######## tilexy_cl_resp_flat ########
tilexy_cl_resp_flat, the metal 3 layer:
Scale: 1 px per um. Cells faint in the background.
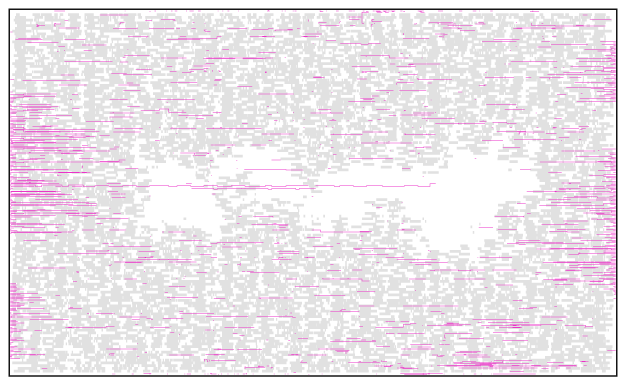

[src/rtl/tilexy_cl_resp_if.sv]
// tilexy_cl_resp_if: request, memory-write and completion channels of the cache-line responder
interface tilexy_cl_resp_if;
  logic         req_valid;
  logic         req_ready;
  logic [527:0] req_data;
  logic [46:0]  req_addr;
  logic [11:0]  req_size;
  logic         req_expun;
  logic [9:0]   req_src;
  logic         mem_we;
  logic [36:0]  mem_addr;
  logic [527:0] mem_wdata;
  logic [11:0]  mem_size;
  logic         mem_ack;
  logic         rsp_valid;
  logic         rsp_ready;
  logic [9:0]   rsp_dst;
  logic [36:0]  rsp_addr;
  logic [1:0]   rsp_status;
  modport slave (
    input  req_valid, req_data, req_addr, req_size, req_expun, req_src, mem_ack, rsp_ready,
    output req_ready, mem_we, mem_addr, mem_wdata, mem_size, rsp_valid, rsp_dst, rsp_addr, rsp_status
  );
  modport master (
    output req_valid, req_data, req_addr, req_size, req_expun, req_src, mem_ack, rsp_ready,
    input  req_ready, mem_we, mem_addr, mem_wdata, mem_size, rsp_valid, rsp_dst, rsp_addr, rsp_status
  );
endinterface

[src/rtl/tilexy_cl_resp.sv]
// tilexy_cl_resp: buffers mesh write requests, commits lines to local memory, returns completions; TILEXY_CL_RESP_TMO_EN adds a memory-ack timeout
module tilexy_cl_resp #(
  parameter int tile_X = 0,
  parameter int tile_Y = 0,
  parameter int DEPTH  = 4,
  parameter int TMO    = 255
) (
  input  logic clk,
  input  logic rst_n,
  tilexy_cl_resp_if.slave bus,
  output logic busy
);
  localparam int AW = $clog2(DEPTH);
  localparam logic [9:0] TILE = {5'(tile_Y), 5'(tile_X)};
  typedef enum logic [1:0] {IDLE, WRITE, RESP} state_t;
  typedef struct packed {
    logic [527:0] data;
    logic [46:0]  addr;
    logic [11:0]  size;
    logic         expun;
    logic [9:0]   src;
  } entry_t;
  entry_t        buf_q [DEPTH];
  entry_t        head;
  state_t        state_q, state_d;
  logic [AW:0]   count_q, count_d;
  logic [AW-1:0] wptr_q, wptr_d, rptr_q, rptr_d;
  logic          mem_we_q, mem_we_d, rsp_valid_q, rsp_valid_d;
  logic [36:0]   mem_addr_q, mem_addr_d, rsp_addr_q, rsp_addr_d;
  logic [527:0]  mem_wdata_q, mem_wdata_d;
  logic [11:0]   mem_size_q, mem_size_d;
  logic [9:0]    rsp_dst_q, rsp_dst_d;
  logic [1:0]    rsp_status_q, rsp_status_d;
  logic          push, pop, skip, misroute, tmo_hit;

  assign head         = buf_q[rptr_q];
  assign misroute     = head.addr[46:37] != TILE;
  assign skip         = head.expun || misroute;
  assign bus.req_ready = count_q != (AW+1)'(DEPTH);
  assign push         = bus.req_valid && bus.req_ready;
  assign pop          = state_q == IDLE && count_q != '0;
  assign busy         = count_q != '0 || state_q != IDLE;
  assign bus.mem_we     = mem_we_q;
  assign bus.mem_addr   = mem_addr_q;
  assign bus.mem_wdata  = mem_wdata_q;
  assign bus.mem_size   = mem_size_q;
  assign bus.rsp_valid  = rsp_valid_q;
  assign bus.rsp_dst    = rsp_dst_q;
  assign bus.rsp_addr   = rsp_addr_q;
  assign bus.rsp_status = rsp_status_q;

`ifdef TILEXY_CL_RESP_TMO_EN
  logic [7:0] wcnt_q, wcnt_d;
  assign wcnt_d  = state_q != WRITE ? '0 : wcnt_q + 8'(!bus.mem_ack);
  assign tmo_hit = !bus.mem_ack && wcnt_q == 8'(TMO - 1);
  // wait counter: zero outside WRITE, counts ack-less cycles inside it
  always_ff @(posedge clk or negedge rst_n)
    if (!rst_n) wcnt_q <= '0;
    else wcnt_q <= wcnt_d;
`else
  assign tmo_hit = 1'b0;
`endif

  // buffer bookkeeping: pointers wrap modulo DEPTH, count tracks occupancy
  always_comb begin
    wptr_d  = push ? wptr_q + AW'(1) : wptr_q;
    rptr_d  = pop ? rptr_q + AW'(1) : rptr_q;
    count_d = count_q + (AW+1)'(push) - (AW+1)'(pop);
  end

  // FSM next state and next registered outputs; a popped request loads both channels' fields
  always_comb begin
    state_d      = state_q;
    mem_we_d     = mem_we_q;
    mem_addr_d   = mem_addr_q;
    mem_wdata_d  = mem_wdata_q;
    mem_size_d   = mem_size_q;
    rsp_valid_d  = rsp_valid_q;
    rsp_dst_d    = rsp_dst_q;
    rsp_addr_d   = rsp_addr_q;
    rsp_status_d = rsp_status_q;
    if (pop) begin
      state_d      = skip ? RESP : WRITE;
      mem_we_d     = !skip;
      rsp_valid_d  = skip;
      mem_addr_d   = head.addr[36:0];
      mem_wdata_d  = head.data;
      mem_size_d   = head.size;
      rsp_dst_d    = head.src;
      rsp_addr_d   = head.addr[36:0];
      rsp_status_d = misroute ? 2'b11 : head.expun ? 2'b01 : 2'b00;
    end else if (state_q == WRITE && (bus.mem_ack || tmo_hit)) begin
      state_d      = RESP;
      mem_we_d     = 1'b0;
      rsp_valid_d  = 1'b1;
      rsp_status_d = bus.mem_ack ? 2'b00 : 2'b10;
    end else if (state_q == RESP && bus.rsp_ready) begin
      state_d     = IDLE;
      rsp_valid_d = 1'b0;
    end
  end

  // request storage needs no reset: count gates every read
  always_ff @(posedge clk)
    if (push) buf_q[wptr_q] <= '{bus.req_data, bus.req_addr, bus.req_size, bus.req_expun, bus.req_src};

  // control state and registered outputs
  always_ff @(posedge clk or negedge rst_n)
    if (!rst_n) begin
      state_q      <= IDLE;
      count_q      <= '0;
      wptr_q       <= '0;
      rptr_q       <= '0;
      mem_we_q     <= 1'b0;
      mem_addr_q   <= '0;
      mem_wdata_q  <= '0;
      mem_size_q   <= '0;
      rsp_valid_q  <= 1'b0;
      rsp_dst_q    <= '0;
      rsp_addr_q   <= '0;
      rsp_status_q <= '0;
    end else begin
      state_q      <= state_d;
      count_q      <= count_d;
      wptr_q       <= wptr_d;
      rptr_q       <= rptr_d;
      mem_we_q     <= mem_we_d;
      mem_addr_q   <= mem_addr_d;
      mem_wdata_q  <= mem_wdata_d;
      mem_size_q   <= mem_size_d;
      rsp_valid_q  <= rsp_valid_d;
      rsp_dst_q    <= rsp_dst_d;
      rsp_addr_q   <= rsp_addr_d;
      rsp_status_q <= rsp_status_d;
    end
endmodule
[src/flat_wrapper.sv]
// flat-port wrapper written by rule: the top's interface ports become plain ports
module tilexy_cl_resp_flat 
#(
  parameter int tile_X = 0,
  parameter int tile_Y = 0,
  parameter int DEPTH  = 4,
  parameter int TMO    = 255
)
  (clk, rst_n, busy, bus_req_valid, bus_req_data, bus_req_addr, bus_req_size, bus_req_expun, bus_req_src, bus_mem_ack, bus_rsp_ready, bus_req_ready, bus_mem_we, bus_mem_addr, bus_mem_wdata, bus_mem_size, bus_rsp_valid, bus_rsp_dst, bus_rsp_addr, bus_rsp_status);
  tilexy_cl_resp_if bus_i ();
  input  logic clk;
  input  logic rst_n;
  output logic busy;
  input wire logic [$bits(bus_i.req_valid)-1:0] bus_req_valid;
  input wire logic [$bits(bus_i.req_data)-1:0] bus_req_data;
  input wire logic [$bits(bus_i.req_addr)-1:0] bus_req_addr;
  input wire logic [$bits(bus_i.req_size)-1:0] bus_req_size;
  input wire logic [$bits(bus_i.req_expun)-1:0] bus_req_expun;
  input wire logic [$bits(bus_i.req_src)-1:0] bus_req_src;
  input wire logic [$bits(bus_i.mem_ack)-1:0] bus_mem_ack;
  input wire logic [$bits(bus_i.rsp_ready)-1:0] bus_rsp_ready;
  output wire logic [$bits(bus_i.req_ready)-1:0] bus_req_ready;
  output wire logic [$bits(bus_i.mem_we)-1:0] bus_mem_we;
  output wire logic [$bits(bus_i.mem_addr)-1:0] bus_mem_addr;
  output wire logic [$bits(bus_i.mem_wdata)-1:0] bus_mem_wdata;
  output wire logic [$bits(bus_i.mem_size)-1:0] bus_mem_size;
  output wire logic [$bits(bus_i.rsp_valid)-1:0] bus_rsp_valid;
  output wire logic [$bits(bus_i.rsp_dst)-1:0] bus_rsp_dst;
  output wire logic [$bits(bus_i.rsp_addr)-1:0] bus_rsp_addr;
  output wire logic [$bits(bus_i.rsp_status)-1:0] bus_rsp_status;
  assign bus_i.req_valid = bus_req_valid;
  assign bus_i.req_data = bus_req_data;
  assign bus_i.req_addr = bus_req_addr;
  assign bus_i.req_size = bus_req_size;
  assign bus_i.req_expun = bus_req_expun;
  assign bus_i.req_src = bus_req_src;
  assign bus_i.mem_ack = bus_mem_ack;
  assign bus_i.rsp_ready = bus_rsp_ready;
  assign bus_req_ready = bus_i.req_ready;
  assign bus_mem_we = bus_i.mem_we;
  assign bus_mem_addr = bus_i.mem_addr;
  assign bus_mem_wdata = bus_i.mem_wdata;
  assign bus_mem_size = bus_i.mem_size;
  assign bus_rsp_valid = bus_i.rsp_valid;
  assign bus_rsp_dst = bus_i.rsp_dst;
  assign bus_rsp_addr = bus_i.rsp_addr;
  assign bus_rsp_status = bus_i.rsp_status;
  tilexy_cl_resp #(.tile_X(tile_X), .tile_Y(tile_Y), .DEPTH(DEPTH), .TMO(TMO)) u_core (.clk(clk), .rst_n(rst_n), .bus(bus_i), .busy(busy));
endmodule
[config.mk]
export PLATFORM = sky130hd
export DESIGN_NAME = tilexy_cl_resp_flat
export DESIGN_NICKNAME = d
export VERILOG_FILES = /design/src/rtl/tilexy_cl_resp_if.sv /design/src/rtl/tilexy_cl_resp.sv /design/src/flat_wrapper.sv
export SDC_FILE = /design/constraint.sdc
export NUM_CORES = 2
export LEC_CHECK = 0
export CAP_MARGIN = 20
export CORE_ASPECT_RATIO = 0.6
export CORE_MARGIN = 2
export CORE_UTILIZATION = 50
export CTS_BUF_LIST = sky130_fd_sc_hd__clkbuf_16
export DETAILED_ROUTE_END_ITERATION = 6
export GPL_TIMING_DRIVEN = 0
export PLACE_DENSITY_LB_ADDON = 0.15
export SLEW_MARGIN = 20
export SYNTH_ARGS = -nofsm -noshare
export SYNTH_HDL_FRONTEND = slang
export SYNTH_SLANG_ARGS = --single-unit
[constraint.sdc]
create_clock -name clk -period 28.6 [get_ports clk]
set_input_delay 4.29 -clock clk [delete_from_list [all_inputs] [get_ports clk]]
set_output_delay 4.29 -clock clk [all_outputs]
set_load 0.005 [all_outputs]
######## demux_1to2_8b ########
$ cat src/rtl/demux_pkg.sv
// -----------------------------------------------------------------------------
// demux_pkg
//
// Shared definitions for the registered 1-to-2 byte demultiplexer.
//
// Contents:
//   DEFAULT_WIDTH  default data width in bits
//   DEFAULT_DEPTH  default entries per channel buffer (power of two, >= 2)
//   COUNT_WIDTH    width of the per-channel traffic counters
//   CH0, CH1       channel index constants used to address per-channel vectors
//   clog2()        pointer-width helper usable in constant expressions
// -----------------------------------------------------------------------------
package demux_pkg;

  localparam int DEFAULT_WIDTH = 8;
  localparam int DEFAULT_DEPTH = 2;
  localparam int COUNT_WIDTH   = 8;

  // Channel indices; SEL = 0 routes to CH0 and SEL = 1 routes to CH1.
  localparam int CH0 = 0;
  localparam int CH1 = 1;

  // Ceiling log2, used to size buffer pointers. A depth of 2 gives a 1-bit
  // pointer; the occupancy counters use one extra bit so "full" is encodable.
  function automatic int clog2(input int value);
    int result;
    result = 0;
    for (int v = value - 1; v > 0; v = v >> 1) begin
      result = result + 1;
    end
    return result;
  endfunction

endpackage

$ cat src/rtl/demux_chan_fifo.sv
// -----------------------------------------------------------------------------
// demux_chan_fifo
//
// One channel buffer of the demultiplexer: a small synchronous FIFO with
// registered pointers and occupancy, so empty/full are clean flop outputs.
//
// Parameters:
//   WIDTH      data width in bits
//   DEPTH      number of entries; must be a power of two, >= 2
//
// Ports:
//   clk        rising-edge clock
//   rst_n      asynchronous active-low reset (pointers and occupancy only)
//   push       write push_data at the tail (ignored when full)
//   push_data  byte to store
//   pop        discard the head entry (ignored when empty)
//   head_data  current head entry; meaningful only when empty is 0
//   empty      occupancy == 0
//   full       occupancy == DEPTH
// -----------------------------------------------------------------------------
module demux_chan_fifo
  import demux_pkg::*;
#(
  parameter int WIDTH = DEFAULT_WIDTH,
  parameter int DEPTH = DEFAULT_DEPTH
) (
  input  logic             clk,
  input  logic             rst_n,
  input  logic             push,
  input  logic [WIDTH-1:0] push_data,
  input  logic             pop,
  output logic [WIDTH-1:0] head_data,
  output logic             empty,
  output logic             full
);

  localparam int PTR_W = clog2(DEPTH);

  localparam logic [PTR_W:0]   FULL_OCC = (PTR_W + 1)'(DEPTH);
  localparam logic [PTR_W:0]   OCC_ONE  = (PTR_W + 1)'(1);
  localparam logic [PTR_W-1:0] PTR_ONE  = PTR_W'(1);

  logic [WIDTH-1:0] mem [DEPTH];
  logic [PTR_W-1:0] rd_ptr;
  logic [PTR_W-1:0] wr_ptr;
  logic [PTR_W:0]   occ;
  logic             push_ok;
  logic             pop_ok;

  // A push into a full buffer is dropped even if a pop happens on the same
  // edge; the freed slot only becomes visible to the writer one cycle later.
  assign push_ok = push & ~full;
  assign pop_ok  = pop & ~empty;

  // Status comes straight from the registered occupancy, so both flags are
  // glitch-free and carry no combinational path from push or pop.
  assign empty = (occ == '0);
  assign full  = (occ == FULL_OCC);

  // The head is read asynchronously so it is valid in the same cycle the
  // occupancy becomes non-zero, giving one cycle of push-to-output latency.
  assign head_data = mem[rd_ptr];

  // Pointer and occupancy bookkeeping. DEPTH is a power of two, so both
  // pointers wrap naturally. A simultaneous push and pop leaves occupancy
  // unchanged while both pointers advance.
  always_ff @(posedge clk or negedge rst_n) begin
    if (!rst_n) begin
      rd_ptr <= '0;
      wr_ptr <= '0;
      occ    <= '0;
    end else begin
      if (push_ok) begin
        wr_ptr <= wr_ptr + PTR_ONE;
      end
      if (pop_ok) begin
        rd_ptr <= rd_ptr + PTR_ONE;
      end
      case ({push_ok, pop_ok})
        2'b10:   occ <= occ + OCC_ONE;
        2'b01:   occ <= occ - OCC_ONE;
        default: occ <= occ;
      endcase
    end
  end

  // Storage is deliberately not reset: clearing the pointers and occupancy
  // is enough to discard everything, and stale contents are never exposed
  // because the head is only meaningful while the buffer is non-empty.
  always_ff @(posedge clk) begin
    if (push_ok) begin
      mem[wr_ptr] <= push_data;
    end
  end

endmodule

$ cat src/rtl/demux_1to2_8b.sv
// -----------------------------------------------------------------------------
// demux_1to2_8b
//
// Registered 1-to-2 byte demultiplexer. Each byte on the input port is
// steered by SEL into one of two channel buffers, each of which drains
// independently through its own valid/ready port. Per-channel counters
// record how many bytes were accepted into each channel (modulo 256).
//
// Parameters:
//   WIDTH                   data width in bits
//   DEPTH                   entries per channel buffer (power of two, >= 2)
//
// Ports:
//   CLK                     rising-edge clock
//   RST_N                   asynchronous active-low reset
//   IN_DATA / IN_VALID      input byte and its qualifier
//   SEL                     0 routes to channel 0, 1 routes to channel 1
//   IN_READY                addressed channel can take a byte this cycle
//   OUTx_DATA / OUTx_VALID  head entry of channel x and non-empty flag
//   OUTx_READY              downstream consumes the head of channel x
//   COUNTx                  bytes accepted into channel x, modulo 256
// -----------------------------------------------------------------------------
module demux_1to2_8b
  import demux_pkg::*;
#(
  parameter int WIDTH = DEFAULT_WIDTH,
  parameter int DEPTH = DEFAULT_DEPTH
) (
  input  logic                   CLK,
  input  logic                   RST_N,
  input  logic [WIDTH-1:0]       IN_DATA,
  input  logic                   IN_VALID,
  input  logic                   SEL,
  output logic                   IN_READY,
  output logic [WIDTH-1:0]       OUT0_DATA,
  output logic [WIDTH-1:0]       OUT1_DATA,
  output logic                   OUT0_VALID,
  output logic                   OUT1_VALID,
  input  logic                   OUT0_READY,
  input  logic                   OUT1_READY,
  output logic [COUNT_WIDTH-1:0] COUNT0,
  output logic [COUNT_WIDTH-1:0] COUNT1
);

  localparam logic [COUNT_WIDTH-1:0] COUNT_ONE = COUNT_WIDTH'(1);

  logic [1:0] full;
  logic [1:0] empty;
  logic       push0;
  logic       push1;

  // IN_READY looks only at the full flag of the addressed channel, so a
  // stalled channel never blocks traffic to the other one and a SEL change
  // is reflected in the same cycle. The full flags are registered, which
  // keeps OUTx_READY out of this path. Reset forces it low explicitly,
  // because the cleared occupancy alone would otherwise read as ready.
  assign IN_READY = RST_N & ~full[SEL];

  assign push0 = IN_VALID & IN_READY & ~SEL;
  assign push1 = IN_VALID & IN_READY &  SEL;

  assign OUT0_VALID = ~empty[CH0];
  assign OUT1_VALID = ~empty[CH1];

  demux_chan_fifo #(
    .WIDTH (WIDTH),
    .DEPTH (DEPTH)
  ) u_chan0 (
    .clk       (CLK),
    .rst_n     (RST_N),
    .push      (push0),
    .push_data (IN_DATA),
    .pop       (OUT0_READY),
    .head_data (OUT0_DATA),
    .empty     (empty[CH0]),
    .full      (full[CH0])
  );

  demux_chan_fifo #(
    .WIDTH (WIDTH),
    .DEPTH (DEPTH)
  ) u_chan1 (
    .clk       (CLK),
    .rst_n     (RST_N),
    .push      (push1),
    .push_data (IN_DATA),
    .pop       (OUT1_READY),
    .head_data (OUT1_DATA),
    .empty     (empty[CH1]),
    .full      (full[CH1])
  );

  // Traffic counters count accepted input transfers only; pops do not
  // touch them, and they wrap silently from 255 back to 0.
  always_ff @(posedge CLK or negedge RST_N) begin
    if (!RST_N) begin
      COUNT0 <= '0;
      COUNT1 <= '0;
    end else begin
      if (push0) begin
        COUNT0 <= COUNT0 + COUNT_ONE;
      end
      if (push1) begin
        COUNT1 <= COUNT1 + COUNT_ONE;
      end
    end
  end

endmodule
$ cat config.mk
export PLATFORM = sky130hd
export DESIGN_NAME = demux_1to2_8b
export DESIGN_NICKNAME = d
export VERILOG_FILES = /design/src/rtl/demux_pkg.sv /design/src/rtl/demux_chan_fifo.sv /design/src/rtl/demux_1to2_8b.sv
export SDC_FILE = /design/constraint.sdc
export NUM_CORES = 1
export LEC_CHECK = 0
export ABC_AREA = 1
export CAP_MARGIN = 10
export CORE_ASPECT_RATIO = 1.2
export CORE_MARGIN = 2
export CORE_UTILIZATION = 30
export DETAILED_ROUTE_END_ITERATION = 6
export HOLD_SLACK_MARGIN = 0.15
export SYNTH_ARGS = -nofsm -noshare
export SYNTH_HDL_FRONTEND = slang
export SYNTH_SLANG_ARGS = --single-unit
$ cat constraint.sdc
create_clock -name CLK -period 1.7 [get_ports CLK]
set_input_delay 0.51 -clock CLK [delete_from_list [all_inputs] [get_ports CLK]]
set_output_delay 0.51 -clock CLK [all_outputs]
set_load 0.01 [all_outputs]

==> notes/layouts.md <==
Pictures saved along the way, in no particular order.

Signal metal coverage by tile.
image #1
Scale: 4 px per um. 17 x 21 tiles, from dark blue (low) to red (high), scaled to the fullest tile. Values are wire area over tile area, all layers added.
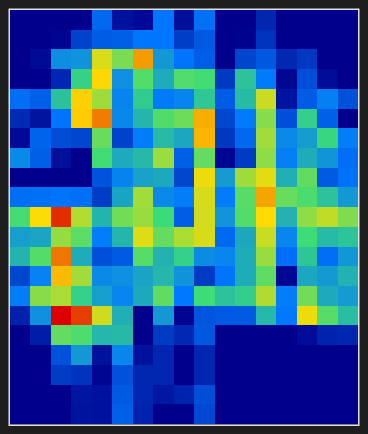
image #2
30 x 18 tiles, from dark blue (low) to red (high), scaled to the fullest tile. Values are wire area over tile area, all layers added.
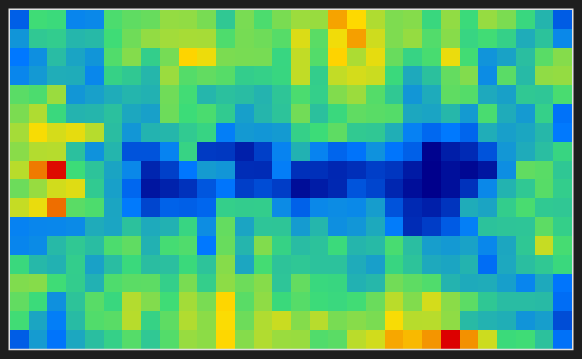
image #2 -> tilexy_cl_resp_flat
image #1 -> demux_1to2_8b

tilexy_cl_resp_flat, I/O pins on the die edge:
Scale: 1 px per um. Pins as bars across the die edge, other pins in grey.
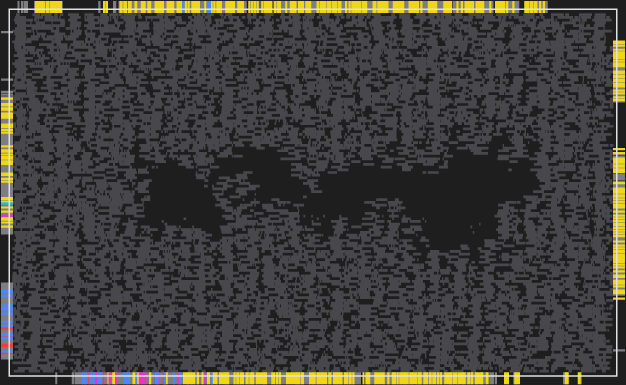
Red shows bus_rsp_dst, pins 10, direction output, edge 5 bottom, 5 left. Yellow shows bus_mem_wdata, pins 528, direction output, edge 223 top, 186 bottom, 83 right, 36 left. Cyan shows bus_mem_we, pins 1, direction output, edge left. Blue shows bus_rsp_addr, pins 37, direction output, edge 21 bottom, 13 left, 3 top. Magenta shows bus_req_size, pins 12, direction input, edge 11 bottom, 1 left.
die span in y: 365 um
PortBufs: 1232
DIE WIDTH: 606 um

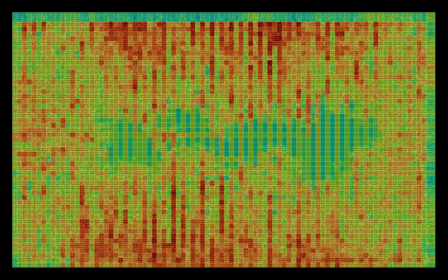
tilexy_cl_resp_flat: routing congestion
met3 usage: 0.0489
grt met1 use: 0.307
GR met2 Demand/Resource: 0.420
average wire per standard cell: 26.5 um
most used routing layer: met2

## Picture notes: 'the metal 3 layer' of tilexy_cl_resp_flat
The layer holds 5.7% of the routed length. 769 nets have wire on it. The wires run mostly horizontal. The layer carries 15600 um of wire.
vias: 56400
Routed Wire Length: 277 mm

==> reports/metrics.yaml, tilexy_cl_resp_flat <==
critical_path:
  worst_r2r_endpoint: "u_core.buf_q[0][186]"
  worst-path-stages: 10
  max_stage_delay_ns: 0.59
  worstPathCellList: "clkdlybuf4s50_1, and3_4, buf_12, buf_12, buf_16, buf_16, buf_16, buf_16, buf_16, buf_16"
  path_max_fanout: 43
clock_network:
  cts_resized: 0
  clock_latency_ns: 0.83
  cts_tree: "built"
  clockBufferDepth: 4
floorplanning:
  initCoreUtil: 0.503
  placementRows: 132
  core_area_um2: 216000
run:
  warnings: 30
power:
  total_leakage_power_nw: 49.3
  top_power_group: "sequential cells"
route:
  post-route-drc-count: 0
hold_path:
  min_path_type: "register to register"
grt:
  grt_pass1_vias: 58000
synthesis:
  synthAoiAreaFrac: 0.000783
  synth-warning-count: 0
  xor_share: 0.000403
place:
  pre_cts_ws_ns: 20.36
run_status:
  outcome: "complete, no violations"
cells_and_area:
  lay_top_count: "edfxtp_1"
  fill_cells: 15300
## tilexy_cl_resp_flat: per-layer routing
metal  vias to the layer above  global-route usage  wire length [um]
li1                      24800                   -                 -
met1                     29300               0.307            105000
met2                      1698               0.420            142000
met3                       587              0.0489             15600
met4                        64               0.123             13900
met5                         -                   0               432
## tilexy_cl_resp_flat: area by class of cell
type	instances	area, um^2	share of cell area
diodes	63	158	0.00117
plain buffers	300	1560	0.0116
clock buffers	282	7060	0.0522
clock inverters	214	1380	0.0102
inverters	9	33.8	0.000250
multi-input cells	2408	20300	0.150
flip-flops and latches	2991	86800	0.643
well taps	2881	3600	0.0267
repair buffers	1304	14200	0.105
## tilexy_cl_resp_flat: through the flow
| stage | hold slack (ns) | cells | total power [mW] | area, um^2 |
|---|---|---|---|---|
| final | 0.472 | 10500 | 14.5 | 135000 |
| after global routing | 0.488 | 10400 | 15.3 | 135000 |
| after CTS | 0.477 | 10400 | 14.7 | 135000 |
| after detailed placement | 0.461 | 9893 | 11.2 | 126000 |
| after global placement | 0.456 | 9821 | 11.9 | 125000 |
| after floorplan | 0.470 | 5708 | 9.31 | 109000 |
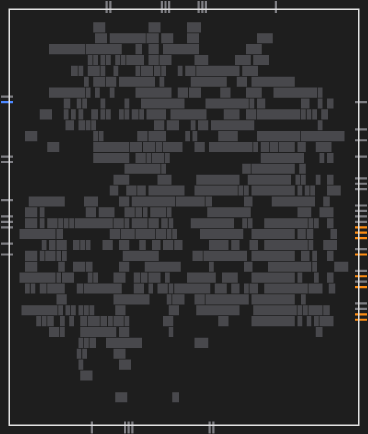
demux_1to2_8b: I/O pins on the die edge
Scale: 4 px per um. Pins as bars across the die edge, other pins in grey.
Blue shows RST_N, pins 1, direction input, edge left. Orange shows OUT0_DATA, pins 8, direction output, edge right.
All pins by edge: 24 right, 10 left, 9 top, 6 bottom.
PortBufs: 48
die span in y: 104 um
DIE WIDTH: 87.0 um

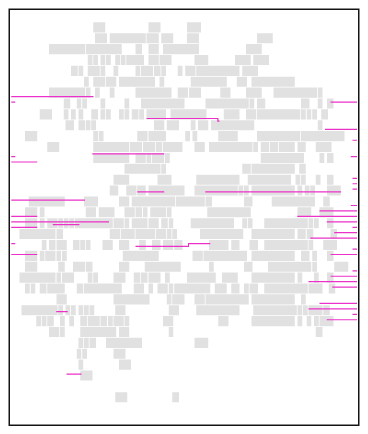
demux_1to2_8b: the metal 3 layer
Scale: 4 px per um. Cells faint in the background.
The wires run mostly horizontal. The layer holds 6.3% of the routed length. 39 nets have wire on it. The longest straight run is 33.6 um.
Routed Wire Length: 5.19 mm
met3 usage: 0.0367
vias: 1890

==> reports/metrics.yaml, demux_1to2_8b <==
cells_and_area:
  final_cell_area_um2: 3560
  antenna_cells: 0
  nets: 364
floorplanning:
  initCoreUtil: 0.308
  placementRows: 36
run_status:
  outcome: "finished with violations"
  failed_checks: "negative setup slack"
critical_path:
  r2r_start: "u_chan1.occ[1]"
  rr_worst_depth: 8
clock_network:
  cts_root_buf: "clkbuf_8"
  clockBufferDepth: 2
  clkSlewWorstSetupHoldPaths_ns: 0.10
  cts_resized: 101
  cts.sinks: 56
place:
  gp_congestion: 0.773
power:
  total_leakage_power_nw: 1.71
route:
  drt-pass1-iter-count: 4
  via_per_inst: 4.28
timing:
  setup_violations: 5
  grt_setup_unrepaired: "true"
  final_max_slew_viol_count: 0
  fin_ws_ns: -0.0223
  clock.fmax_mhz: 581
  finalClockSkew_ns: 0.00626
synthesis:
  most_common_cell: "nand2_1"
  ys_sh_mux: 0
grt:
  antenna_found_initial: 0
[demux_1to2_8b: metrics by stage]
step / hold WS [ns] / setup TNS (ns) / utilization
2_1_floorplan: 0.214 / 0 / -
5_1_grt: 0.280 / -0.644 / 0.442
3_3_place_gp: 0.457 / -20.54 / 0.408
3_5_place_dp: 0.484 / -22.18 / 0.408
4_1_cts: 0.295 / -0.126 / 0.427
6_report: 0.283 / -0.0894 / 0.442
[demux_1to2_8b: power by group through the flow]
stage / clock (mW) / sequential [mW] / combinational (mW)
finish: 1.01 / 1.85 / 2.24
global route: 1.10 / 1.88 / 2.49
CTS: 1.03 / 1.85 / 2.01
detailed placement: 0 / 1.92 / 1.99
global placement: 0 / 1.92 / 1.97
floorplan: 0 / 1.96 / 0.902
[demux_1to2_8b: layout make-up]
class / instances / area share
Multi-Input combinational cell: 166 / 0.245
Inverter: 23 / 0.0277
Clock buffer: 6 / 0.0204
Sequential cell: 56 / 0.439
Tap cell: 95 / 0.0334
Clock inverter: 2 / 0.0169
Timing Repair Buffer: 94 / 0.218
[demux_1to2_8b: routing by layer]
metal	GRT usage	vias to the layer above
li1	-	992
met1	0.151	845
met2	0.193	47
met3	0.0367	6
met4	0.0268	0
met5	0	-

######## store_buffer ########
### src/rtl/mips_mem_pkg.sv
// Shared data-memory types for the MEM stage, store buffer and data memory.
// Word-addressed; one sb_entry_t per posted store.
package mips_mem_pkg;

    localparam int MEM_AW = 32;
    localparam int MEM_DW = 32;

    typedef struct packed {
        logic [MEM_AW-1:0] addr;
        logic [MEM_DW-1:0] data;
    } sb_entry_t;

endpackage

### src/rtl/sb_fwd_match.sv
// Store-to-load forwarding select.
// Walks entries oldest to youngest from head so the youngest hit wins.
module sb_fwd_match
    import mips_mem_pkg::*;
#(
    parameter int DEPTH = 4,
    localparam int PW = $clog2(DEPTH)
) (
    input  sb_entry_t         entries [DEPTH],
    input  logic [DEPTH-1:0]  valid,
    input  logic [PW-1:0]     head,
    input  logic [MEM_AW-1:0] ld_addr,
    output logic              hit,
    output logic [MEM_DW-1:0] data
);

    logic [PW-1:0] idx;

    always_comb begin
        hit  = 1'b0;
        data = '0;
        idx  = head;
        for (int k = 0; k < DEPTH; k++) begin
            idx = head + PW'(k);
            if (valid[idx] && entries[idx].addr == ld_addr) begin
                hit  = 1'b1;
                data = entries[idx].data;
            end
        end
    end

endmodule

### src/rtl/store_buffer.sv
// Posted-write buffer between MEM stage and single-port data memory.
// Loads own the port; stores drain in order on idle cycles.
module store_buffer
    import mips_mem_pkg::*;
#(
    parameter int DEPTH = 4,
    parameter int AW    = MEM_AW,
    parameter int DW    = MEM_DW,
    localparam int PW   = $clog2(DEPTH),
    localparam int CW   = $clog2(DEPTH + 1)
) (
    input  logic          clk,
    input  logic          rst,
    input  logic          st_valid,
    input  logic [AW-1:0] st_addr,
    input  logic [DW-1:0] st_data,
    output logic          st_ready,
    input  logic          ld_valid,
    input  logic [AW-1:0] ld_addr,
    output logic [DW-1:0] ld_data,
    output logic          ld_fwd,
    output logic          mem_we,
    output logic [AW-1:0] mem_a,
    output logic [DW-1:0] mem_wd,
    input  logic [DW-1:0] mem_rd,
    output logic          empty,
    output logic [CW-1:0] count
);

    if (AW != MEM_AW || DW != MEM_DW) begin : g_width_chk
        $error("store_buffer AW/DW must match mips_mem_pkg");
    end

    sb_entry_t        fifo [DEPTH];
    logic [PW-1:0]    head;
    logic [PW-1:0]    tail;
    logic [DEPTH-1:0] valid;
    logic             full;
    logic             enq;
    logic             deq;
    logic             hit;
    logic [DW-1:0]    fwd_data;

    assign full     = (count == CW'(DEPTH));
    assign empty    = (count == '0);
    assign st_ready = !full && !ld_valid;
    assign enq      = st_valid && st_ready;
    assign deq      = !empty && !ld_valid;

    assign mem_we = deq;
    assign mem_a  = ld_valid ? ld_addr : fifo[head].addr;
    assign mem_wd = fifo[head].data;

    // An entry is live when its distance from head is below count.
    always_comb begin
        valid = '0;
        for (int i = 0; i < DEPTH; i++) begin
            valid[i] = CW'(PW'(i) - head) < count;
        end
    end

    sb_fwd_match #(
        .DEPTH (DEPTH)
    ) u_fwd (
        .entries (fifo),
        .valid   (valid),
        .head    (head),
        .ld_addr (ld_addr),
        .hit     (hit),
        .data    (fwd_data)
    );

    assign ld_fwd  = ld_valid && hit;
    assign ld_data = ld_fwd ? fwd_data : mem_rd;

    always_ff @(posedge clk or posedge rst) begin
        if (rst) begin
            head  <= '0;
            tail  <= '0;
            count <= '0;
        end else begin
            head  <= head + PW'(deq);
            tail  <= tail + PW'(enq);
            count <= count + CW'(enq) - CW'(deq);
        end
    end

    always_ff @(posedge clk or posedge rst) begin
        if (rst) begin
            for (int i = 0; i < DEPTH; i++) begin
                fifo[i] <= '0;
            end
        end else if (enq) begin
            fifo[tail] <= '{addr: st_addr, data: st_data};
        end
    end

endmodule

### config.mk
export PLATFORM = sky130hd
export DESIGN_NAME = store_buffer
export DESIGN_NICKNAME = d
export VERILOG_FILES = /design/src/rtl/mips_mem_pkg.sv /design/src/rtl/sb_fwd_match.sv /design/src/rtl/store_buffer.sv
export SDC_FILE = /design/constraint.sdc
export NUM_CORES = 1
export LEC_CHECK = 0
export CAP_MARGIN = 25
export CORE_UTILIZATION = 59
export CTS_BUF_LIST = sky130_fd_sc_hd__clkbuf_4 sky130_fd_sc_hd__clkbuf_8
export DETAILED_ROUTE_END_ITERATION = 16
export HOLD_SLACK_MARGIN = 0.02
export PLACE_DENSITY = 0.82
export SLEW_MARGIN = 25
export SYNTH_ARGS = -nofsm -noshare
export SYNTH_HDL_FRONTEND = slang
export SYNTH_HIERARCHICAL = 1
export SYNTH_SLANG_ARGS = --single-unit
### constraint.sdc
create_clock -name clk -period 13.6 [get_ports clk]
set_clock_uncertainty 0.1 [all_clocks]
set_input_delay 2.72 -clock clk [delete_from_list [all_inputs] [get_ports clk]]
set_output_delay 2.72 -clock clk [all_outputs]
set_load 0.02 [all_outputs]
######## fb_lut_loader_flat ########
### src/rtl/fb_lut_loader_pkg.sv
// Shared definitions for the BPM gain-scale LUT loader: command fields,
// target codes, FSM states and default bus widths.
package fb_lut_loader_pkg;

    localparam int ADDR_W_DEF   = 15;
    localparam int DATA_W_DEF   = 7;
    localparam int CMD_SYNC_BIT = 7;
    localparam int CMD_RW_BIT   = 6;

    typedef enum logic [1:0] {
        TGT_BPM1_I = 2'd0,
        TGT_BPM1_Q = 2'd1,
        TGT_BPM2_I = 2'd2,
        TGT_BPM2_Q = 2'd3
    } target_e;

    typedef enum logic [3:0] {
        ST_IDLE,
        ST_AHI,
        ST_ALO,
        ST_NHI,
        ST_NLO,
        ST_WR_DATA,
        ST_WR_CSUM,
        ST_RD_ISSUE,
        ST_RD_WAIT,
        ST_RD_SEND,
        ST_RD_CSUM
    } state_e;

    // A command byte needs the sync bit set and its reserved field clear.
    function automatic logic cmd_valid(input logic [7:0] cmd);
        return cmd[CMD_SYNC_BIT] && (cmd[5:2] == 4'd0);
    endfunction

endpackage

### src/rtl/fb_lut_loader_if.sv
// Host byte interface of the LUT loader: rx stream in, tx readback stream out.
interface fb_lut_loader_if;

    logic [7:0] rx_data;
    logic       rx_valid;
    logic       rx_ready;
    logic [7:0] tx_data;
    logic       tx_valid;
    logic       tx_ready;

    modport master (
        output rx_data, rx_valid, tx_ready,
        input  rx_ready, tx_data, tx_valid
    );

    modport slave (
        input  rx_data, rx_valid, tx_ready,
        output rx_ready, tx_data, tx_valid
    );

endinterface

### src/rtl/fb_lut_loader_rdmux.sv
// Registered 4:1 select of the LUT readback ports, with a valid strobe that
// lines up with the data once the LUT read latency has elapsed.
module fb_lut_rdmux
    import fb_lut_loader_pkg::*;
#(
    parameter int DATA_W = DATA_W_DEF,
    parameter int RD_LAT = 2
) (
    input  logic                   clk,
    input  logic                   rst,
    input  logic                   issue_i,
    input  logic [1:0]             sel_i,
    input  logic [3:0][DATA_W-1:0] doutb_i,
    output logic [DATA_W-1:0]      data_o,
    output logic                   valid_o
);

    // One stage for the address register, RD_LAT for the LUT, one for data_q.
    localparam int DEPTH = RD_LAT + 2;

    logic [DEPTH-1:0]  vld_q;
    logic [DATA_W-1:0] data_q;

    always_ff @(posedge clk) begin
        if (rst) begin
            vld_q  <= '0;
            data_q <= '0;
        end else begin
            vld_q  <= {vld_q[DEPTH-2:0], issue_i};
            data_q <= doutb_i[sel_i];
        end
    end

    assign data_o  = data_q;
    assign valid_o = vld_q[DEPTH-1];

endmodule

### src/rtl/fb_lut_loader.sv
// Framed host-byte loader for the four BPM gain-scale LUT B-ports: streams
// writes straight into the selected LUT and returns checksummed readback.
module fb_lut_loader
    import fb_lut_loader_pkg::*;
#(
    parameter int ADDR_W  = ADDR_W_DEF,
    parameter int DATA_W  = DATA_W_DEF,
    parameter int RD_LAT  = 2,
    parameter int TIMEOUT = 65535
) (
    input  logic              clk,
    input  logic              rst,
    fb_lut_loader_if.slave    host,
    output logic [DATA_W-1:0] bpm_lut_dinb,
    output logic [ADDR_W-1:0] bpm_lut_addrb,
    output logic              bpm1_i_lut_web,
    output logic              bpm1_q_lut_web,
    output logic              bpm2_i_lut_web,
    output logic              bpm2_q_lut_web,
    input  logic [DATA_W-1:0] bpm1_i_lut_doutb,
    input  logic [DATA_W-1:0] bpm1_q_lut_doutb,
    input  logic [DATA_W-1:0] bpm2_i_lut_doutb,
    input  logic [DATA_W-1:0] bpm2_q_lut_doutb,
    output logic              busy,
    output logic              done,
    output logic              err
);

    localparam int TMO_W = $clog2(TIMEOUT + 1);

    state_e            state_q, state_d;
    target_e           tgt_q, tgt_d;
    logic              rd_q, rd_d;
    logic [ADDR_W-1:0] addr_q, addr_d;
    logic [15:0]       cnt_q, cnt_d;
    logic [7:0]        csum_q, csum_d;
    logic [TMO_W-1:0]  tmo_q, tmo_d;
    logic              err_q, err_d;
    logic              done_q, done_d;
    logic [3:0]        web_q, web_d;
    logic [DATA_W-1:0] dinb_q, dinb_d;
    logic [ADDR_W-1:0] addrb_q, addrb_d;
    logic [7:0]        txd_q, txd_d;

    logic              rx_ready;
    logic              tx_valid;
    logic              rx_fire;
    logic              tx_fire;
    logic              rd_issue;
    logic              rd_valid;
    logic [DATA_W-1:0] rd_data;
    logic [15:0]       n_full;

    fb_lut_rdmux #(
        .DATA_W (DATA_W),
        .RD_LAT (RD_LAT)
    ) u_rdmux (
        .clk     (clk),
        .rst     (rst),
        .issue_i (rd_issue),
        .sel_i   (tgt_q),
        .doutb_i ({bpm2_q_lut_doutb, bpm2_i_lut_doutb, bpm1_q_lut_doutb, bpm1_i_lut_doutb}),
        .data_o  (rd_data),
        .valid_o (rd_valid)
    );

    // WR_DATA drops rx_ready once the count is spent so the final web pulse
    // still lands while the FSM is in WR_DATA.
    always_comb begin
        rx_ready = 1'b0;
        case (state_q)
            ST_IDLE, ST_AHI, ST_ALO, ST_NHI, ST_NLO, ST_WR_CSUM: rx_ready = 1'b1;
            ST_WR_DATA: rx_ready = (cnt_q != 16'd0);
            default:    rx_ready = 1'b0;
        endcase
    end

    assign tx_valid = (state_q == ST_RD_SEND) || (state_q == ST_RD_CSUM);
    assign rx_fire  = host.rx_valid && rx_ready;
    assign tx_fire  = tx_valid && host.tx_ready;
    assign n_full   = {cnt_q[15:8], host.rx_data};

    always_comb begin
        state_d  = state_q;
        tgt_d    = tgt_q;
        rd_d     = rd_q;
        addr_d   = addr_q;
        cnt_d    = cnt_q;
        csum_d   = csum_q;
        err_d    = err_q;
        done_d   = 1'b0;
        web_d    = '0;
        dinb_d   = dinb_q;
        addrb_d  = addrb_q;
        txd_d    = txd_q;
        rd_issue = 1'b0;
        tmo_d    = '0;

        if ((state_q != ST_IDLE) && rx_ready && !rx_fire) begin
            tmo_d = tmo_q + TMO_W'(1);
        end

        case (state_q)
            ST_IDLE: if (rx_fire) begin
                if (cmd_valid(host.rx_data)) begin
                    err_d   = 1'b0;
                    tgt_d   = target_e'(host.rx_data[1:0]);
                    rd_d    = host.rx_data[CMD_RW_BIT];
                    csum_d  = host.rx_data;
                    state_d = ST_AHI;
                end else begin
                    err_d = 1'b1;
                end
            end
            ST_AHI: if (rx_fire) begin
                addr_d  = ADDR_W'({host.rx_data[6:0], 8'h00});
                csum_d  = csum_q ^ host.rx_data;
                state_d = ST_ALO;
            end
            ST_ALO: if (rx_fire) begin
                addr_d  = addr_q | ADDR_W'(host.rx_data);
                csum_d  = csum_q ^ host.rx_data;
                state_d = ST_NHI;
            end
            ST_NHI: if (rx_fire) begin
                cnt_d   = {host.rx_data, 8'h00};
                csum_d  = csum_q ^ host.rx_data;
                state_d = ST_NLO;
            end
            ST_NLO: if (rx_fire) begin
                cnt_d = n_full;
                if (rd_q) begin
                    // Readback checksum covers only the bytes sent back.
                    csum_d = 8'h00;
                    if (n_full == 16'd0) begin
                        txd_d   = 8'h00;
                        state_d = ST_RD_CSUM;
                    end else begin
                        state_d = ST_RD_ISSUE;
                    end
                end else begin
                    csum_d  = csum_q ^ host.rx_data;
                    state_d = (n_full == 16'd0) ? ST_WR_CSUM : ST_WR_DATA;
                end
            end
            ST_WR_DATA: begin
                if (cnt_q == 16'd0) begin
                    state_d = ST_WR_CSUM;
                end else if (rx_fire) begin
                    web_d[tgt_q] = 1'b1;
                    dinb_d       = DATA_W'(host.rx_data[6:0]);
                    addrb_d      = addr_q;
                    addr_d       = addr_q + ADDR_W'(1);
                    cnt_d        = cnt_q - 16'd1;
                    csum_d       = csum_q ^ host.rx_data;
                end
            end
            ST_WR_CSUM: if (rx_fire) begin
                if (host.rx_data == csum_q) begin
                    done_d = 1'b1;
                end else begin
                    err_d = 1'b1;
                end
                state_d = ST_IDLE;
            end
            ST_RD_ISSUE: begin
                addrb_d  = addr_q;
                rd_issue = 1'b1;
                state_d  = ST_RD_WAIT;
            end
            ST_RD_WAIT: if (rd_valid) begin
                txd_d   = 8'(rd_data);
                state_d = ST_RD_SEND;
            end
            ST_RD_SEND: if (tx_fire) begin
                csum_d = csum_q ^ txd_q;
                addr_d = addr_q + ADDR_W'(1);
                cnt_d  = cnt_q - 16'd1;
                if (cnt_q == 16'd1) begin
                    txd_d   = csum_q ^ txd_q;
                    state_d = ST_RD_CSUM;
                end else begin
                    state_d = ST_RD_ISSUE;
                end
            end
            ST_RD_CSUM: if (tx_fire) begin
                done_d  = 1'b1;
                state_d = ST_IDLE;
            end
            default: state_d = ST_IDLE;
        endcase

        // Idle gap inside a frame on the rx side aborts it; nothing was accepted
        // this cycle, so no write can be pending from it.
        if ((state_q != ST_IDLE) && rx_ready && !rx_fire &&
            (tmo_q == TMO_W'(TIMEOUT - 1))) begin
            err_d   = 1'b1;
            state_d = ST_IDLE;
            tmo_d   = '0;
        end
    end

    always_ff @(posedge clk) begin
        if (rst) begin
            state_q <= ST_IDLE;
            tgt_q   <= TGT_BPM1_I;
            rd_q    <= 1'b0;
            addr_q  <= '0;
            cnt_q   <= '0;
            csum_q  <= '0;
            tmo_q   <= '0;
            err_q   <= 1'b0;
            done_q  <= 1'b0;
            web_q   <= '0;
            dinb_q  <= '0;
            addrb_q <= '0;
            txd_q   <= '0;
        end else begin
            state_q <= state_d;
            tgt_q   <= tgt_d;
            rd_q    <= rd_d;
            addr_q  <= addr_d;
            cnt_q   <= cnt_d;
            csum_q  <= csum_d;
            tmo_q   <= tmo_d;
            err_q   <= err_d;
            done_q  <= done_d;
            web_q   <= web_d;
            dinb_q  <= dinb_d;
            addrb_q <= addrb_d;
            txd_q   <= txd_d;
        end
    end

    assign host.rx_ready  = rx_ready;
    assign host.tx_data   = txd_q;
    assign host.tx_valid  = tx_valid;
    assign bpm_lut_dinb   = dinb_q;
    assign bpm_lut_addrb  = addrb_q;
    assign bpm1_i_lut_web = web_q[0];
    assign bpm1_q_lut_web = web_q[1];
    assign bpm2_i_lut_web = web_q[2];
    assign bpm2_q_lut_web = web_q[3];
    assign busy           = (state_q != ST_IDLE);
    assign done           = done_q;
    assign err            = err_q;

endmodule

### src/flat_wrapper.sv
// flat-port wrapper written by rule: the top's interface ports become plain ports
module fb_lut_loader_flat import fb_lut_loader_pkg::*;
#(
    parameter int ADDR_W  = ADDR_W_DEF,
    parameter int DATA_W  = DATA_W_DEF,
    parameter int RD_LAT  = 2,
    parameter int TIMEOUT = 65535
)
  (clk, rst, bpm_lut_dinb, bpm_lut_addrb, bpm1_i_lut_web, bpm1_q_lut_web, bpm2_i_lut_web, bpm2_q_lut_web, bpm1_i_lut_doutb, bpm1_q_lut_doutb, bpm2_i_lut_doutb, bpm2_q_lut_doutb, busy, done, err, host_rx_data, host_rx_valid, host_tx_ready, host_rx_ready, host_tx_data, host_tx_valid);
  fb_lut_loader_if host_i ();
  input  logic clk;
  input  logic rst;
  output logic [DATA_W-1:0] bpm_lut_dinb;
  output logic [ADDR_W-1:0] bpm_lut_addrb;
  output logic bpm1_i_lut_web;
  output logic bpm1_q_lut_web;
  output logic bpm2_i_lut_web;
  output logic bpm2_q_lut_web;
  input  logic [DATA_W-1:0] bpm1_i_lut_doutb;
  input  logic [DATA_W-1:0] bpm1_q_lut_doutb;
  input  logic [DATA_W-1:0] bpm2_i_lut_doutb;
  input  logic [DATA_W-1:0] bpm2_q_lut_doutb;
  output logic busy;
  output logic done;
  output logic err;
  input wire logic [$bits(host_i.rx_data)-1:0] host_rx_data;
  input wire logic [$bits(host_i.rx_valid)-1:0] host_rx_valid;
  input wire logic [$bits(host_i.tx_ready)-1:0] host_tx_ready;
  output wire logic [$bits(host_i.rx_ready)-1:0] host_rx_ready;
  output wire logic [$bits(host_i.tx_data)-1:0] host_tx_data;
  output wire logic [$bits(host_i.tx_valid)-1:0] host_tx_valid;
  assign host_i.rx_data = host_rx_data;
  assign host_i.rx_valid = host_rx_valid;
  assign host_i.tx_ready = host_tx_ready;
  assign host_rx_ready = host_i.rx_ready;
  assign host_tx_data = host_i.tx_data;
  assign host_tx_valid = host_i.tx_valid;
  fb_lut_loader #(.ADDR_W(ADDR_W), .DATA_W(DATA_W), .RD_LAT(RD_LAT), .TIMEOUT(TIMEOUT)) u_core (.clk(clk), .rst(rst), .host(host_i), .bpm_lut_dinb(bpm_lut_dinb), .bpm_lut_addrb(bpm_lut_addrb), .bpm1_i_lut_web(bpm1_i_lut_web), .bpm1_q_lut_web(bpm1_q_lut_web), .bpm2_i_lut_web(bpm2_i_lut_web), .bpm2_q_lut_web(bpm2_q_lut_web), .bpm1_i_lut_doutb(bpm1_i_lut_doutb), .bpm1_q_lut_doutb(bpm1_q_lut_doutb), .bpm2_i_lut_doutb(bpm2_i_lut_doutb), .bpm2_q_lut_doutb(bpm2_q_lut_doutb), .busy(busy), .done(done), .err(err));
endmodule
### config.mk
export PLATFORM = sky130hd
export DESIGN_NAME = fb_lut_loader_flat
export DESIGN_NICKNAME = d
export VERILOG_FILES = /design/src/rtl/fb_lut_loader_pkg.sv /design/src/rtl/fb_lut_loader_if.sv /design/src/rtl/fb_lut_loader_rdmux.sv /design/src/rtl/fb_lut_loader.sv /design/src/flat_wrapper.sv
export SDC_FILE = /design/constraint.sdc
export NUM_CORES = 1
export LEC_CHECK = 0
export CAP_MARGIN = 5
export CORE_UTILIZATION = 30
export CTS_CLUSTER_DIAMETER = 60
export DETAILED_ROUTE_END_ITERATION = 12
export PLACE_DENSITY = 0.59
export SETUP_SLACK_MARGIN = 0.3
export SYNTH_ARGS = -nofsm -noshare
export SYNTH_HDL_FRONTEND = slang
export SYNTH_SLANG_ARGS = --single-unit
### constraint.sdc
create_clock -name clk -period 2.5 [get_ports clk]
set_clock_uncertainty 0.05 [all_clocks]
set_input_delay 0.25 -clock clk [delete_from_list [all_inputs] [get_ports clk]]
set_output_delay 0.25 -clock clk [all_outputs]
set_load 0.01 [all_outputs]
######## mem_lsu_flat ########
[src/rtl/mem_lsu_if.sv]
// mem_lsu_if: request/response handshake and word-memory bus bundle for mem_lsu
interface mem_lsu_if #(parameter int ADDR_W = 11);
  logic              i_req_valid;
  logic              o_req_ready;
  logic              i_req_we;
  logic [1:0]        i_req_size;
  logic              i_req_unsigned;
  logic [ADDR_W-1:0] i_req_addr;
  logic [31:0]       i_req_wdata;
  logic              o_rsp_valid;
  logic [31:0]       o_rsp_rdata;
  logic              o_rsp_err;
  logic [ADDR_W-1:0] o_mem_addr;
  logic [31:0]       o_mem_wdata;
  logic [3:0]        o_mem_mask;
  logic              o_mem_wren;
  logic [31:0]       i_mem_rdata;
  modport slave (
    input  i_req_valid, i_req_we, i_req_size, i_req_unsigned, i_req_addr, i_req_wdata, i_mem_rdata,
    output o_req_ready, o_rsp_valid, o_rsp_rdata, o_rsp_err, o_mem_addr, o_mem_wdata, o_mem_mask, o_mem_wren
  );
  modport master (
    output i_req_valid, i_req_we, i_req_size, i_req_unsigned, i_req_addr, i_req_wdata, i_mem_rdata,
    input  o_req_ready, o_rsp_valid, o_rsp_rdata, o_rsp_err, o_mem_addr, o_mem_wdata, o_mem_mask, o_mem_wren
  );
endinterface

[src/rtl/mem_lsu.sv]
// mem_lsu: byte/half/word load-store unit over a 32-bit word memory, splitting misaligned accesses
module mem_lsu #(parameter int ADDR_W = 11) (
  input logic     i_clk,
  input logic     i_reset,
  mem_lsu_if.slave bus
);
  typedef enum logic [2:0] {IDLE, ACC0, ACC1, LAST, RESP} state_t;
  state_t            state_q, state_d;
  logic              we_q, uns_q, err_q;
  logic [1:0]        size_q;
  logic [ADDR_W-1:0] addr_q;
  logic [31:0]       wdata_q, word0_q, rdata_q;
  logic              accept, split;
  logic [1:0]        off;
  logic [2:0]        nbytes;
  logic [3:0]        lanes;
  logic [7:0]        mask8;
  logic [63:0]       wide_w, wide_r;
  logic [31:0]       ext;
  logic [ADDR_W-1:0] base;
  assign accept = bus.i_req_valid && bus.o_req_ready;
  assign off    = addr_q[1:0];
  assign nbytes = size_q == 2'b00 ? 3'd1 : size_q == 2'b01 ? 3'd2 : 3'd4;
  assign lanes  = size_q == 2'b00 ? 4'b0001 : size_q == 2'b01 ? 4'b0011 : 4'b1111;
  assign split  = ({1'b0, off} + nbytes) > 3'd4;
  assign mask8  = {4'b0000, lanes} << off;
  assign wide_w = {32'b0, wdata_q} << {off, 3'b000};
  assign base   = {addr_q[ADDR_W-1:2], 2'b00};
  // In LAST the live read word is word1 for a split access, otherwise it is word0 itself
  assign wide_r = (split ? {bus.i_mem_rdata, word0_q} : {32'b0, bus.i_mem_rdata}) >> {off, 3'b000};
  assign ext    = size_q == 2'b00 ? {{24{~uns_q & wide_r[7]}}, wide_r[7:0]} :
                  size_q == 2'b01 ? {{16{~uns_q & wide_r[15]}}, wide_r[15:0]} : wide_r[31:0];
  assign bus.o_req_ready = state_q == IDLE && !i_reset;
  assign bus.o_rsp_valid = state_q == RESP;
  assign bus.o_rsp_rdata = rdata_q;
  assign bus.o_rsp_err   = err_q;
  // Next state and memory drive; ACC0 uses the low lane halves, ACC1 the high halves at the next word
  always_comb begin
    state_d         = state_q;
    bus.o_mem_addr  = '0;
    bus.o_mem_wdata = '0;
    bus.o_mem_mask  = '0;
    bus.o_mem_wren  = 1'b0;
    case (state_q)
      IDLE: state_d = accept ? (bus.i_req_size == 2'b11 ? RESP : ACC0) : IDLE;
      ACC0: begin
        state_d         = split ? ACC1 : we_q ? RESP : LAST;
        bus.o_mem_addr  = base;
        bus.o_mem_wdata = we_q ? wide_w[31:0] : '0;
        bus.o_mem_mask  = we_q ? mask8[3:0] : '0;
        bus.o_mem_wren  = we_q;
      end
      ACC1: begin
        state_d         = we_q ? RESP : LAST;
        bus.o_mem_addr  = base + ADDR_W'(4);
        bus.o_mem_wdata = we_q ? wide_w[63:32] : '0;
        bus.o_mem_mask  = we_q ? mask8[7:4] : '0;
        bus.o_mem_wren  = we_q;
      end
      LAST: state_d = RESP;
      RESP: state_d = IDLE;
      default: state_d = IDLE;
    endcase
  end
  // State register; reset aborts any transaction in flight
  always_ff @(posedge i_clk or posedge i_reset)
    if (i_reset) state_q <= IDLE;
    else state_q <= state_d;
  // Request latch, first-word capture and response registers that are nonzero only in RESP
  always_ff @(posedge i_clk or posedge i_reset)
    if (i_reset) begin
      we_q    <= 1'b0;
      uns_q   <= 1'b0;
      size_q  <= 2'b00;
      addr_q  <= '0;
      wdata_q <= '0;
      word0_q <= '0;
      rdata_q <= '0;
      err_q   <= 1'b0;
    end else begin
      if (accept) begin
        we_q    <= bus.i_req_we;
        uns_q   <= bus.i_req_unsigned;
        size_q  <= bus.i_req_size;
        addr_q  <= bus.i_req_addr;
        wdata_q <= bus.i_req_wdata;
      end
      if (state_q == ACC1) word0_q <= bus.i_mem_rdata;
      rdata_q <= state_q == LAST && !we_q ? ext : '0;
      err_q   <= accept && bus.i_req_size == 2'b11;
    end
endmodule

[src/flat_wrapper.sv]
// flat-port wrapper written by rule: the top's interface ports become plain ports
module mem_lsu_flat 
#(parameter int ADDR_W = 11)
  (i_clk, i_reset, bus_i_req_valid, bus_i_req_we, bus_i_req_size, bus_i_req_unsigned, bus_i_req_addr, bus_i_req_wdata, bus_i_mem_rdata, bus_o_req_ready, bus_o_rsp_valid, bus_o_rsp_rdata, bus_o_rsp_err, bus_o_mem_addr, bus_o_mem_wdata, bus_o_mem_mask, bus_o_mem_wren);
  mem_lsu_if #(.ADDR_W(ADDR_W)) bus_i ();
  input logic i_clk;
  input logic i_reset;
  input wire logic [$bits(bus_i.i_req_valid)-1:0] bus_i_req_valid;
  input wire logic [$bits(bus_i.i_req_we)-1:0] bus_i_req_we;
  input wire logic [$bits(bus_i.i_req_size)-1:0] bus_i_req_size;
  input wire logic [$bits(bus_i.i_req_unsigned)-1:0] bus_i_req_unsigned;
  input wire logic [$bits(bus_i.i_req_addr)-1:0] bus_i_req_addr;
  input wire logic [$bits(bus_i.i_req_wdata)-1:0] bus_i_req_wdata;
  input wire logic [$bits(bus_i.i_mem_rdata)-1:0] bus_i_mem_rdata;
  output wire logic [$bits(bus_i.o_req_ready)-1:0] bus_o_req_ready;
  output wire logic [$bits(bus_i.o_rsp_valid)-1:0] bus_o_rsp_valid;
  output wire logic [$bits(bus_i.o_rsp_rdata)-1:0] bus_o_rsp_rdata;
  output wire logic [$bits(bus_i.o_rsp_err)-1:0] bus_o_rsp_err;
  output wire logic [$bits(bus_i.o_mem_addr)-1:0] bus_o_mem_addr;
  output wire logic [$bits(bus_i.o_mem_wdata)-1:0] bus_o_mem_wdata;
  output wire logic [$bits(bus_i.o_mem_mask)-1:0] bus_o_mem_mask;
  output wire logic [$bits(bus_i.o_mem_wren)-1:0] bus_o_mem_wren;
  assign bus_i.i_req_valid = bus_i_req_valid;
  assign bus_i.i_req_we = bus_i_req_we;
  assign bus_i.i_req_size = bus_i_req_size;
  assign bus_i.i_req_unsigned = bus_i_req_unsigned;
  assign bus_i.i_req_addr = bus_i_req_addr;
  assign bus_i.i_req_wdata = bus_i_req_wdata;
  assign bus_i.i_mem_rdata = bus_i_mem_rdata;
  assign bus_o_req_ready = bus_i.o_req_ready;
  assign bus_o_rsp_valid = bus_i.o_rsp_valid;
  assign bus_o_rsp_rdata = bus_i.o_rsp_rdata;
  assign bus_o_rsp_err = bus_i.o_rsp_err;
  assign bus_o_mem_addr = bus_i.o_mem_addr;
  assign bus_o_mem_wdata = bus_i.o_mem_wdata;
  assign bus_o_mem_mask = bus_i.o_mem_mask;
  assign bus_o_mem_wren = bus_i.o_mem_wren;
  mem_lsu #(.ADDR_W(ADDR_W)) u_core (.i_clk(i_clk), .i_reset(i_reset), .bus(bus_i));
endmodule
[config.mk]
export PLATFORM = sky130hd
export DESIGN_NAME = mem_lsu_flat
export DESIGN_NICKNAME = d
export VERILOG_FILES = /design/src/rtl/mem_lsu_if.sv /design/src/rtl/mem_lsu.sv /design/src/flat_wrapper.sv
export SDC_FILE = /design/constraint.sdc
export NUM_CORES = 1
export LEC_CHECK = 0
export CAP_MARGIN = 10
export CORE_ASPECT_RATIO = 0.7
export CORE_MARGIN = 5
export CORE_UTILIZATION = 51
export DETAILED_ROUTE_END_ITERATION = 10
export PLACE_DENSITY = 0.83
export SKIP_LAST_GASP = 1
export SLEW_MARGIN = 15
export SYNTH_ARGS = -nofsm -noshare
export SYNTH_HDL_FRONTEND = slang
export SYNTH_SLANG_ARGS = --single-unit
[constraint.sdc]
create_clock -name i_clk -period 3.9 [get_ports i_clk]
set_input_delay 0.585 -clock i_clk [delete_from_list [all_inputs] [get_ports i_clk]]
set_output_delay 0.585 -clock i_clk [all_outputs]
set_load 0.05 [all_outputs]

==> layout pictures side by side <==
Signal metal coverage by tile.
shot_01.png
Scale: 2 px per um. 29 x 29 tiles, from dark blue (low) to red (high), scaled to the fullest tile. Values are wire area over tile area, all layers added.
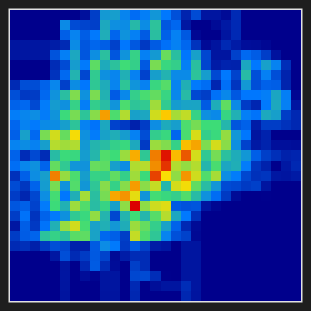
shot_02.png
Scale: 2 px per um. 39 x 39 tiles, from dark blue (low) to red (high), scaled to the fullest tile. Values are wire area over tile area, all layers added.
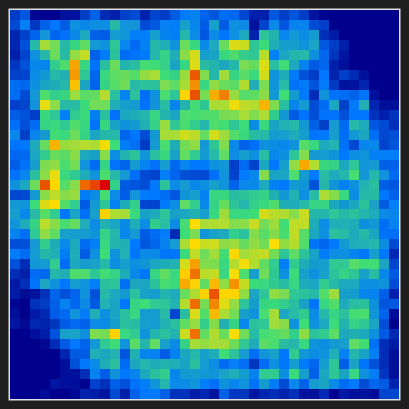
shot_03.png
Scale: 2 px per um. 30 x 22 tiles, from dark blue (low) to red (high), scaled to the fullest tile. Values are wire area over tile area, all layers added.
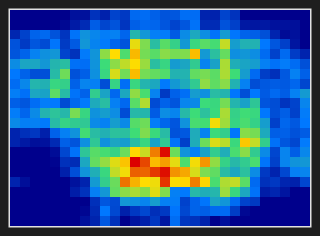
mem_lsu_flat is shot_03.png.
fb_lut_loader_flat is shot_01.png.
store_buffer is shot_02.png.
Of these, largest die: shot_02.png
Of these, smallest die: shot_03.png

Key to shot_02.png:
The fullest tile reaches 0.90. The emptiest ninth of the die: top right. 20% of the tiles are over half the peak. The mean over all tiles is 0.31. 5.6% of the tiles are nearly empty.

store_buffer, routing congestion:
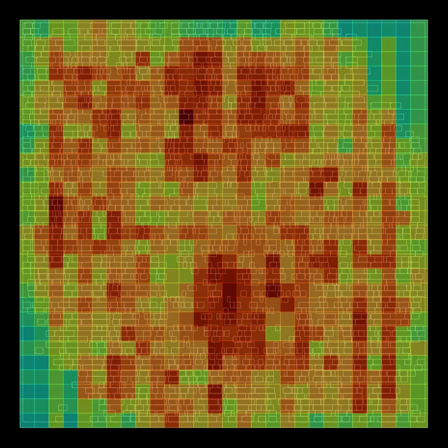
most used routing layer: met2
grt met1 use: 0.536
average wire per standard cell: 27.5 um

==> reports/metrics.yaml, store_buffer <==
run_status:
  outcome: "complete, no violations"
timing:
  clock.fmax_mhz: 93.4
  hold_violations: 0
  setup-tns-final_ns: 0
critical_path:
  critPathBufInv: 2
  start_kind: "input port"
synthesis:
  synthDistinctLibCells: 79
  netlist_instances: 1933
  avgSynthCellArea_um2: 11.3
  synthFlopType: "dfrtp_1"
  synth_flops: 263
grt:
  grt_use_total: 0.367
cells_and_area:
  postLayoutCoreUtil: 0.684
route:
  via_per_inst: 7.15
  drt_iter0_markers: 2188
  drt-pass1-iter-count: 9
  wl_met3_mm: 7.32
clock_network:
  cts.sinks: 263
  cts_root_buf: "clkbuf_8"
  cts_tree: "built"
power:
  power_mw: 6.72
  top_power_group: "combinational cells"
  pwr-share-seq: 0.260
  p_int_mw: 3.66
  p_clk_frac: 0.115
floorplanning:
  die_x_um: 194
  die-area_um2: 37800
place:
  dp_hpwl_mm: 47.2
  placed_area_um2: 24000
## store_buffer: final timing paths
path                              from          end  slack, ns
max in group asynchronous          rst      head[0]       9.53
min in group asynchronous          rst     fifo[54]       2.53
max reg2reg                   count[1]    fifo[112]      10.57
max                        ld_addr[23]  ld_data[18]       2.90
min reg2reg                  fifo[206]    fifo[206]       0.45
min                          fifo[206]    fifo[206]       0.45
## store_buffer: cell usage in the layout, fill, tap and decap left out, drive strengths merged, types with 25 or more instances in the layout
cell type / instances
a2111oi: 40
a211oi: 54
a221oi: 42
a41oi: 28
buf: 33
clkbuf: 68
clkdlybuf4s50: 233
dfrtp: 263
inv: 58
mux2: 341
mux2i: 223
mux4: 79
nand2: 64
nor2: 55
nor2b: 36
nor3: 25
xnor2: 66
xor2: 41
## store_buffer: cell type report
| class | count | area, um^2 | area share |
|---|---|---|---|
| sequential | 263 | 6590 | 0.264 |
| tap | 468 | 586 | 0.0234 |
| multi-input combinational | 1423 | 14000 | 0.561 |
| antenna | 2 | 5.00 | 0.000200 |
| clock buffer | 68 | 848 | 0.0339 |
| clock inverter | 10 | 88.8 | 0.00355 |
| timing repair buffer | 266 | 2630 | 0.105 |
| inverter | 55 | 214 | 0.00856 |
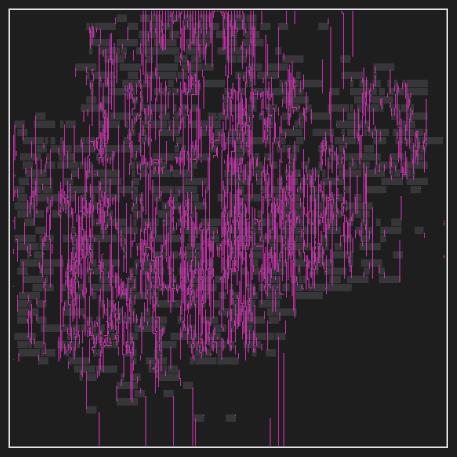
fb_lut_loader_flat: met2 routing
Scale: 3 px per um. Cells faint in the background.
The layer holds 44% of the routed length. The layer carries 8590 um of wire. The longest straight run is 62.2 um. The wires run mostly vertical.
vias: 6142
Routed Wire Length: 19.5 mm

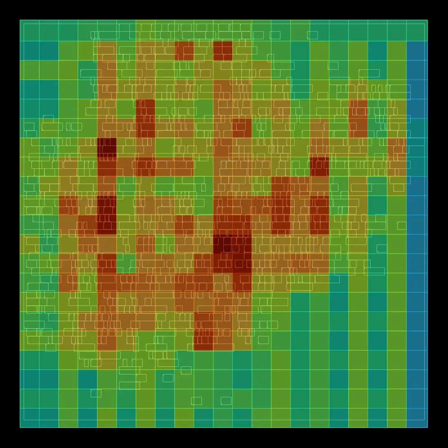
fb_lut_loader_flat: routing congestion
fin util: 0.404
most used routing layer: met2
GR met2 Demand/Resource: 0.279
average wire per standard cell: 16.9 um

==> reports/metrics.yaml, fb_lut_loader_flat <==
cells_and_area:
  final_cells: 1152
  sh_comb_area: 0.466
  comb_cells: 585
  lay_top_count: "nor2_1"
  final.clkbuf_count: 11
synthesis:
  synthDistinctLibCells: 72
  ys_seq_frac: 0.353
  edf_count: 0
timing:
  slew_headroom: 0.572
  grt_setup_unrepaired: "true"
  setup-tns-final_ns: 0
power:
  combPwrFrac: 0.067
  power_density_nw_per_um2: 431
  p_sw_frac: 0.239
  p_clk_frac: 0.436
run_status:
  outcome: "complete, no violations"
clock_network:
  cts.sinks: 109
  cts_resized: 13
hold_path:
  hold_end: "u_core.u_rdmux.data_o[0]"
place:
  gp_congestion: 0.933
critical_path:
  cp_slowest_cell: "dfxtp_2"
  rrSetupSlack_ns: 0.33
route:
  drt-pass1-iter-count: 5
grt:
  antenna_found_initial: 0
floorplanning:
  die_h_um: 146
  pin_count: 79
-- fb_lut_loader_flat: power by group through the flow --
stage               clock network [mW]  logic (mW)  registers (mW)
CTS                               1.57       0.233            1.75
detailed placement                   0       0.229            1.80
global placement                     0       0.229            1.80
finish                            1.54       0.235            1.75
global route                      1.64       0.252            1.75
floorplan                            0       0.102            1.79
-- fb_lut_loader_flat: worst max-delay path by stage --
stage	startpoint	to	slack, ns	cells after the start
5_1_grt	u_core.state_q[3]	u_core.host.tx_data[7]	0.28	8
3_3_place_gp	host_rx_data[2]	u_core.csum_q[6]	-0.05	6
4_1_cts	u_core.cnt_q[4]	host_rx_ready	0.24	4
3_5_place_dp	host_rx_data[2]	u_core.csum_q[6]	-0.05	6
2_1_floorplan	u_core.cnt_q[0]	u_core.bpm_lut_addrb[10]	0.45	9
6_report	u_core.cnt_q[0]	u_core.bpm_lut_addrb[0]	0.33	10
-- fb_lut_loader_flat: metal layers --
layer / up-vias / global-route usage
li1: 3011 / -
met1: 2931 / 0.263
met2: 175 / 0.279
met3: 25 / 0.0379
met4: 0 / 0.0563
met5: - / 0
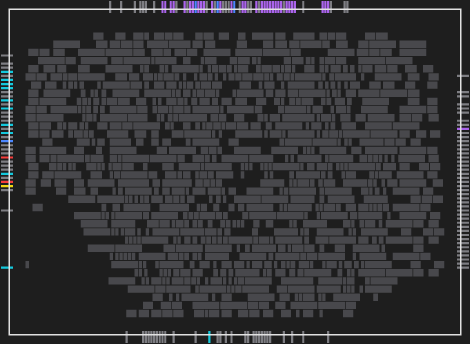
mem_lsu_flat: I/O pins on the die edge
Scale: 3 px per um. Pins as bars across the die edge, other pins in grey.
Blue shows bus_o_mem_mask, pins 4, direction output, edge 3 top, 1 left. Purple shows bus_o_mem_wdata, pins 32, direction output, edge 31 top, 1 right. Red shows bus_i_req_size, pins 2, direction input, edge left. Cyan shows bus_o_mem_addr, pins 11, direction output, edge 10 left, 1 bottom. Yellow shows bus_i_req_unsigned, pins 1, direction input, edge left.
All pins by edge: 57 top, 43 right, 35 left, 30 bottom.
DIE WIDTH: 150 um
die span in y: 108 um

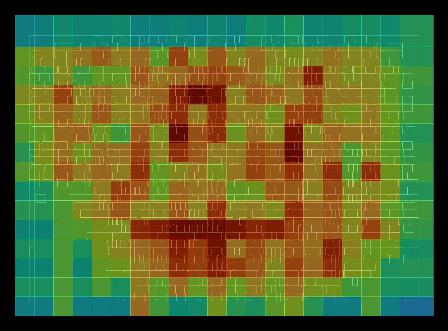
mem_lsu_flat: routing congestion
GR met2 Demand/Resource: 0.383
average wire per standard cell: 20.1 um

==> reports/metrics.yaml, mem_lsu_flat <==
cells_and_area:
  dominant_cells: "combinational gates"
  seqCellArea_um2: 2880
  final_layout_top_logic_cells: "174 x nand2_1, 134 x clkdlybuf4s50_1, 113 x dfrtp_1"
  final_cell_area_um2: 9380
  nets: 955
  sh_comb_area: 0.409
timing:
  slew_headroom: 0.417
  period_minus_slack_ns: 3.72
synthesis:
  ys_sh_adder: 0.00823
  netlist_area_um2: 6990
  ys_cells: 727
  top_area_frac: 0.411
run_status:
  outcome: "complete, no violations"
power:
  power_mw: 8.57
  total_leakage_power_nw: 4.08
clock_network:
  clkSlewWorstSetupHoldPaths_ns: 0.05
  cts_resized: 0
grt:
  grt_pass1_vias: 6177
  grt_max_degree: 62
route:
  routed_wl_mm: 21.4
critical_path:
  worstSetupEndpointType: "register"
  path_max_fanout: 10
floorplanning:
  num_tap_cells: 185
[mem_lsu_flat: where the power goes]
part | switching [mW] | internal, mW | leakage (nW)
Sequential | 0.490 | 1.65 | 1.45
Combinational | 2.83 | 2.02 | 2.35
Clock | 0.571 | 1.01 | 0.280
[mem_lsu_flat: metal layers]
layer / wire length (um) / share of wire / GRT usage
met5: 0 / 0 / 0
met4: 385 / 0.018 / 0.0633
met3: 2720 / 0.13 / 0.0888
met2: 9340 / 0.44 / 0.383
met1: 9000 / 0.42 / 0.395
[mem_lsu_flat: logic make-up (layout without fill, tap and decap cells)]
group	Yosys count	after routing
buffers and inverters	63	215
muxes	131	131
xor gates and xnor gates	5	5
other	1	2
adders and majority gates	4	4
AOI/OAI and AO/OA	128	128
DFF	115	115
and+or+nand+nor	280	281
[mem_lsu_flat: path summary, 6_finish.rpt]
path | endpoint | slack [ns] | cells past startpoint
max | u_core.bus.o_rsp_rdata[8] | 0.18 | 10
min | u_core.word0_q[0] | 0.48 | 2
max reg2reg | u_core.bus.o_rsp_rdata[8] | 0.18 | 10
min reg2reg | u_core.word0_q[0] | 0.48 | 2
max in group asynchronous | u_core.wdata_q[7] | 2.42 | 3
min in group asynchronous | u_core.we_q | 0.72 | 2

######## direction_ctrl ########
direction_ctrl, signal metal coverage by tile:
Scale: 4 px per um. 21 x 21 tiles, from dark blue (low) to red (high), scaled to the fullest tile. Values are wire area over tile area, all layers added.
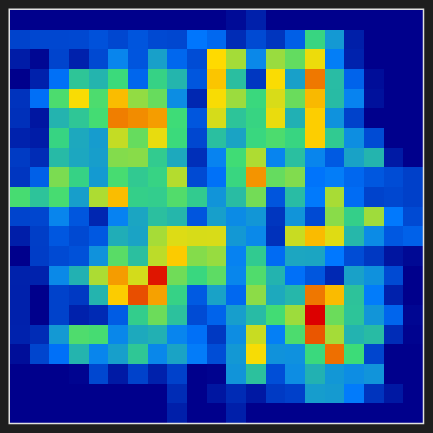

File: src/rtl/direction_ctrl_pkg.sv
// Shared definitions for the direction input stage: direction codes,
// the reversal test and the default debounce length.
package direction_ctrl_pkg;

  typedef enum logic [1:0] {
    DIR_UP    = 2'd0,
    DIR_LEFT  = 2'd1,
    DIR_DOWN  = 2'd2,
    DIR_RIGHT = 2'd3
  } dir_t;

  // 10 ms at 25 MHz.
  localparam int DEBOUNCE_CYCLES_DEFAULT = 250000;

  // Codes were chosen so that opposite headings differ only in bit 1.
  function automatic logic is_opposite(input dir_t a, input dir_t b);
    return (a ^ b) == 2'b10;
  endfunction

endpackage : direction_ctrl_pkg

File: src/rtl/direction_ctrl_button_debounce.sv
// One button: two-flop synchroniser, hold-time debounce counter, stable
// level and a one-cycle pulse on each accepted press (stable 1 -> 0).
module button_debounce #(
  parameter int DEBOUNCE_CYCLES = 250000,
  parameter int CNT_W           = 18
) (
  input  logic VGA_clk,
  input  logic reset,
  input  logic btn_n,
  output logic stable_n,
  output logic press
);

  logic             sync1_q, sync2_q;
  logic             stable_q, stable_d;
  logic [CNT_W-1:0] cnt_q, cnt_d;
  logic             press_q, press_d;

  // Debounce next state: restart whenever the synchronised level agrees
  // with the accepted one, accept it after DEBOUNCE_CYCLES disagreeing cycles.
  always_comb begin
    // NOTE: every signal gets a default before any branch so no latch is inferred.
    stable_d = stable_q;
    cnt_d    = cnt_q;
    press_d  = 1'b0;
    if (sync2_q == stable_q) begin
      cnt_d = '0;
    end else if (cnt_q == CNT_W'(DEBOUNCE_CYCLES - 1)) begin
      stable_d = sync2_q;
      cnt_d    = '0;
      press_d  = stable_q;  // only the 1 -> 0 transition is a press
    end else begin
      cnt_d = cnt_q + 1'b1;
    end
  end

  // Synchroniser and debounce state; released buttons read as 1.
  always_ff @(posedge VGA_clk or posedge reset) begin
    if (reset) begin
      sync1_q  <= 1'b1;
      sync2_q  <= 1'b1;
      stable_q <= 1'b1;
      cnt_q    <= '0;
      press_q  <= 1'b0;
    end else begin
      // NOTE: non-blocking assignments keep the two synchroniser stages distinct flops.
      sync1_q  <= btn_n;
      sync2_q  <= sync1_q;
      stable_q <= stable_d;
      cnt_q    <= cnt_d;
      press_q  <= press_d;
    end
  end

  assign stable_n = stable_q;
  assign press    = press_q;

endmodule : button_debounce

File: src/rtl/direction_ctrl.sv
// Direction input stage: debounces four buttons, queues the latest press
// and commits it on the game's update tick, refusing 180-degree reversals.
module direction_ctrl
  import direction_ctrl_pkg::*;
#(
  parameter int DEBOUNCE_CYCLES = DEBOUNCE_CYCLES_DEFAULT,
  parameter int CNT_W           = 18
) (
  input  logic VGA_clk,
  input  logic reset,
  input  logic btn_up_n,
  input  logic btn_left_n,
  input  logic btn_down_n,
  input  logic btn_right_n,
  input  logic update,
  input  logic clear,
  output logic up,
  output logic left,
  output logic down,
  output logic right
);

  // Bit index of each vector equals the direction code.
  logic [3:0] btn_n_w;
  logic [3:0] press_w;

  assign btn_n_w = {btn_right_n, btn_down_n, btn_left_n, btn_up_n};

  for (genvar g = 0; g < 4; g++) begin : g_btn
    button_debounce #(
      .DEBOUNCE_CYCLES(DEBOUNCE_CYCLES),
      .CNT_W          (CNT_W)
    ) u_debounce (
      .VGA_clk (VGA_clk),
      .reset   (reset),
      .btn_n   (btn_n_w[g]),
      .stable_n(),
      .press   (press_w[g])
    );
  end

  dir_t       cur_q, cur_d;
  dir_t       pending_q, pending_d;
  logic       pending_valid_q, pending_valid_d;
  logic       moving_q, moving_d;
  logic [3:0] dir_n_q, dir_n_d;

  // Heading and request queue: clear wins, then the update commits the old
  // request, then a fresh press (lowest code wins) becomes the new request.
  always_comb begin
    cur_d           = cur_q;
    pending_d       = pending_q;
    pending_valid_d = pending_valid_q;
    moving_d        = moving_q;
    if (clear) begin
      moving_d        = 1'b0;
      pending_valid_d = 1'b0;
    end else begin
      if (update && pending_valid_q) begin
        if (!(moving_q && is_opposite(pending_q, cur_q))) begin
          cur_d    = pending_q;
          moving_d = 1'b1;
        end
        pending_valid_d = 1'b0;
      end
      for (int i = 3; i >= 0; i--) begin
        if (press_w[i]) begin
          pending_d       = dir_t'(2'(i));
          pending_valid_d = 1'b1;
        end
      end
    end
    dir_n_d = moving_d ? ~(4'b0001 << cur_d) : 4'b1111;
  end

  // Registered state and active-low outputs.
  always_ff @(posedge VGA_clk or posedge reset) begin
    if (reset) begin
      cur_q           <= DIR_UP;
      pending_q       <= DIR_UP;
      pending_valid_q <= 1'b0;
      moving_q        <= 1'b0;
      dir_n_q         <= 4'b1111;
    end else begin
      cur_q           <= cur_d;
      pending_q       <= pending_d;
      pending_valid_q <= pending_valid_d;
      moving_q        <= moving_d;
      dir_n_q         <= dir_n_d;
    end
  end

  assign up    = dir_n_q[DIR_UP];
  assign left  = dir_n_q[DIR_LEFT];
  assign down  = dir_n_q[DIR_DOWN];
  assign right = dir_n_q[DIR_RIGHT];

endmodule : direction_ctrl

File: config.mk
export PLATFORM = sky130hd
export DESIGN_NAME = direction_ctrl
export DESIGN_NICKNAME = d
export VERILOG_FILES = /design/src/rtl/direction_ctrl_pkg.sv /design/src/rtl/direction_ctrl_button_debounce.sv /design/src/rtl/direction_ctrl.sv
export SDC_FILE = /design/constraint.sdc
export NUM_CORES = 1
export LEC_CHECK = 0
export ABC_CLOCK_PERIOD_IN_PS = 4350
export CAP_MARGIN = 25
export CORE_MARGIN = 4
export CORE_UTILIZATION = 50
export CTS_CLUSTER_DIAMETER = 60
export DETAILED_ROUTE_END_ITERATION = 8
export GPL_ROUTABILITY_DRIVEN = 0
export PLACE_DENSITY = 0.66
export SETUP_SLACK_MARGIN = 0.1
export SYNTH_ARGS = -nofsm -noshare
export SYNTH_HDL_FRONTEND = slang
export SYNTH_SLANG_ARGS = --single-unit
File: constraint.sdc
create_clock -name VGA_clk -period 4.35 [get_ports VGA_clk]
set_input_delay 0.87 -clock VGA_clk [delete_from_list [all_inputs] [get_ports VGA_clk]]
set_output_delay 0.87 -clock VGA_clk [all_outputs]
set_load 0.01 [all_outputs]
######## fp32_sub_unit ########
===== src/rtl/fp32_sub_unit.sv =====
// Registered binary32 subtractor (result = a - b), round-to-nearest-even, DAZ/FTZ.
// One cycle latency, one operation per cycle, no backpressure.
module fp32_sub_unit (
  input  logic        clk,
  input  logic        rst_n,
  input  logic        in_valid,
  input  logic [31:0] a,
  input  logic [31:0] b,
  output logic [31:0] result,
  output logic        out_valid
);

  localparam logic [31:0] QNAN = 32'h7FC0_0000;

  function automatic logic [4:0] lzc27(input logic [26:0] v);
    logic [4:0] n;
    n = 5'd27;
    for (int i = 0; i < 27; i++) begin
      n = v[i] ? 5'(26 - i) : n;
    end
    return n;
  endfunction

  logic [7:0]  ea_s, eb_s, e_big_s, e_small_s, d_s;
  logic [22:0] fa_s, fb_s;
  logic        sa_s, sb_s, s_big_s, eff_sub_s, swap_s;
  logic        a_nan_s, b_nan_s, a_inf_s, b_inf_s, a_zero_s, b_zero_s;
  logic [23:0] siga_s, sigb_s, sig_big_s, sig_small_s;
  logic [4:0]  d_c_s, lz_s;
  logic [53:0] wide_s;
  logic [26:0] small_al_s, m_s;
  logic [27:0] big_ext_s, small_ext_s, sum_s;
  logic signed [9:0] exp_n_s, exp_r_s;
  logic        rnd_up_s;
  logic [24:0] mant25_s;
  logic [22:0] frac_s;
  logic [31:0] res_s;
  logic [31:0] result_r;
  logic        out_valid_r;

  // Unpack operands, apply DAZ, negate b and order by magnitude.
  always_comb begin
    ea_s     = a[30:23];
    eb_s     = b[30:23];
    fa_s     = a[22:0];
    fb_s     = b[22:0];
    sa_s     = a[31];
    sb_s     = ~b[31];
    a_nan_s  = (ea_s == 8'hFF) && (fa_s != 23'd0);
    b_nan_s  = (eb_s == 8'hFF) && (fb_s != 23'd0);
    a_inf_s  = (ea_s == 8'hFF) && (fa_s == 23'd0);
    b_inf_s  = (eb_s == 8'hFF) && (fb_s == 23'd0);
    a_zero_s = (ea_s == 8'd0);
    b_zero_s = (eb_s == 8'd0);
    siga_s   = a_zero_s ? 24'd0 : {1'b1, fa_s};
    sigb_s   = b_zero_s ? 24'd0 : {1'b1, fb_s};
    swap_s   = (a[30:0] < b[30:0]);
    eff_sub_s = sa_s ^ sb_s;
    if (swap_s) begin
      e_big_s     = eb_s;
      e_small_s   = ea_s;
      sig_big_s   = sigb_s;
      sig_small_s = siga_s;
      s_big_s     = sb_s;
    end else begin
      e_big_s     = ea_s;
      e_small_s   = eb_s;
      sig_big_s   = siga_s;
      sig_small_s = sigb_s;
      s_big_s     = sa_s;
    end
  end

  // Align the smaller significand with guard/round/sticky, then add or subtract.
  always_comb begin
    d_s         = e_big_s - e_small_s;
    d_c_s       = (d_s > 8'd27) ? 5'd27 : d_s[4:0];
    wide_s      = {sig_small_s, 3'b000, 27'd0} >> d_c_s;
    small_al_s  = {wide_s[53:28], wide_s[27] | (|wide_s[26:0])};
    big_ext_s   = {1'b0, sig_big_s, 3'b000};
    small_ext_s = {1'b0, small_al_s};
    if (eff_sub_s) begin
      sum_s = big_ext_s - small_ext_s;
    end else begin
      sum_s = big_ext_s + small_ext_s;
    end
  end

  // Normalize and round to nearest even; a mantissa carry bumps the exponent.
  always_comb begin
    lz_s = lzc27(sum_s[26:0]);
    if (sum_s[27]) begin
      m_s     = {sum_s[27:2], sum_s[1] | sum_s[0]};
      exp_n_s = $signed({2'b00, e_big_s}) + 10'sd1;
    end else begin
      m_s     = sum_s[26:0] << lz_s;
      exp_n_s = $signed({2'b00, e_big_s}) - $signed({5'b00000, lz_s});
    end
    rnd_up_s = m_s[2] & (m_s[1] | m_s[0] | m_s[3]);
    mant25_s = {1'b0, m_s[26:3]} + {24'd0, rnd_up_s};
    if (mant25_s[24]) begin
      frac_s  = mant25_s[23:1];
      exp_r_s = exp_n_s + 10'sd1;
    end else begin
      frac_s  = mant25_s[22:0];
      exp_r_s = exp_n_s;
    end
  end

  // Special values take priority over the arithmetic path.
  always_comb begin
    if (a_nan_s || b_nan_s) begin
      res_s = QNAN;
    end else if (a_inf_s && b_inf_s) begin
      res_s = (sa_s == sb_s) ? {sa_s, 8'hFF, 23'd0} : QNAN;
    end else if (a_inf_s) begin
      res_s = {sa_s, 8'hFF, 23'd0};
    end else if (b_inf_s) begin
      res_s = {sb_s, 8'hFF, 23'd0};
    end else if (a_zero_s && b_zero_s) begin
      // only (-0) - (+0) keeps a negative sign
      res_s = {sa_s & sb_s, 31'd0};
    end else if (sum_s == 28'd0) begin
      res_s = 32'h0000_0000;
    end else if (exp_r_s >= 10'sd255) begin
      res_s = {s_big_s, 8'hFF, 23'd0};
    end else if (exp_r_s <= 10'sd0) begin
      res_s = {s_big_s, 31'd0};
    end else begin
      res_s = {s_big_s, exp_r_s[7:0], frac_s};
    end
  end

  // Output register: reset wins, idle cycles hold the previous result.
  always_ff @(posedge clk) begin
    if (!rst_n) begin
      result_r    <= 32'h0000_0000;
      out_valid_r <= 1'b0;
    end else if (in_valid) begin
      result_r    <= res_s;
      out_valid_r <= 1'b1;
    end else begin
      result_r    <= result_r;
      out_valid_r <= 1'b0;
    end
  end

  assign result    = result_r;
  assign out_valid = out_valid_r;

endmodule


===== config.mk =====
export PLATFORM = sky130hd
export DESIGN_NAME = fp32_sub_unit
export DESIGN_NICKNAME = d
export VERILOG_FILES = /design/src/rtl/fp32_sub_unit.sv
export SDC_FILE = /design/constraint.sdc
export NUM_CORES = 1
export LEC_CHECK = 0
export CORE_MARGIN = 5
export CORE_UTILIZATION = 50
export DETAILED_ROUTE_END_ITERATION = 7
export GPL_TIMING_DRIVEN = 0
export PLACE_DENSITY = 0.7
export SYNTH_ARGS = -nofsm -noshare
export SYNTH_HDL_FRONTEND = slang
export SYNTH_SLANG_ARGS = --single-unit

===== constraint.sdc =====
create_clock -name clk -period 20.3 [get_ports clk]
set_input_delay 4.06 -clock clk [delete_from_list [all_inputs] [get_ports clk]]
set_output_delay 4.06 -clock clk [all_outputs]
set_load 0.01 [all_outputs]

direction_ctrl, routing congestion:
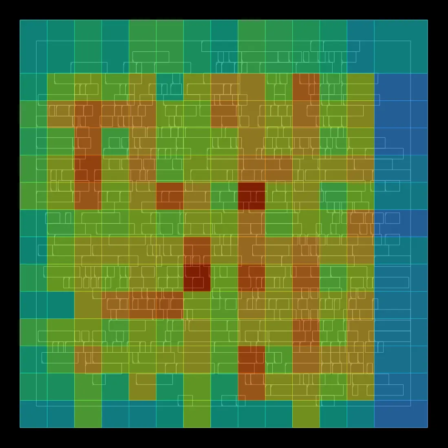
met3 usage: 0.0469
fin util: 0.571
gr usage total: 0.172
most used routing layer: met2

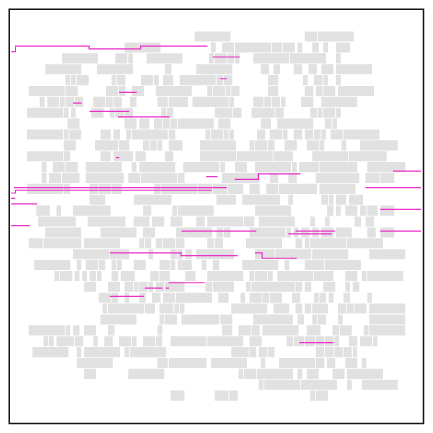
direction_ctrl: the metal 3 layer
Scale: 4 px per um. Cells faint in the background.
The longest straight run is 52.9 um. The layer holds 4.6% of the routed length. The layer carries 375 um of wire. 21 nets have wire on it.
vias: 3164
Routed Wire Length: 8.16 mm

About 'signal metal coverage by tile' of direction_ctrl:
19% of the tiles are nearly empty. The mean over all tiles is 0.12. The fullest tile reaches 0.41. The emptiest ninth of the die: bottom left. The densest ninth of the die: middle. 20% of the tiles are over half the peak.
average wire per standard cell: 14.5 um

==> reports/metrics.yaml, direction_ctrl <==
clock_network:
  postCtsHoldBufs: 0
power:
  power_density_nw_per_um2: 329
  seq-power_mw: 0.940
cells_and_area:
  final.clkbuf_count: 10
  nonClkBufAreaFrac: 0.0295
  flops: 98
synthesis:
  synth-warning-count: 0
  synthAoiAreaFrac: 0.0478
  avgSynthCellArea_um2: 10.5
route:
  route.met2.wl_mm: 3.77
  maxUsedRoutingLayer: "met4"
floorplanning:
  placementRows: 34
  core_area_um2: 8760
run_status:
  outcome: "complete, no violations"
place:
  pre_cts_ws_ns: 1.60
timing:
  holdWs_ns: 0.361
grt:
  met1_usage: 0.248
==> direction_ctrl: synthesized netlist by cell type, types with 2 or more instances <==
cell / count / area share
a21oi_1: 14 / 0.015
and3_1: 6 / 0.0083
and4_1: 4 / 0.0077
buf_2: 3 / 0.0033
buf_4: 2 / 0.0033
clkbuf_1: 2 / 0.0017
dfrtp_1: 82 / 0.45
dfstp_2: 16 / 0.093
ha_1: 4 / 0.011
inv_1: 14 / 0.012
mux2_2: 4 / 0.0099
nand2_1: 19 / 0.016
nand2b_1: 2 / 0.0028
nand3_1: 28 / 0.031
nand3b_1: 3 / 0.0050
nand4_1: 19 / 0.026
nor2_1: 71 / 0.059
nor3_1: 11 / 0.012
nor3b_1: 4 / 0.0066
nor4_1: 17 / 0.023
nor4b_1: 3 / 0.0058
nor4bb_1: 2 / 0.0044
o21ai_0: 6 / 0.0066
o31ai_1: 4 / 0.0066
o41ai_2: 2 / 0.0072
or3_1: 4 / 0.0055
or4_1: 9 / 0.015
or4_4: 2 / 0.0050
or4b_1: 2 / 0.0044
xnor2_1: 37 / 0.072
xor2_1: 22 / 0.043
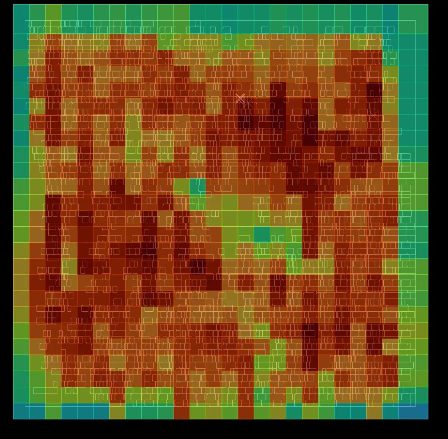
fp32_sub_unit: routing congestion
met3 usage: 0.103
fin util: 0.584
average wire per standard cell: 27.1 um

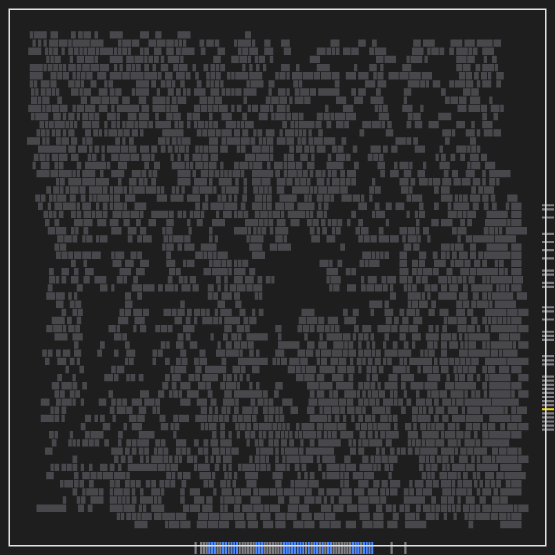
fp32_sub_unit: I/O pins on the die edge
Scale: 3 px per um. Pins as bars across the die edge, other pins in grey.
Yellow shows out_valid, pins 1, direction output, edge right. Blue shows a, pins 32, direction input, edge bottom.
All pins by edge: 66 bottom, 34 right.
PortBufs: 99
die span in y: 178 um
DIE WIDTH: 178 um

==> reports/metrics.yaml, fp32_sub_unit <==
route:
  drt-met1-wl_mm: 25.9
  via_per_inst: 7.45
  post-route-drc-count: 10
synthesis:
  avgSynthCellArea_um2: 6.39
  edf_count: 0
  ys_cells: 2215
  synthAoiAreaFrac: 0.389
  netlist_area_um2: 14200
critical_path:
  crit_type: "input port to register"
  worst-path-stages: 65
  arrival_ns: 20.08
cells_and_area:
  largest_reg_flops: 32
place:
  placed_area_um2: 15600
grt:
  gr-total-overflow: 0
run_status:
  outcome: "finished with violations"
  failed_checks: "design-rule violations, max-capacitance violations, max-slew violations"
clock_network:
  cts_tree: "built"
hold_path:
  min_from: "result[5]"
timing:
  final_max_slew_viol_count: 6
  holdWs_ns: 0.444
  slew_headroom: -0.0575
run:
  cap_violations: 1
power:
  power_density_nw_per_um2: 90.0
  pwr-share-seq: 0.061
fp32_sub_unit: path summary, 6_finish.rpt:
check,slack [ns],end
worst max-delay path,0.39,result[16]
worst min-delay path,0.44,result[5]
worst max register to register,19.12,result[22]
worst min register to register,0.44,result[5]
fp32_sub_unit: area by class of cell:
| type | count | area, um^2 |
|---|---|---|
| multi-input cells | 1936 | 12800 |
| fillers | 2720 | 11600 |
| repair buffers | 115 | 1110 |
| plain buffers | 132 | 667 |
| flip-flops and latches | 33 | 661 |
| well taps | 378 | 473 |
| inverters | 107 | 402 |
| clock buffers | 7 | 153 |
| clock inverters | 1 | 5.00 |
fp32_sub_unit: Yosys cell counts (38+ instances only):
library cell	number	share of area
nand2_1	252	0.067
nor2_1	220	0.058
o21ai_0	159	0.056
a21oi_1	156	0.055
nand3_1	113	0.040
inv_1	104	0.028
ha_1	89	0.079
clkbuf_1	88	0.023
nor3_1	83	0.029
mux2i_1	55	0.039
a211oi_1	43	0.023
a31oi_1	41	0.018
nand4_1	41	0.018
xnor2_1	41	0.025
nor4_1	38	0.017
fp32_sub_unit: what timing repair did:
action                                  CTS  global route
gates resized                            35            52
pin swaps                                 2             9
buffers inserted                          3            13
endpoints found under the setup margin   31            31

==> screenshots <==
Met2 routing.
Plate I
Scale: 3 px per um. Cells faint in the background.
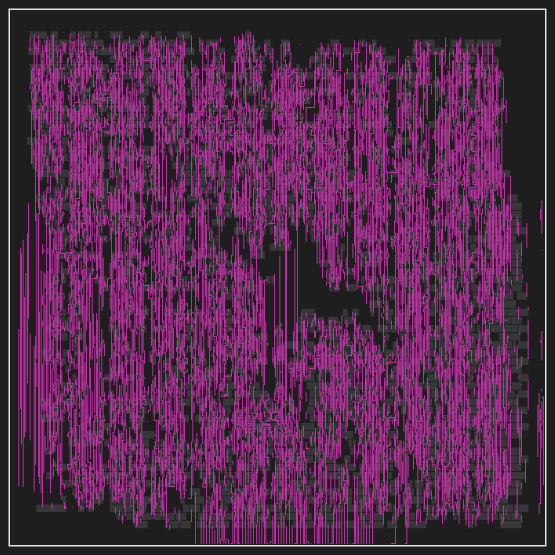
Plate II
Scale: 4 px per um. Cells faint in the background.
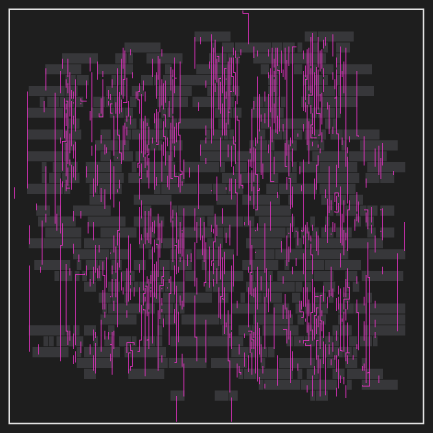
The one with the largest die is Plate I.
Plate I is fp32_sub_unit.
Plate II is direction_ctrl.


######## generic_ram_loader_flat ########
generic_ram_loader_flat, routing congestion:
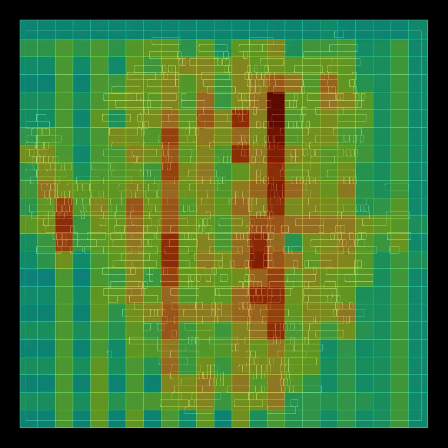

`src/rtl/generic_ram_loader_pkg.sv`:
```
// Shared constants for the run-time programmable FSM-table blocks:
// the default table geometry and the loader state encoding.
package generic_ram_loader_pkg;

    localparam int cTableAddressWidth = 4;
    localparam int cTableDataWidth    = 8;

    localparam logic [1:0] cStateIdle = 2'd0;
    localparam logic [1:0] cStateLoad = 2'd1;
    localparam logic [1:0] cStateDone = 2'd2;

endpackage

```
`src/rtl/generic_ram_loader_if.sv`:
```
// Load stream and table read port of generic_ram_loader. The loader
// itself takes the slave side; whoever feeds and reads the table takes master.
interface generic_ram_loader_if
    import generic_ram_loader_pkg::*;
#(
    parameter int gAddressWidth = cTableAddressWidth,
    parameter int gDataWidth    = cTableDataWidth
) ();

    logic                   iStart;
    logic                   iAbort;
    logic [gDataWidth-1:0]  iWrData;
    logic                   iWrValid;
    logic                   oWrReady;
    logic                   oBusy;
    logic                   oDone;
    logic [gAddressWidth:0] oLoadCount;
    logic [gAddressWidth-1:0] iRdAddress;
    logic [gDataWidth-1:0]  oRdData;

    modport slave (
        input  iStart, iAbort, iWrData, iWrValid, iRdAddress,
        output oWrReady, oBusy, oDone, oLoadCount, oRdData
    );

    modport master (
        output iStart, iAbort, iWrData, iWrValid, iRdAddress,
        input  oWrReady, oBusy, oDone, oLoadCount, oRdData
    );

endinterface

```
`src/rtl/generic_ram_loader_sdp_block_ram.sv`:
```
// Simple dual-port block RAM: one write port, one registered read-first
// read port with a 1-cycle latency.
module sdp_block_ram #(
    parameter int gAddressWidth = 4,
    parameter int gDataWidth    = 8
) (
    input  logic                     clk,
    input  logic                     rst_n,
    input  logic                     wr_en_i,
    input  logic [gAddressWidth-1:0] wr_addr_i,
    input  logic [gDataWidth-1:0]    wr_data_i,
    input  logic [gAddressWidth-1:0] rd_addr_i,
    output logic [gDataWidth-1:0]    rd_data_o
);

    (* ram_style = "block" *)
    logic [gDataWidth-1:0] mem_q [2**gAddressWidth];
    logic [gDataWidth-1:0] rd_data_q;

    // NOTE: the array has no reset branch; resetting it would stop the tools
    // from mapping it onto a block RAM, and the table must survive reset anyway.
    always_ff @(posedge clk) begin
        if (wr_en_i) begin
            mem_q[wr_addr_i] <= wr_data_i;
        end
    end

    // Non-blocking read of mem_q sees the pre-write contents: read-first.
    always_ff @(posedge clk or negedge rst_n) begin
        if (!rst_n) begin
            rd_data_q <= '0;
        end else begin
            rd_data_q <= mem_q[rd_addr_i];
        end
    end

    assign rd_data_o = rd_data_q;

endmodule

```
`src/rtl/generic_ram_loader.sv`:
```
// Streams gLoadWords words from a valid/ready source into a block RAM that is
// then read as a ROM. Holds only the control FSM and the load counter.
module generic_ram_loader
    import generic_ram_loader_pkg::*;
#(
    parameter int gAddressWidth = cTableAddressWidth,
    parameter int gDataWidth    = cTableDataWidth,
    parameter int gLoadWords    = 2**gAddressWidth
) (
    input  logic                 iClock,
    input  logic                 iResetN,
    generic_ram_loader_if.slave  bus
);

    if (gLoadWords < 1 || gLoadWords > 2**gAddressWidth) begin : g_bad_load_words
        $error("generic_ram_loader: gLoadWords must lie in 1..2**gAddressWidth");
    end

    localparam logic [gAddressWidth:0] cLoadWords = (gAddressWidth + 1)'(gLoadWords);
    localparam logic [gAddressWidth:0] cCountOne  = (gAddressWidth + 1)'(1);

    logic [1:0]             state_q, state_d;
    logic [gAddressWidth:0] count_q, count_d;
    logic                   wr_en;

    // NOTE: every signal gets its default before the case so that no path
    // leaves one unassigned, which would otherwise infer a latch.
    always_comb begin
        state_d = state_q;
        count_d = count_q;
        wr_en   = 1'b0;
        case (state_q)
            cStateIdle, cStateDone: begin
                if (bus.iStart && !bus.iAbort) begin
                    state_d = cStateLoad;
                    count_d = '0;
                end
            end
            cStateLoad: begin
                if (bus.iAbort) begin
                    state_d = cStateIdle;
                end else if (bus.iWrValid) begin
                    wr_en   = 1'b1;
                    count_d = count_q + cCountOne;
                    if (count_d == cLoadWords) begin
                        state_d = cStateDone;
                    end
                end
            end
            default: state_d = cStateIdle;
        endcase
    end

    // NOTE: state registers use non-blocking assignments so every flop samples
    // the pre-edge values regardless of block evaluation order.
    always_ff @(posedge iClock or negedge iResetN) begin
        if (!iResetN) begin
            state_q <= cStateIdle;
            count_q <= '0;
        end else begin
            state_q <= state_d;
            count_q <= count_d;
        end
    end

    // The write address tracks the count; the load ends before it could wrap.
    sdp_block_ram #(
        .gAddressWidth (gAddressWidth),
        .gDataWidth    (gDataWidth)
    ) u_ram (
        .clk       (iClock),
        .rst_n     (iResetN),
        .wr_en_i   (wr_en),
        .wr_addr_i (count_q[gAddressWidth-1:0]),
        .wr_data_i (bus.iWrData),
        .rd_addr_i (bus.iRdAddress),
        .rd_data_o (bus.oRdData)
    );

    assign bus.oWrReady   = (state_q == cStateLoad);
    assign bus.oBusy      = (state_q == cStateLoad);
    assign bus.oDone      = (state_q == cStateDone);
    assign bus.oLoadCount = count_q;

endmodule

```
`src/flat_wrapper.sv`:
```
// flat-port wrapper written by rule: the top's interface ports become plain ports
module generic_ram_loader_flat import generic_ram_loader_pkg::*;
#(
    parameter int gAddressWidth = cTableAddressWidth,
    parameter int gDataWidth    = cTableDataWidth,
    parameter int gLoadWords    = 2**gAddressWidth
)
  (iClock, iResetN, bus_iStart, bus_iAbort, bus_iWrData, bus_iWrValid, bus_iRdAddress, bus_oWrReady, bus_oBusy, bus_oDone, bus_oLoadCount, bus_oRdData);
  generic_ram_loader_if #(.gAddressWidth(gAddressWidth), .gDataWidth(gDataWidth)) bus_i ();
  input  logic iClock;
  input  logic iResetN;
  input wire logic [$bits(bus_i.iStart)-1:0] bus_iStart;
  input wire logic [$bits(bus_i.iAbort)-1:0] bus_iAbort;
  input wire logic [$bits(bus_i.iWrData)-1:0] bus_iWrData;
  input wire logic [$bits(bus_i.iWrValid)-1:0] bus_iWrValid;
  input wire logic [$bits(bus_i.iRdAddress)-1:0] bus_iRdAddress;
  output wire logic [$bits(bus_i.oWrReady)-1:0] bus_oWrReady;
  output wire logic [$bits(bus_i.oBusy)-1:0] bus_oBusy;
  output wire logic [$bits(bus_i.oDone)-1:0] bus_oDone;
  output wire logic [$bits(bus_i.oLoadCount)-1:0] bus_oLoadCount;
  output wire logic [$bits(bus_i.oRdData)-1:0] bus_oRdData;
  assign bus_i.iStart = bus_iStart;
  assign bus_i.iAbort = bus_iAbort;
  assign bus_i.iWrData = bus_iWrData;
  assign bus_i.iWrValid = bus_iWrValid;
  assign bus_i.iRdAddress = bus_iRdAddress;
  assign bus_oWrReady = bus_i.oWrReady;
  assign bus_oBusy = bus_i.oBusy;
  assign bus_oDone = bus_i.oDone;
  assign bus_oLoadCount = bus_i.oLoadCount;
  assign bus_oRdData = bus_i.oRdData;
  generic_ram_loader #(.gAddressWidth(gAddressWidth), .gDataWidth(gDataWidth), .gLoadWords(gLoadWords)) u_core (.iClock(iClock), .iResetN(iResetN), .bus(bus_i));
endmodule
```
`config.mk`:
```
export PLATFORM = sky130hd
export DESIGN_NAME = generic_ram_loader_flat
export DESIGN_NICKNAME = d
export VERILOG_FILES = /design/src/rtl/generic_ram_loader_pkg.sv /design/src/rtl/generic_ram_loader_if.sv /design/src/rtl/generic_ram_loader_sdp_block_ram.sv /design/src/rtl/generic_ram_loader.sv /design/src/flat_wrapper.sv
export SDC_FILE = /design/constraint.sdc
export NUM_CORES = 1
export LEC_CHECK = 0
export ABC_AREA = 1
export CORE_MARGIN = 2
export CORE_UTILIZATION = 25
export CTS_CLUSTER_SIZE = 24
export DETAILED_ROUTE_END_ITERATION = 6
export DONT_BUFFER_PORTS = 1
export GPL_TIMING_DRIVEN = 0
export PLACE_DENSITY = 0.4
export SLEW_MARGIN = 40
export SYNTH_ARGS = -nofsm -noshare
export SYNTH_HDL_FRONTEND = slang
export SYNTH_SLANG_ARGS = --single-unit
```
`constraint.sdc`:
```
create_clock -name iClock -period 1.8 [get_ports iClock]
set_clock_uncertainty 0.2 [all_clocks]
set_input_delay 0.36 -clock iClock [delete_from_list [all_inputs] [get_ports iClock]]
set_output_delay 0.36 -clock iClock [all_outputs]
set_load 0.02 [all_outputs]
```
######## imm_gen_pipe_flat ########
### config.mk
export PLATFORM = sky130hd
export DESIGN_NAME = imm_gen_pipe_flat
export DESIGN_NICKNAME = d
export VERILOG_FILES = /design/src/rtl/imm_gen_pkg.sv /design/src/rtl/imm_gen_if.sv /design/src/rtl/imm_decode.sv /design/src/rtl/imm_gen_pipe.sv /design/src/flat_wrapper.sv
export SDC_FILE = /design/constraint.sdc
export NUM_CORES = 1
export LEC_CHECK = 0
export CELL_PAD_IN_SITES_DETAIL_PLACEMENT = 1
export CELL_PAD_IN_SITES_GLOBAL_PLACEMENT = 1
export CORE_ASPECT_RATIO = 1.75
export CORE_MARGIN = 2
export CORE_UTILIZATION = 39
export CTS_BUF_LIST = sky130_fd_sc_hd__clkbuf_8 sky130_fd_sc_hd__clkbuf_16
export CTS_CLUSTER_DIAMETER = 100
export DETAILED_ROUTE_END_ITERATION = 8
export PLACE_DENSITY = 0.91
export SLEW_MARGIN = 25
export SYNTH_ARGS = -nofsm -noshare
export SYNTH_HDL_FRONTEND = slang
export SYNTH_SLANG_ARGS = --single-unit
### constraint.sdc
create_clock -name CLK -period 3.2 [get_ports CLK]
set_input_delay 0.64 -clock CLK [delete_from_list [all_inputs] [get_ports CLK]]
set_output_delay 0.64 -clock CLK [all_outputs]
set_load 0.03 [all_outputs]
### src/rtl/imm_gen_pkg.sv
// Shared constants for the immediate generator: format select codes and the
// OP-IMM shift encodings that switch the I-format into shamt mode.
package imm_gen_pkg;

    typedef enum logic [2:0] {
        IMM_I = 3'd0,
        IMM_S = 3'd1,
        IMM_U = 3'd2,
        IMM_B = 3'd3,
        IMM_J = 3'd4,
        IMM_Z = 3'd5
    } imm_sel_e;

    localparam logic [6:0] OP_IMM   = 7'b0010011;
    localparam logic [2:0] F3_SLLI  = 3'b001;
    localparam logic [2:0] F3_SRXI  = 3'b101;

    // SLLI/SRLI/SRAI carry a shift amount rather than a signed immediate
    function automatic logic is_shift_imm(input logic [31:0] instr);
        return (instr[6:0] == OP_IMM) &&
               ((instr[14:12] == F3_SLLI) || (instr[14:12] == F3_SRXI));
    endfunction

endpackage

### src/rtl/imm_gen_if.sv
// Handshake bundle for the immediate generator: input beat, output beat.
// master = producer/consumer side, slave = the pipeline itself.
interface imm_gen_if #(
    parameter int unsigned XLEN  = 32,
    parameter int unsigned TAG_W = 5
);
    logic             IN_VALID;
    logic             IN_READY;
    logic [31:0]      INSTRUCTION;
    logic [2:0]       SELECT;
    logic [TAG_W-1:0] IN_TAG;
    logic             OUT_VALID;
    logic             OUT_READY;
    logic [XLEN-1:0]  OUT;
    logic [TAG_W-1:0] OUT_TAG;
    logic             OUT_ILLEGAL;

    modport master (
        output IN_VALID, INSTRUCTION, SELECT, IN_TAG, OUT_READY,
        input  IN_READY, OUT_VALID, OUT, OUT_TAG, OUT_ILLEGAL
    );

    modport slave (
        input  IN_VALID, INSTRUCTION, SELECT, IN_TAG, OUT_READY,
        output IN_READY, OUT_VALID, OUT, OUT_TAG, OUT_ILLEGAL
    );
endinterface

### src/rtl/imm_decode.sv
// Combinational immediate decoder for RV32/RV64 formats I, S, U, B, J and
// CSR zimm. Unknown select codes yield zero with the illegal flag raised.
module imm_decode
    import imm_gen_pkg::*;
#(
    parameter int unsigned XLEN = 32
) (
    input  logic [31:0]     instr_i,
    input  logic [2:0]      sel_i,
    output logic [XLEN-1:0] imm_o,
    output logic            illegal_o
);

    logic [XLEN-1:0] shamt;

    // RV64 shifts use a 6-bit shamt, RV32 only 5 bits
    assign shamt = (XLEN == 64) ? XLEN'(instr_i[25:20]) : XLEN'(instr_i[24:20]);

    // Format mux; signed casts perform the sign extension to XLEN
    always_comb begin
        imm_o     = '0;
        illegal_o = 1'b0;
        unique case (sel_i)
            IMM_I: begin
                if (is_shift_imm(instr_i)) begin
                    imm_o = shamt;
                end else begin
                    imm_o = XLEN'($signed(instr_i[31:20]));
                end
            end
            IMM_S: imm_o = XLEN'($signed({instr_i[31:25], instr_i[11:7]}));
            IMM_U: imm_o = XLEN'($signed({instr_i[31:12], 12'b0}));
            IMM_B: imm_o = XLEN'($signed({instr_i[31], instr_i[7], instr_i[30:25],
                                          instr_i[11:8], 1'b0}));
            IMM_J: imm_o = XLEN'($signed({instr_i[31], instr_i[19:12], instr_i[20],
                                          instr_i[30:21], 1'b0}));
            IMM_Z: imm_o = XLEN'(instr_i[19:15]);
            default: illegal_o = 1'b1;
        endcase
    end

endmodule

### src/rtl/imm_gen_pipe.sv
// Immediate generator pipeline: decodes at the input and carries the result
// through a two-entry output/skid buffer with a fully registered ready path.
module imm_gen_pipe #(
    parameter int unsigned XLEN  = 32,
    parameter int unsigned TAG_W = 5
) (
    input logic       CLK,
    input logic       RESET,
    imm_gen_if.slave  bus
);

    logic [XLEN-1:0]  dec_imm;
    logic             dec_ill;

    logic             out_valid_q, out_valid_d;
    logic [XLEN-1:0]  out_imm_q, out_imm_d;
    logic [TAG_W-1:0] out_tag_q, out_tag_d;
    logic             out_ill_q, out_ill_d;

    logic             skid_valid_q, skid_valid_d;
    logic [XLEN-1:0]  skid_imm_q, skid_imm_d;
    logic [TAG_W-1:0] skid_tag_q, skid_tag_d;
    logic             skid_ill_q, skid_ill_d;

    logic             in_ready;
    logic             accept;
    logic             out_free;

    imm_decode #(
        .XLEN (XLEN)
    ) u_decode (
        .instr_i   (bus.INSTRUCTION),
        .sel_i     (bus.SELECT),
        .imm_o     (dec_imm),
        .illegal_o (dec_ill)
    );

    // Ready depends only on the skid flop (and reset), never on OUT_READY
    assign in_ready = ~skid_valid_q & ~RESET;
    assign accept   = bus.IN_VALID & in_ready;
    // Output register can take a new beat this edge
    assign out_free = ~out_valid_q | bus.OUT_READY;

    // Next-state for output and skid registers; skid refills output first
    always_comb begin
        out_valid_d  = out_valid_q;
        out_imm_d    = out_imm_q;
        out_tag_d    = out_tag_q;
        out_ill_d    = out_ill_q;
        skid_valid_d = skid_valid_q;
        skid_imm_d   = skid_imm_q;
        skid_tag_d   = skid_tag_q;
        skid_ill_d   = skid_ill_q;

        if (out_free) begin
            if (skid_valid_q) begin
                out_valid_d  = 1'b1;
                out_imm_d    = skid_imm_q;
                out_tag_d    = skid_tag_q;
                out_ill_d    = skid_ill_q;
                skid_valid_d = 1'b0;
            end else if (accept) begin
                out_valid_d = 1'b1;
                out_imm_d   = dec_imm;
                out_tag_d   = bus.IN_TAG;
                out_ill_d   = dec_ill;
            end else begin
                out_valid_d = 1'b0;
            end
        end else if (accept) begin
            skid_valid_d = 1'b1;
            skid_imm_d   = dec_imm;
            skid_tag_d   = bus.IN_TAG;
            skid_ill_d   = dec_ill;
        end
    end

    // State registers; reset overrides any handshake on the same edge
    always_ff @(posedge CLK) begin
        if (RESET) begin
            out_valid_q  <= 1'b0;
            out_imm_q    <= '0;
            out_tag_q    <= '0;
            out_ill_q    <= 1'b0;
            skid_valid_q <= 1'b0;
            skid_imm_q   <= '0;
            skid_tag_q   <= '0;
            skid_ill_q   <= 1'b0;
        end else begin
            out_valid_q  <= out_valid_d;
            out_imm_q    <= out_imm_d;
            out_tag_q    <= out_tag_d;
            out_ill_q    <= out_ill_d;
            skid_valid_q <= skid_valid_d;
            skid_imm_q   <= skid_imm_d;
            skid_tag_q   <= skid_tag_d;
            skid_ill_q   <= skid_ill_d;
        end
    end

    assign bus.IN_READY    = in_ready;
    assign bus.OUT_VALID   = out_valid_q;
    assign bus.OUT         = out_imm_q;
    assign bus.OUT_TAG     = out_tag_q;
    assign bus.OUT_ILLEGAL = out_ill_q;

endmodule
### src/flat_wrapper.sv
// flat-port wrapper written by rule: the top's interface ports become plain ports
module imm_gen_pipe_flat 
#(
    parameter int unsigned XLEN  = 32,
    parameter int unsigned TAG_W = 5
)
  (CLK, RESET, bus_IN_VALID, bus_INSTRUCTION, bus_SELECT, bus_IN_TAG, bus_OUT_READY, bus_IN_READY, bus_OUT_VALID, bus_OUT, bus_OUT_TAG, bus_OUT_ILLEGAL);
  imm_gen_if #(.XLEN(XLEN), .TAG_W(TAG_W)) bus_i ();
  input logic CLK;
  input logic RESET;
  input wire logic [$bits(bus_i.IN_VALID)-1:0] bus_IN_VALID;
  input wire logic [$bits(bus_i.INSTRUCTION)-1:0] bus_INSTRUCTION;
  input wire logic [$bits(bus_i.SELECT)-1:0] bus_SELECT;
  input wire logic [$bits(bus_i.IN_TAG)-1:0] bus_IN_TAG;
  input wire logic [$bits(bus_i.OUT_READY)-1:0] bus_OUT_READY;
  output wire logic [$bits(bus_i.IN_READY)-1:0] bus_IN_READY;
  output wire logic [$bits(bus_i.OUT_VALID)-1:0] bus_OUT_VALID;
  output wire logic [$bits(bus_i.OUT)-1:0] bus_OUT;
  output wire logic [$bits(bus_i.OUT_TAG)-1:0] bus_OUT_TAG;
  output wire logic [$bits(bus_i.OUT_ILLEGAL)-1:0] bus_OUT_ILLEGAL;
  assign bus_i.IN_VALID = bus_IN_VALID;
  assign bus_i.INSTRUCTION = bus_INSTRUCTION;
  assign bus_i.SELECT = bus_SELECT;
  assign bus_i.IN_TAG = bus_IN_TAG;
  assign bus_i.OUT_READY = bus_OUT_READY;
  assign bus_IN_READY = bus_i.IN_READY;
  assign bus_OUT_VALID = bus_i.OUT_VALID;
  assign bus_OUT = bus_i.OUT;
  assign bus_OUT_TAG = bus_i.OUT_TAG;
  assign bus_OUT_ILLEGAL = bus_i.OUT_ILLEGAL;
  imm_gen_pipe #(.XLEN(XLEN), .TAG_W(TAG_W)) u_core (.CLK(CLK), .RESET(RESET), .bus(bus_i));
endmodule
generic_ram_loader_flat, the metal 3 layer:
Scale: 3 px per um. Cells faint in the background.
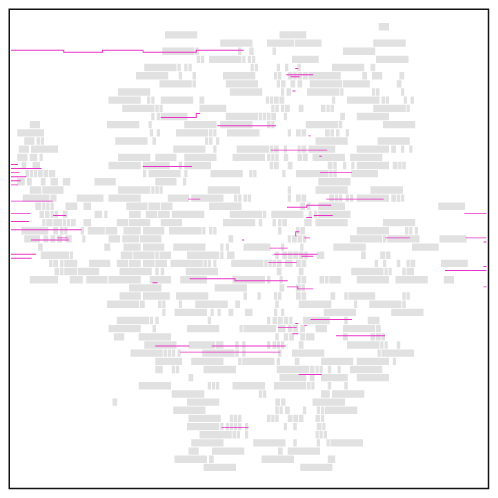
The layer carries 566 um of wire. 39 nets have wire on it. The layer holds 3.5% of the routed length. The wires run mostly horizontal.
met3 usage: 0.0279
Routed Wire Length: 16.1 mm
vias: 3960

About 'routing congestion' of generic_ram_loader_flat:
most used routing layer: met2
GR met2 Demand/Resource: 0.212
gr usage total: 0.134
grt met1 use: 0.178

==> reports/metrics.yaml, generic_ram_loader_flat <==
run:
  cap_violations: 0
clock_network:
  cts_root_buf: "clkbuf_16"
  clkSlewWorstSetupHoldPaths_ns: 0.06
timing:
  worst_pin_slew_ns: 0.765
  setup_violations: 130
  fin_ws_ns: -0.0672
  fin_crit_sh: 1.04
synthesis:
  synthTopCellsByCount: "186 x nand2_1, 128 x edfxtp_1, 71 x nand3_1"
  async_reset_ff_frac: 0.105
  ys_cells: 558
  most_common_cell: "nand2_1"
  synth-warning-count: 0
critical_path:
  worstPathCellList: "buf_4, inv_1, nor2_1"
route:
  post-route-drc-count: 0
  drt_iter0_markers: 376
floorplanning:
  die_h_um: 159
run_status:
  outcome: "finished with violations"
  failed_checks: "negative setup slack"
power:
  seq-power_mw: 3.74
  p_clk_frac: 0.447
cells_and_area:
  final.clkbuf_count: 21
  dominant_cells: "sequential cells"
  n_all_buffers: 58
grt:
  grt_pass1_vias: 4028
==> generic_ram_loader_flat: worst paths after layout <==
kind | slack, ns | startpoint | end | cells past startpoint
max in group asynchronous | 0.80 | iResetN | u_core.bus.oLoadCount[0] | 2
min in group asynchronous | 0.23 | iResetN | u_core.state_q[0] | 2
worst max-delay path | -0.07 | u_core.state_q[1] | bus_oDone | 3
worst max register to register | -0.07 | u_core.state_q[0] | u_core.u_ram.mem_q[3][0] | 8
worst min-delay path | 0.03 | bus_iStart | u_core.state_q[1] | 4
worst min register to register | 0.47 | u_core.u_ram.mem_q[11][2] | u_core.u_ram.rd_data_o[2] | 4
==> generic_ram_loader_flat: cells by family after synthesis <==
logic type | count (synthesis) | synth area share
AOI/OAI and AO/OA | 24 | 0.0208
and+or+nand+nor | 310 | 0.211
xor gates and xnor gates | 1 | 0.00145
buffers and inverters | 76 | 0.0585
adders and majority gates | 4 | 0.00830
DFF | 143 | 0.700
==> generic_ram_loader_flat: worst min-delay path, stage by stage <==
cell	delay, ns
inv_1	0.05
o21ai_0	0.07
nand3_1	0.08
nand2_1	0.05
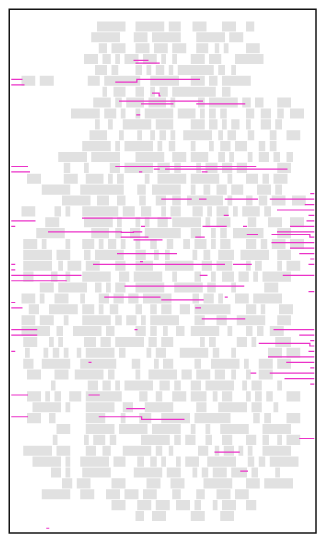
imm_gen_pipe_flat: the metal 3 layer
Scale: 4 px per um. Cells faint in the background.
70 nets have wire on it. The layer carries 617 um of wire. The wires run mostly horizontal.
met3 usage: 0.0481
Routed Wire Length: 12.7 mm
vias: 3589

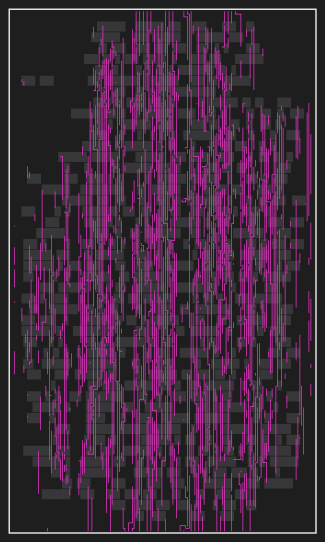
imm_gen_pipe_flat: met2 routing
Scale: 4 px per um. Cells faint in the background.
The layer holds 55% of the routed length. The longest straight run is 51.8 um. The layer carries 6990 um of wire. The wires run mostly vertical.
GR met2 Demand/Resource: 0.492

==> reports/metrics.yaml, imm_gen_pipe_flat <==
run_status:
  outcome: "complete, no violations"
cells_and_area:
  sh_comb_area: 0.382
  logic_area_um2: 1840
  final_layout_top_logic_cells: "82 x clkdlybuf4s50_1, 78 x dfxtp_1, 58 x nor2_1"
  final.clkbuf_count: 10
  seq_share: 0.324
route:
  drt-pass1-iter-count: 4
grt:
  busiest_layer: "met2"
  grt_pass1_vias: 3825
critical_path:
  worstPathCellList: "buf_2, nor2_1, clkdlybuf4s50_1"
  max_stage_delay_ns: 0.77
  path_max_fanout: 12
  start_kind: "input port"
synthesis:
  synth_flops: 78
  async_reset_ff_frac: 0
  synthFlopType: "dfxtp_1"
  fp_nets: 471
  synthDistinctLibCells: 47
hold_path:
  hold_end: "u_core.bus.OUT[12]"
floorplanning:
  initCoreUtil: 0.398
  core_area_um2: 8980
power:
  p_clk_frac: 0.436
  power_density_nw_per_um2: 535
  seq-power_mw: 1.04
-- imm_gen_pipe_flat: synthesized netlist by cell type (3+ instances only) --
cell type  instances  share of area
o21ai_1           10          0.014
a211oi_2          10          0.035
nor4_1            12          0.021
nand2b_1           6          0.011
a21oi_1           29          0.041
a21oi_2           11          0.027
a21o_1             4         0.0084
buf_2             12          0.017
o2bb2ai_1          6          0.015
buf_1              3         0.0032
clkbuf_1          19          0.020
a211oi_1          24          0.050
a22oi_1            6          0.013
nor3_1            14          0.020
nor2_1            58          0.061
o21ai_0           13          0.018
mux2i_1            5          0.014
nand3_1            6         0.0084
and3_1             9          0.016
dfxtp_1           78           0.44
nand2_1           52          0.055
nor3b_1            8          0.017
-- imm_gen_pipe_flat: layer usage --
metal | routed length, um | share of wire | vias up
li1 | - | - | 1670
met1 | 4580 | 0.36 | 1776
met2 | 6990 | 0.55 | 112
met3 | 616 | 0.048 | 31
met4 | 528 | 0.042 | 0
met5 | 0 | 0 | -
-- imm_gen_pipe_flat: critical path, delay by kind of cell --
family,cells,cell delay [ns]
buffers and inverters,2,0.95
and+or+nand+nor,1,0.36


==> layout pictures side by side <==
I/O pins on the die edge.
panel A
Scale: 2 px per um. Pins as bars across the die edge, other pins in grey.
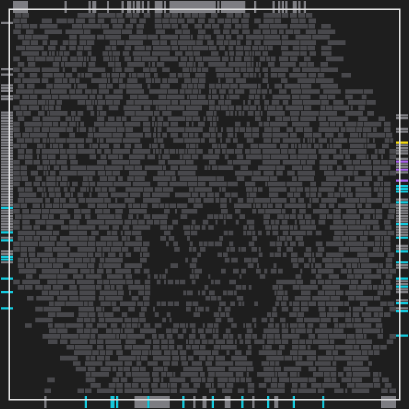
panel B
Scale: 3 px per um. Pins as bars across the die edge, other pins in grey.
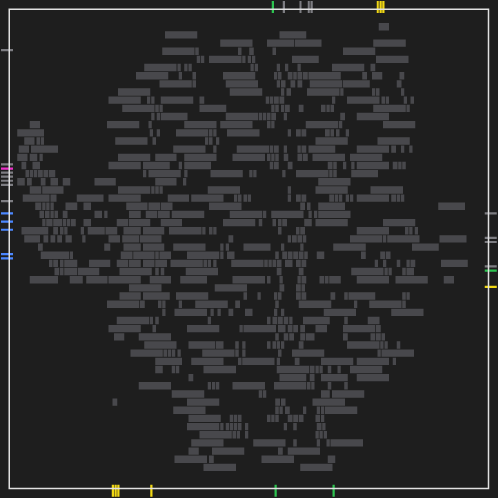
panel C
Scale: 3 px per um. Pins as bars across the die edge, other pins in grey.
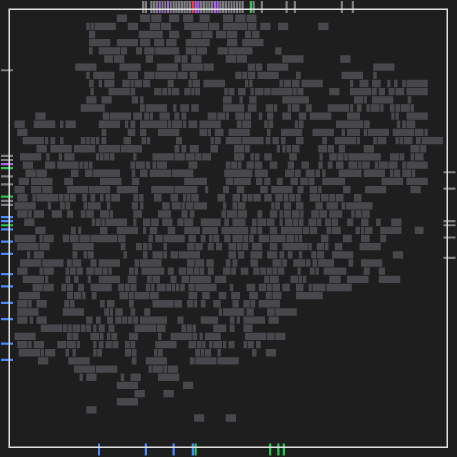
panel D
Scale: 4 px per um. Pins as bars across the die edge, other pins in grey.
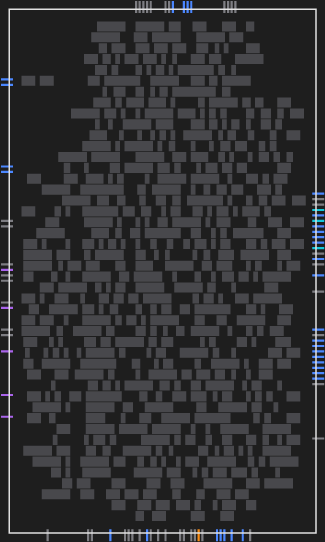
fb_lut_loader_flat is panel C.
generic_ram_loader_flat is panel B.
store_buffer is panel A.
imm_gen_pipe_flat is panel D.


==> screenshots <==
The metal 3 layer.
picture 1
Scale: 3 px per um. Cells faint in the background.
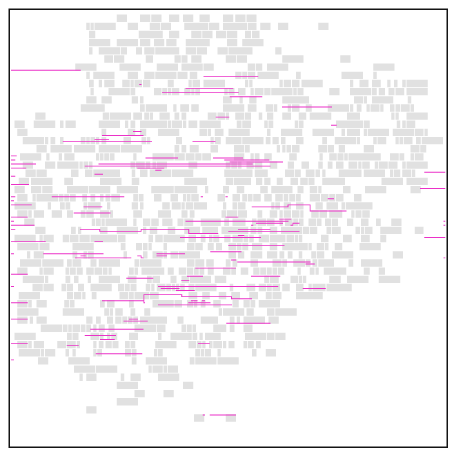
picture 2
Scale: 3 px per um. Cells faint in the background.
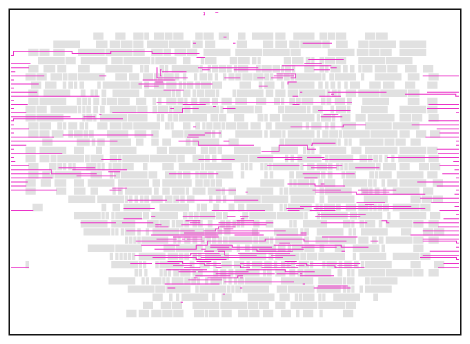
picture 3
Scale: 3 px per um. Cells faint in the background.
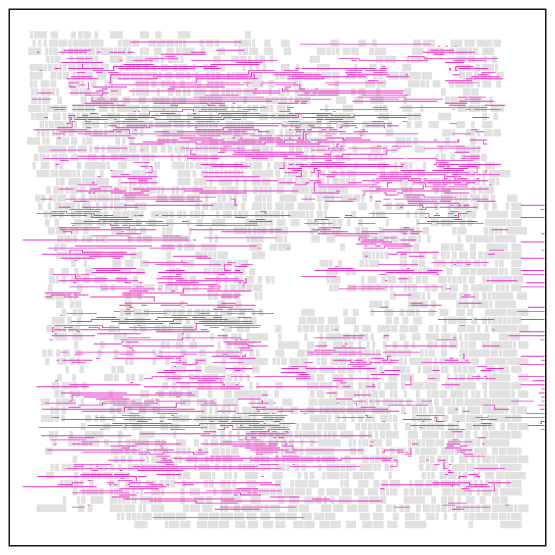
picture 4
Scale: 2 px per um. Cells faint in the background.
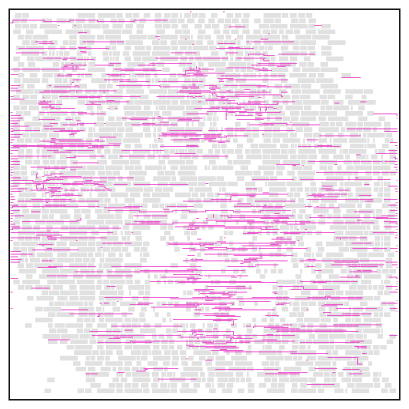
The one with the largest die is picture 4.
The one with the smallest die is picture 2.
store_buffer is picture 4.
fp32_sub_unit is picture 3.
fb_lut_loader_flat is picture 1.
mem_lsu_flat is picture 2.

Power is estimated from default activity; no workload was simulated.
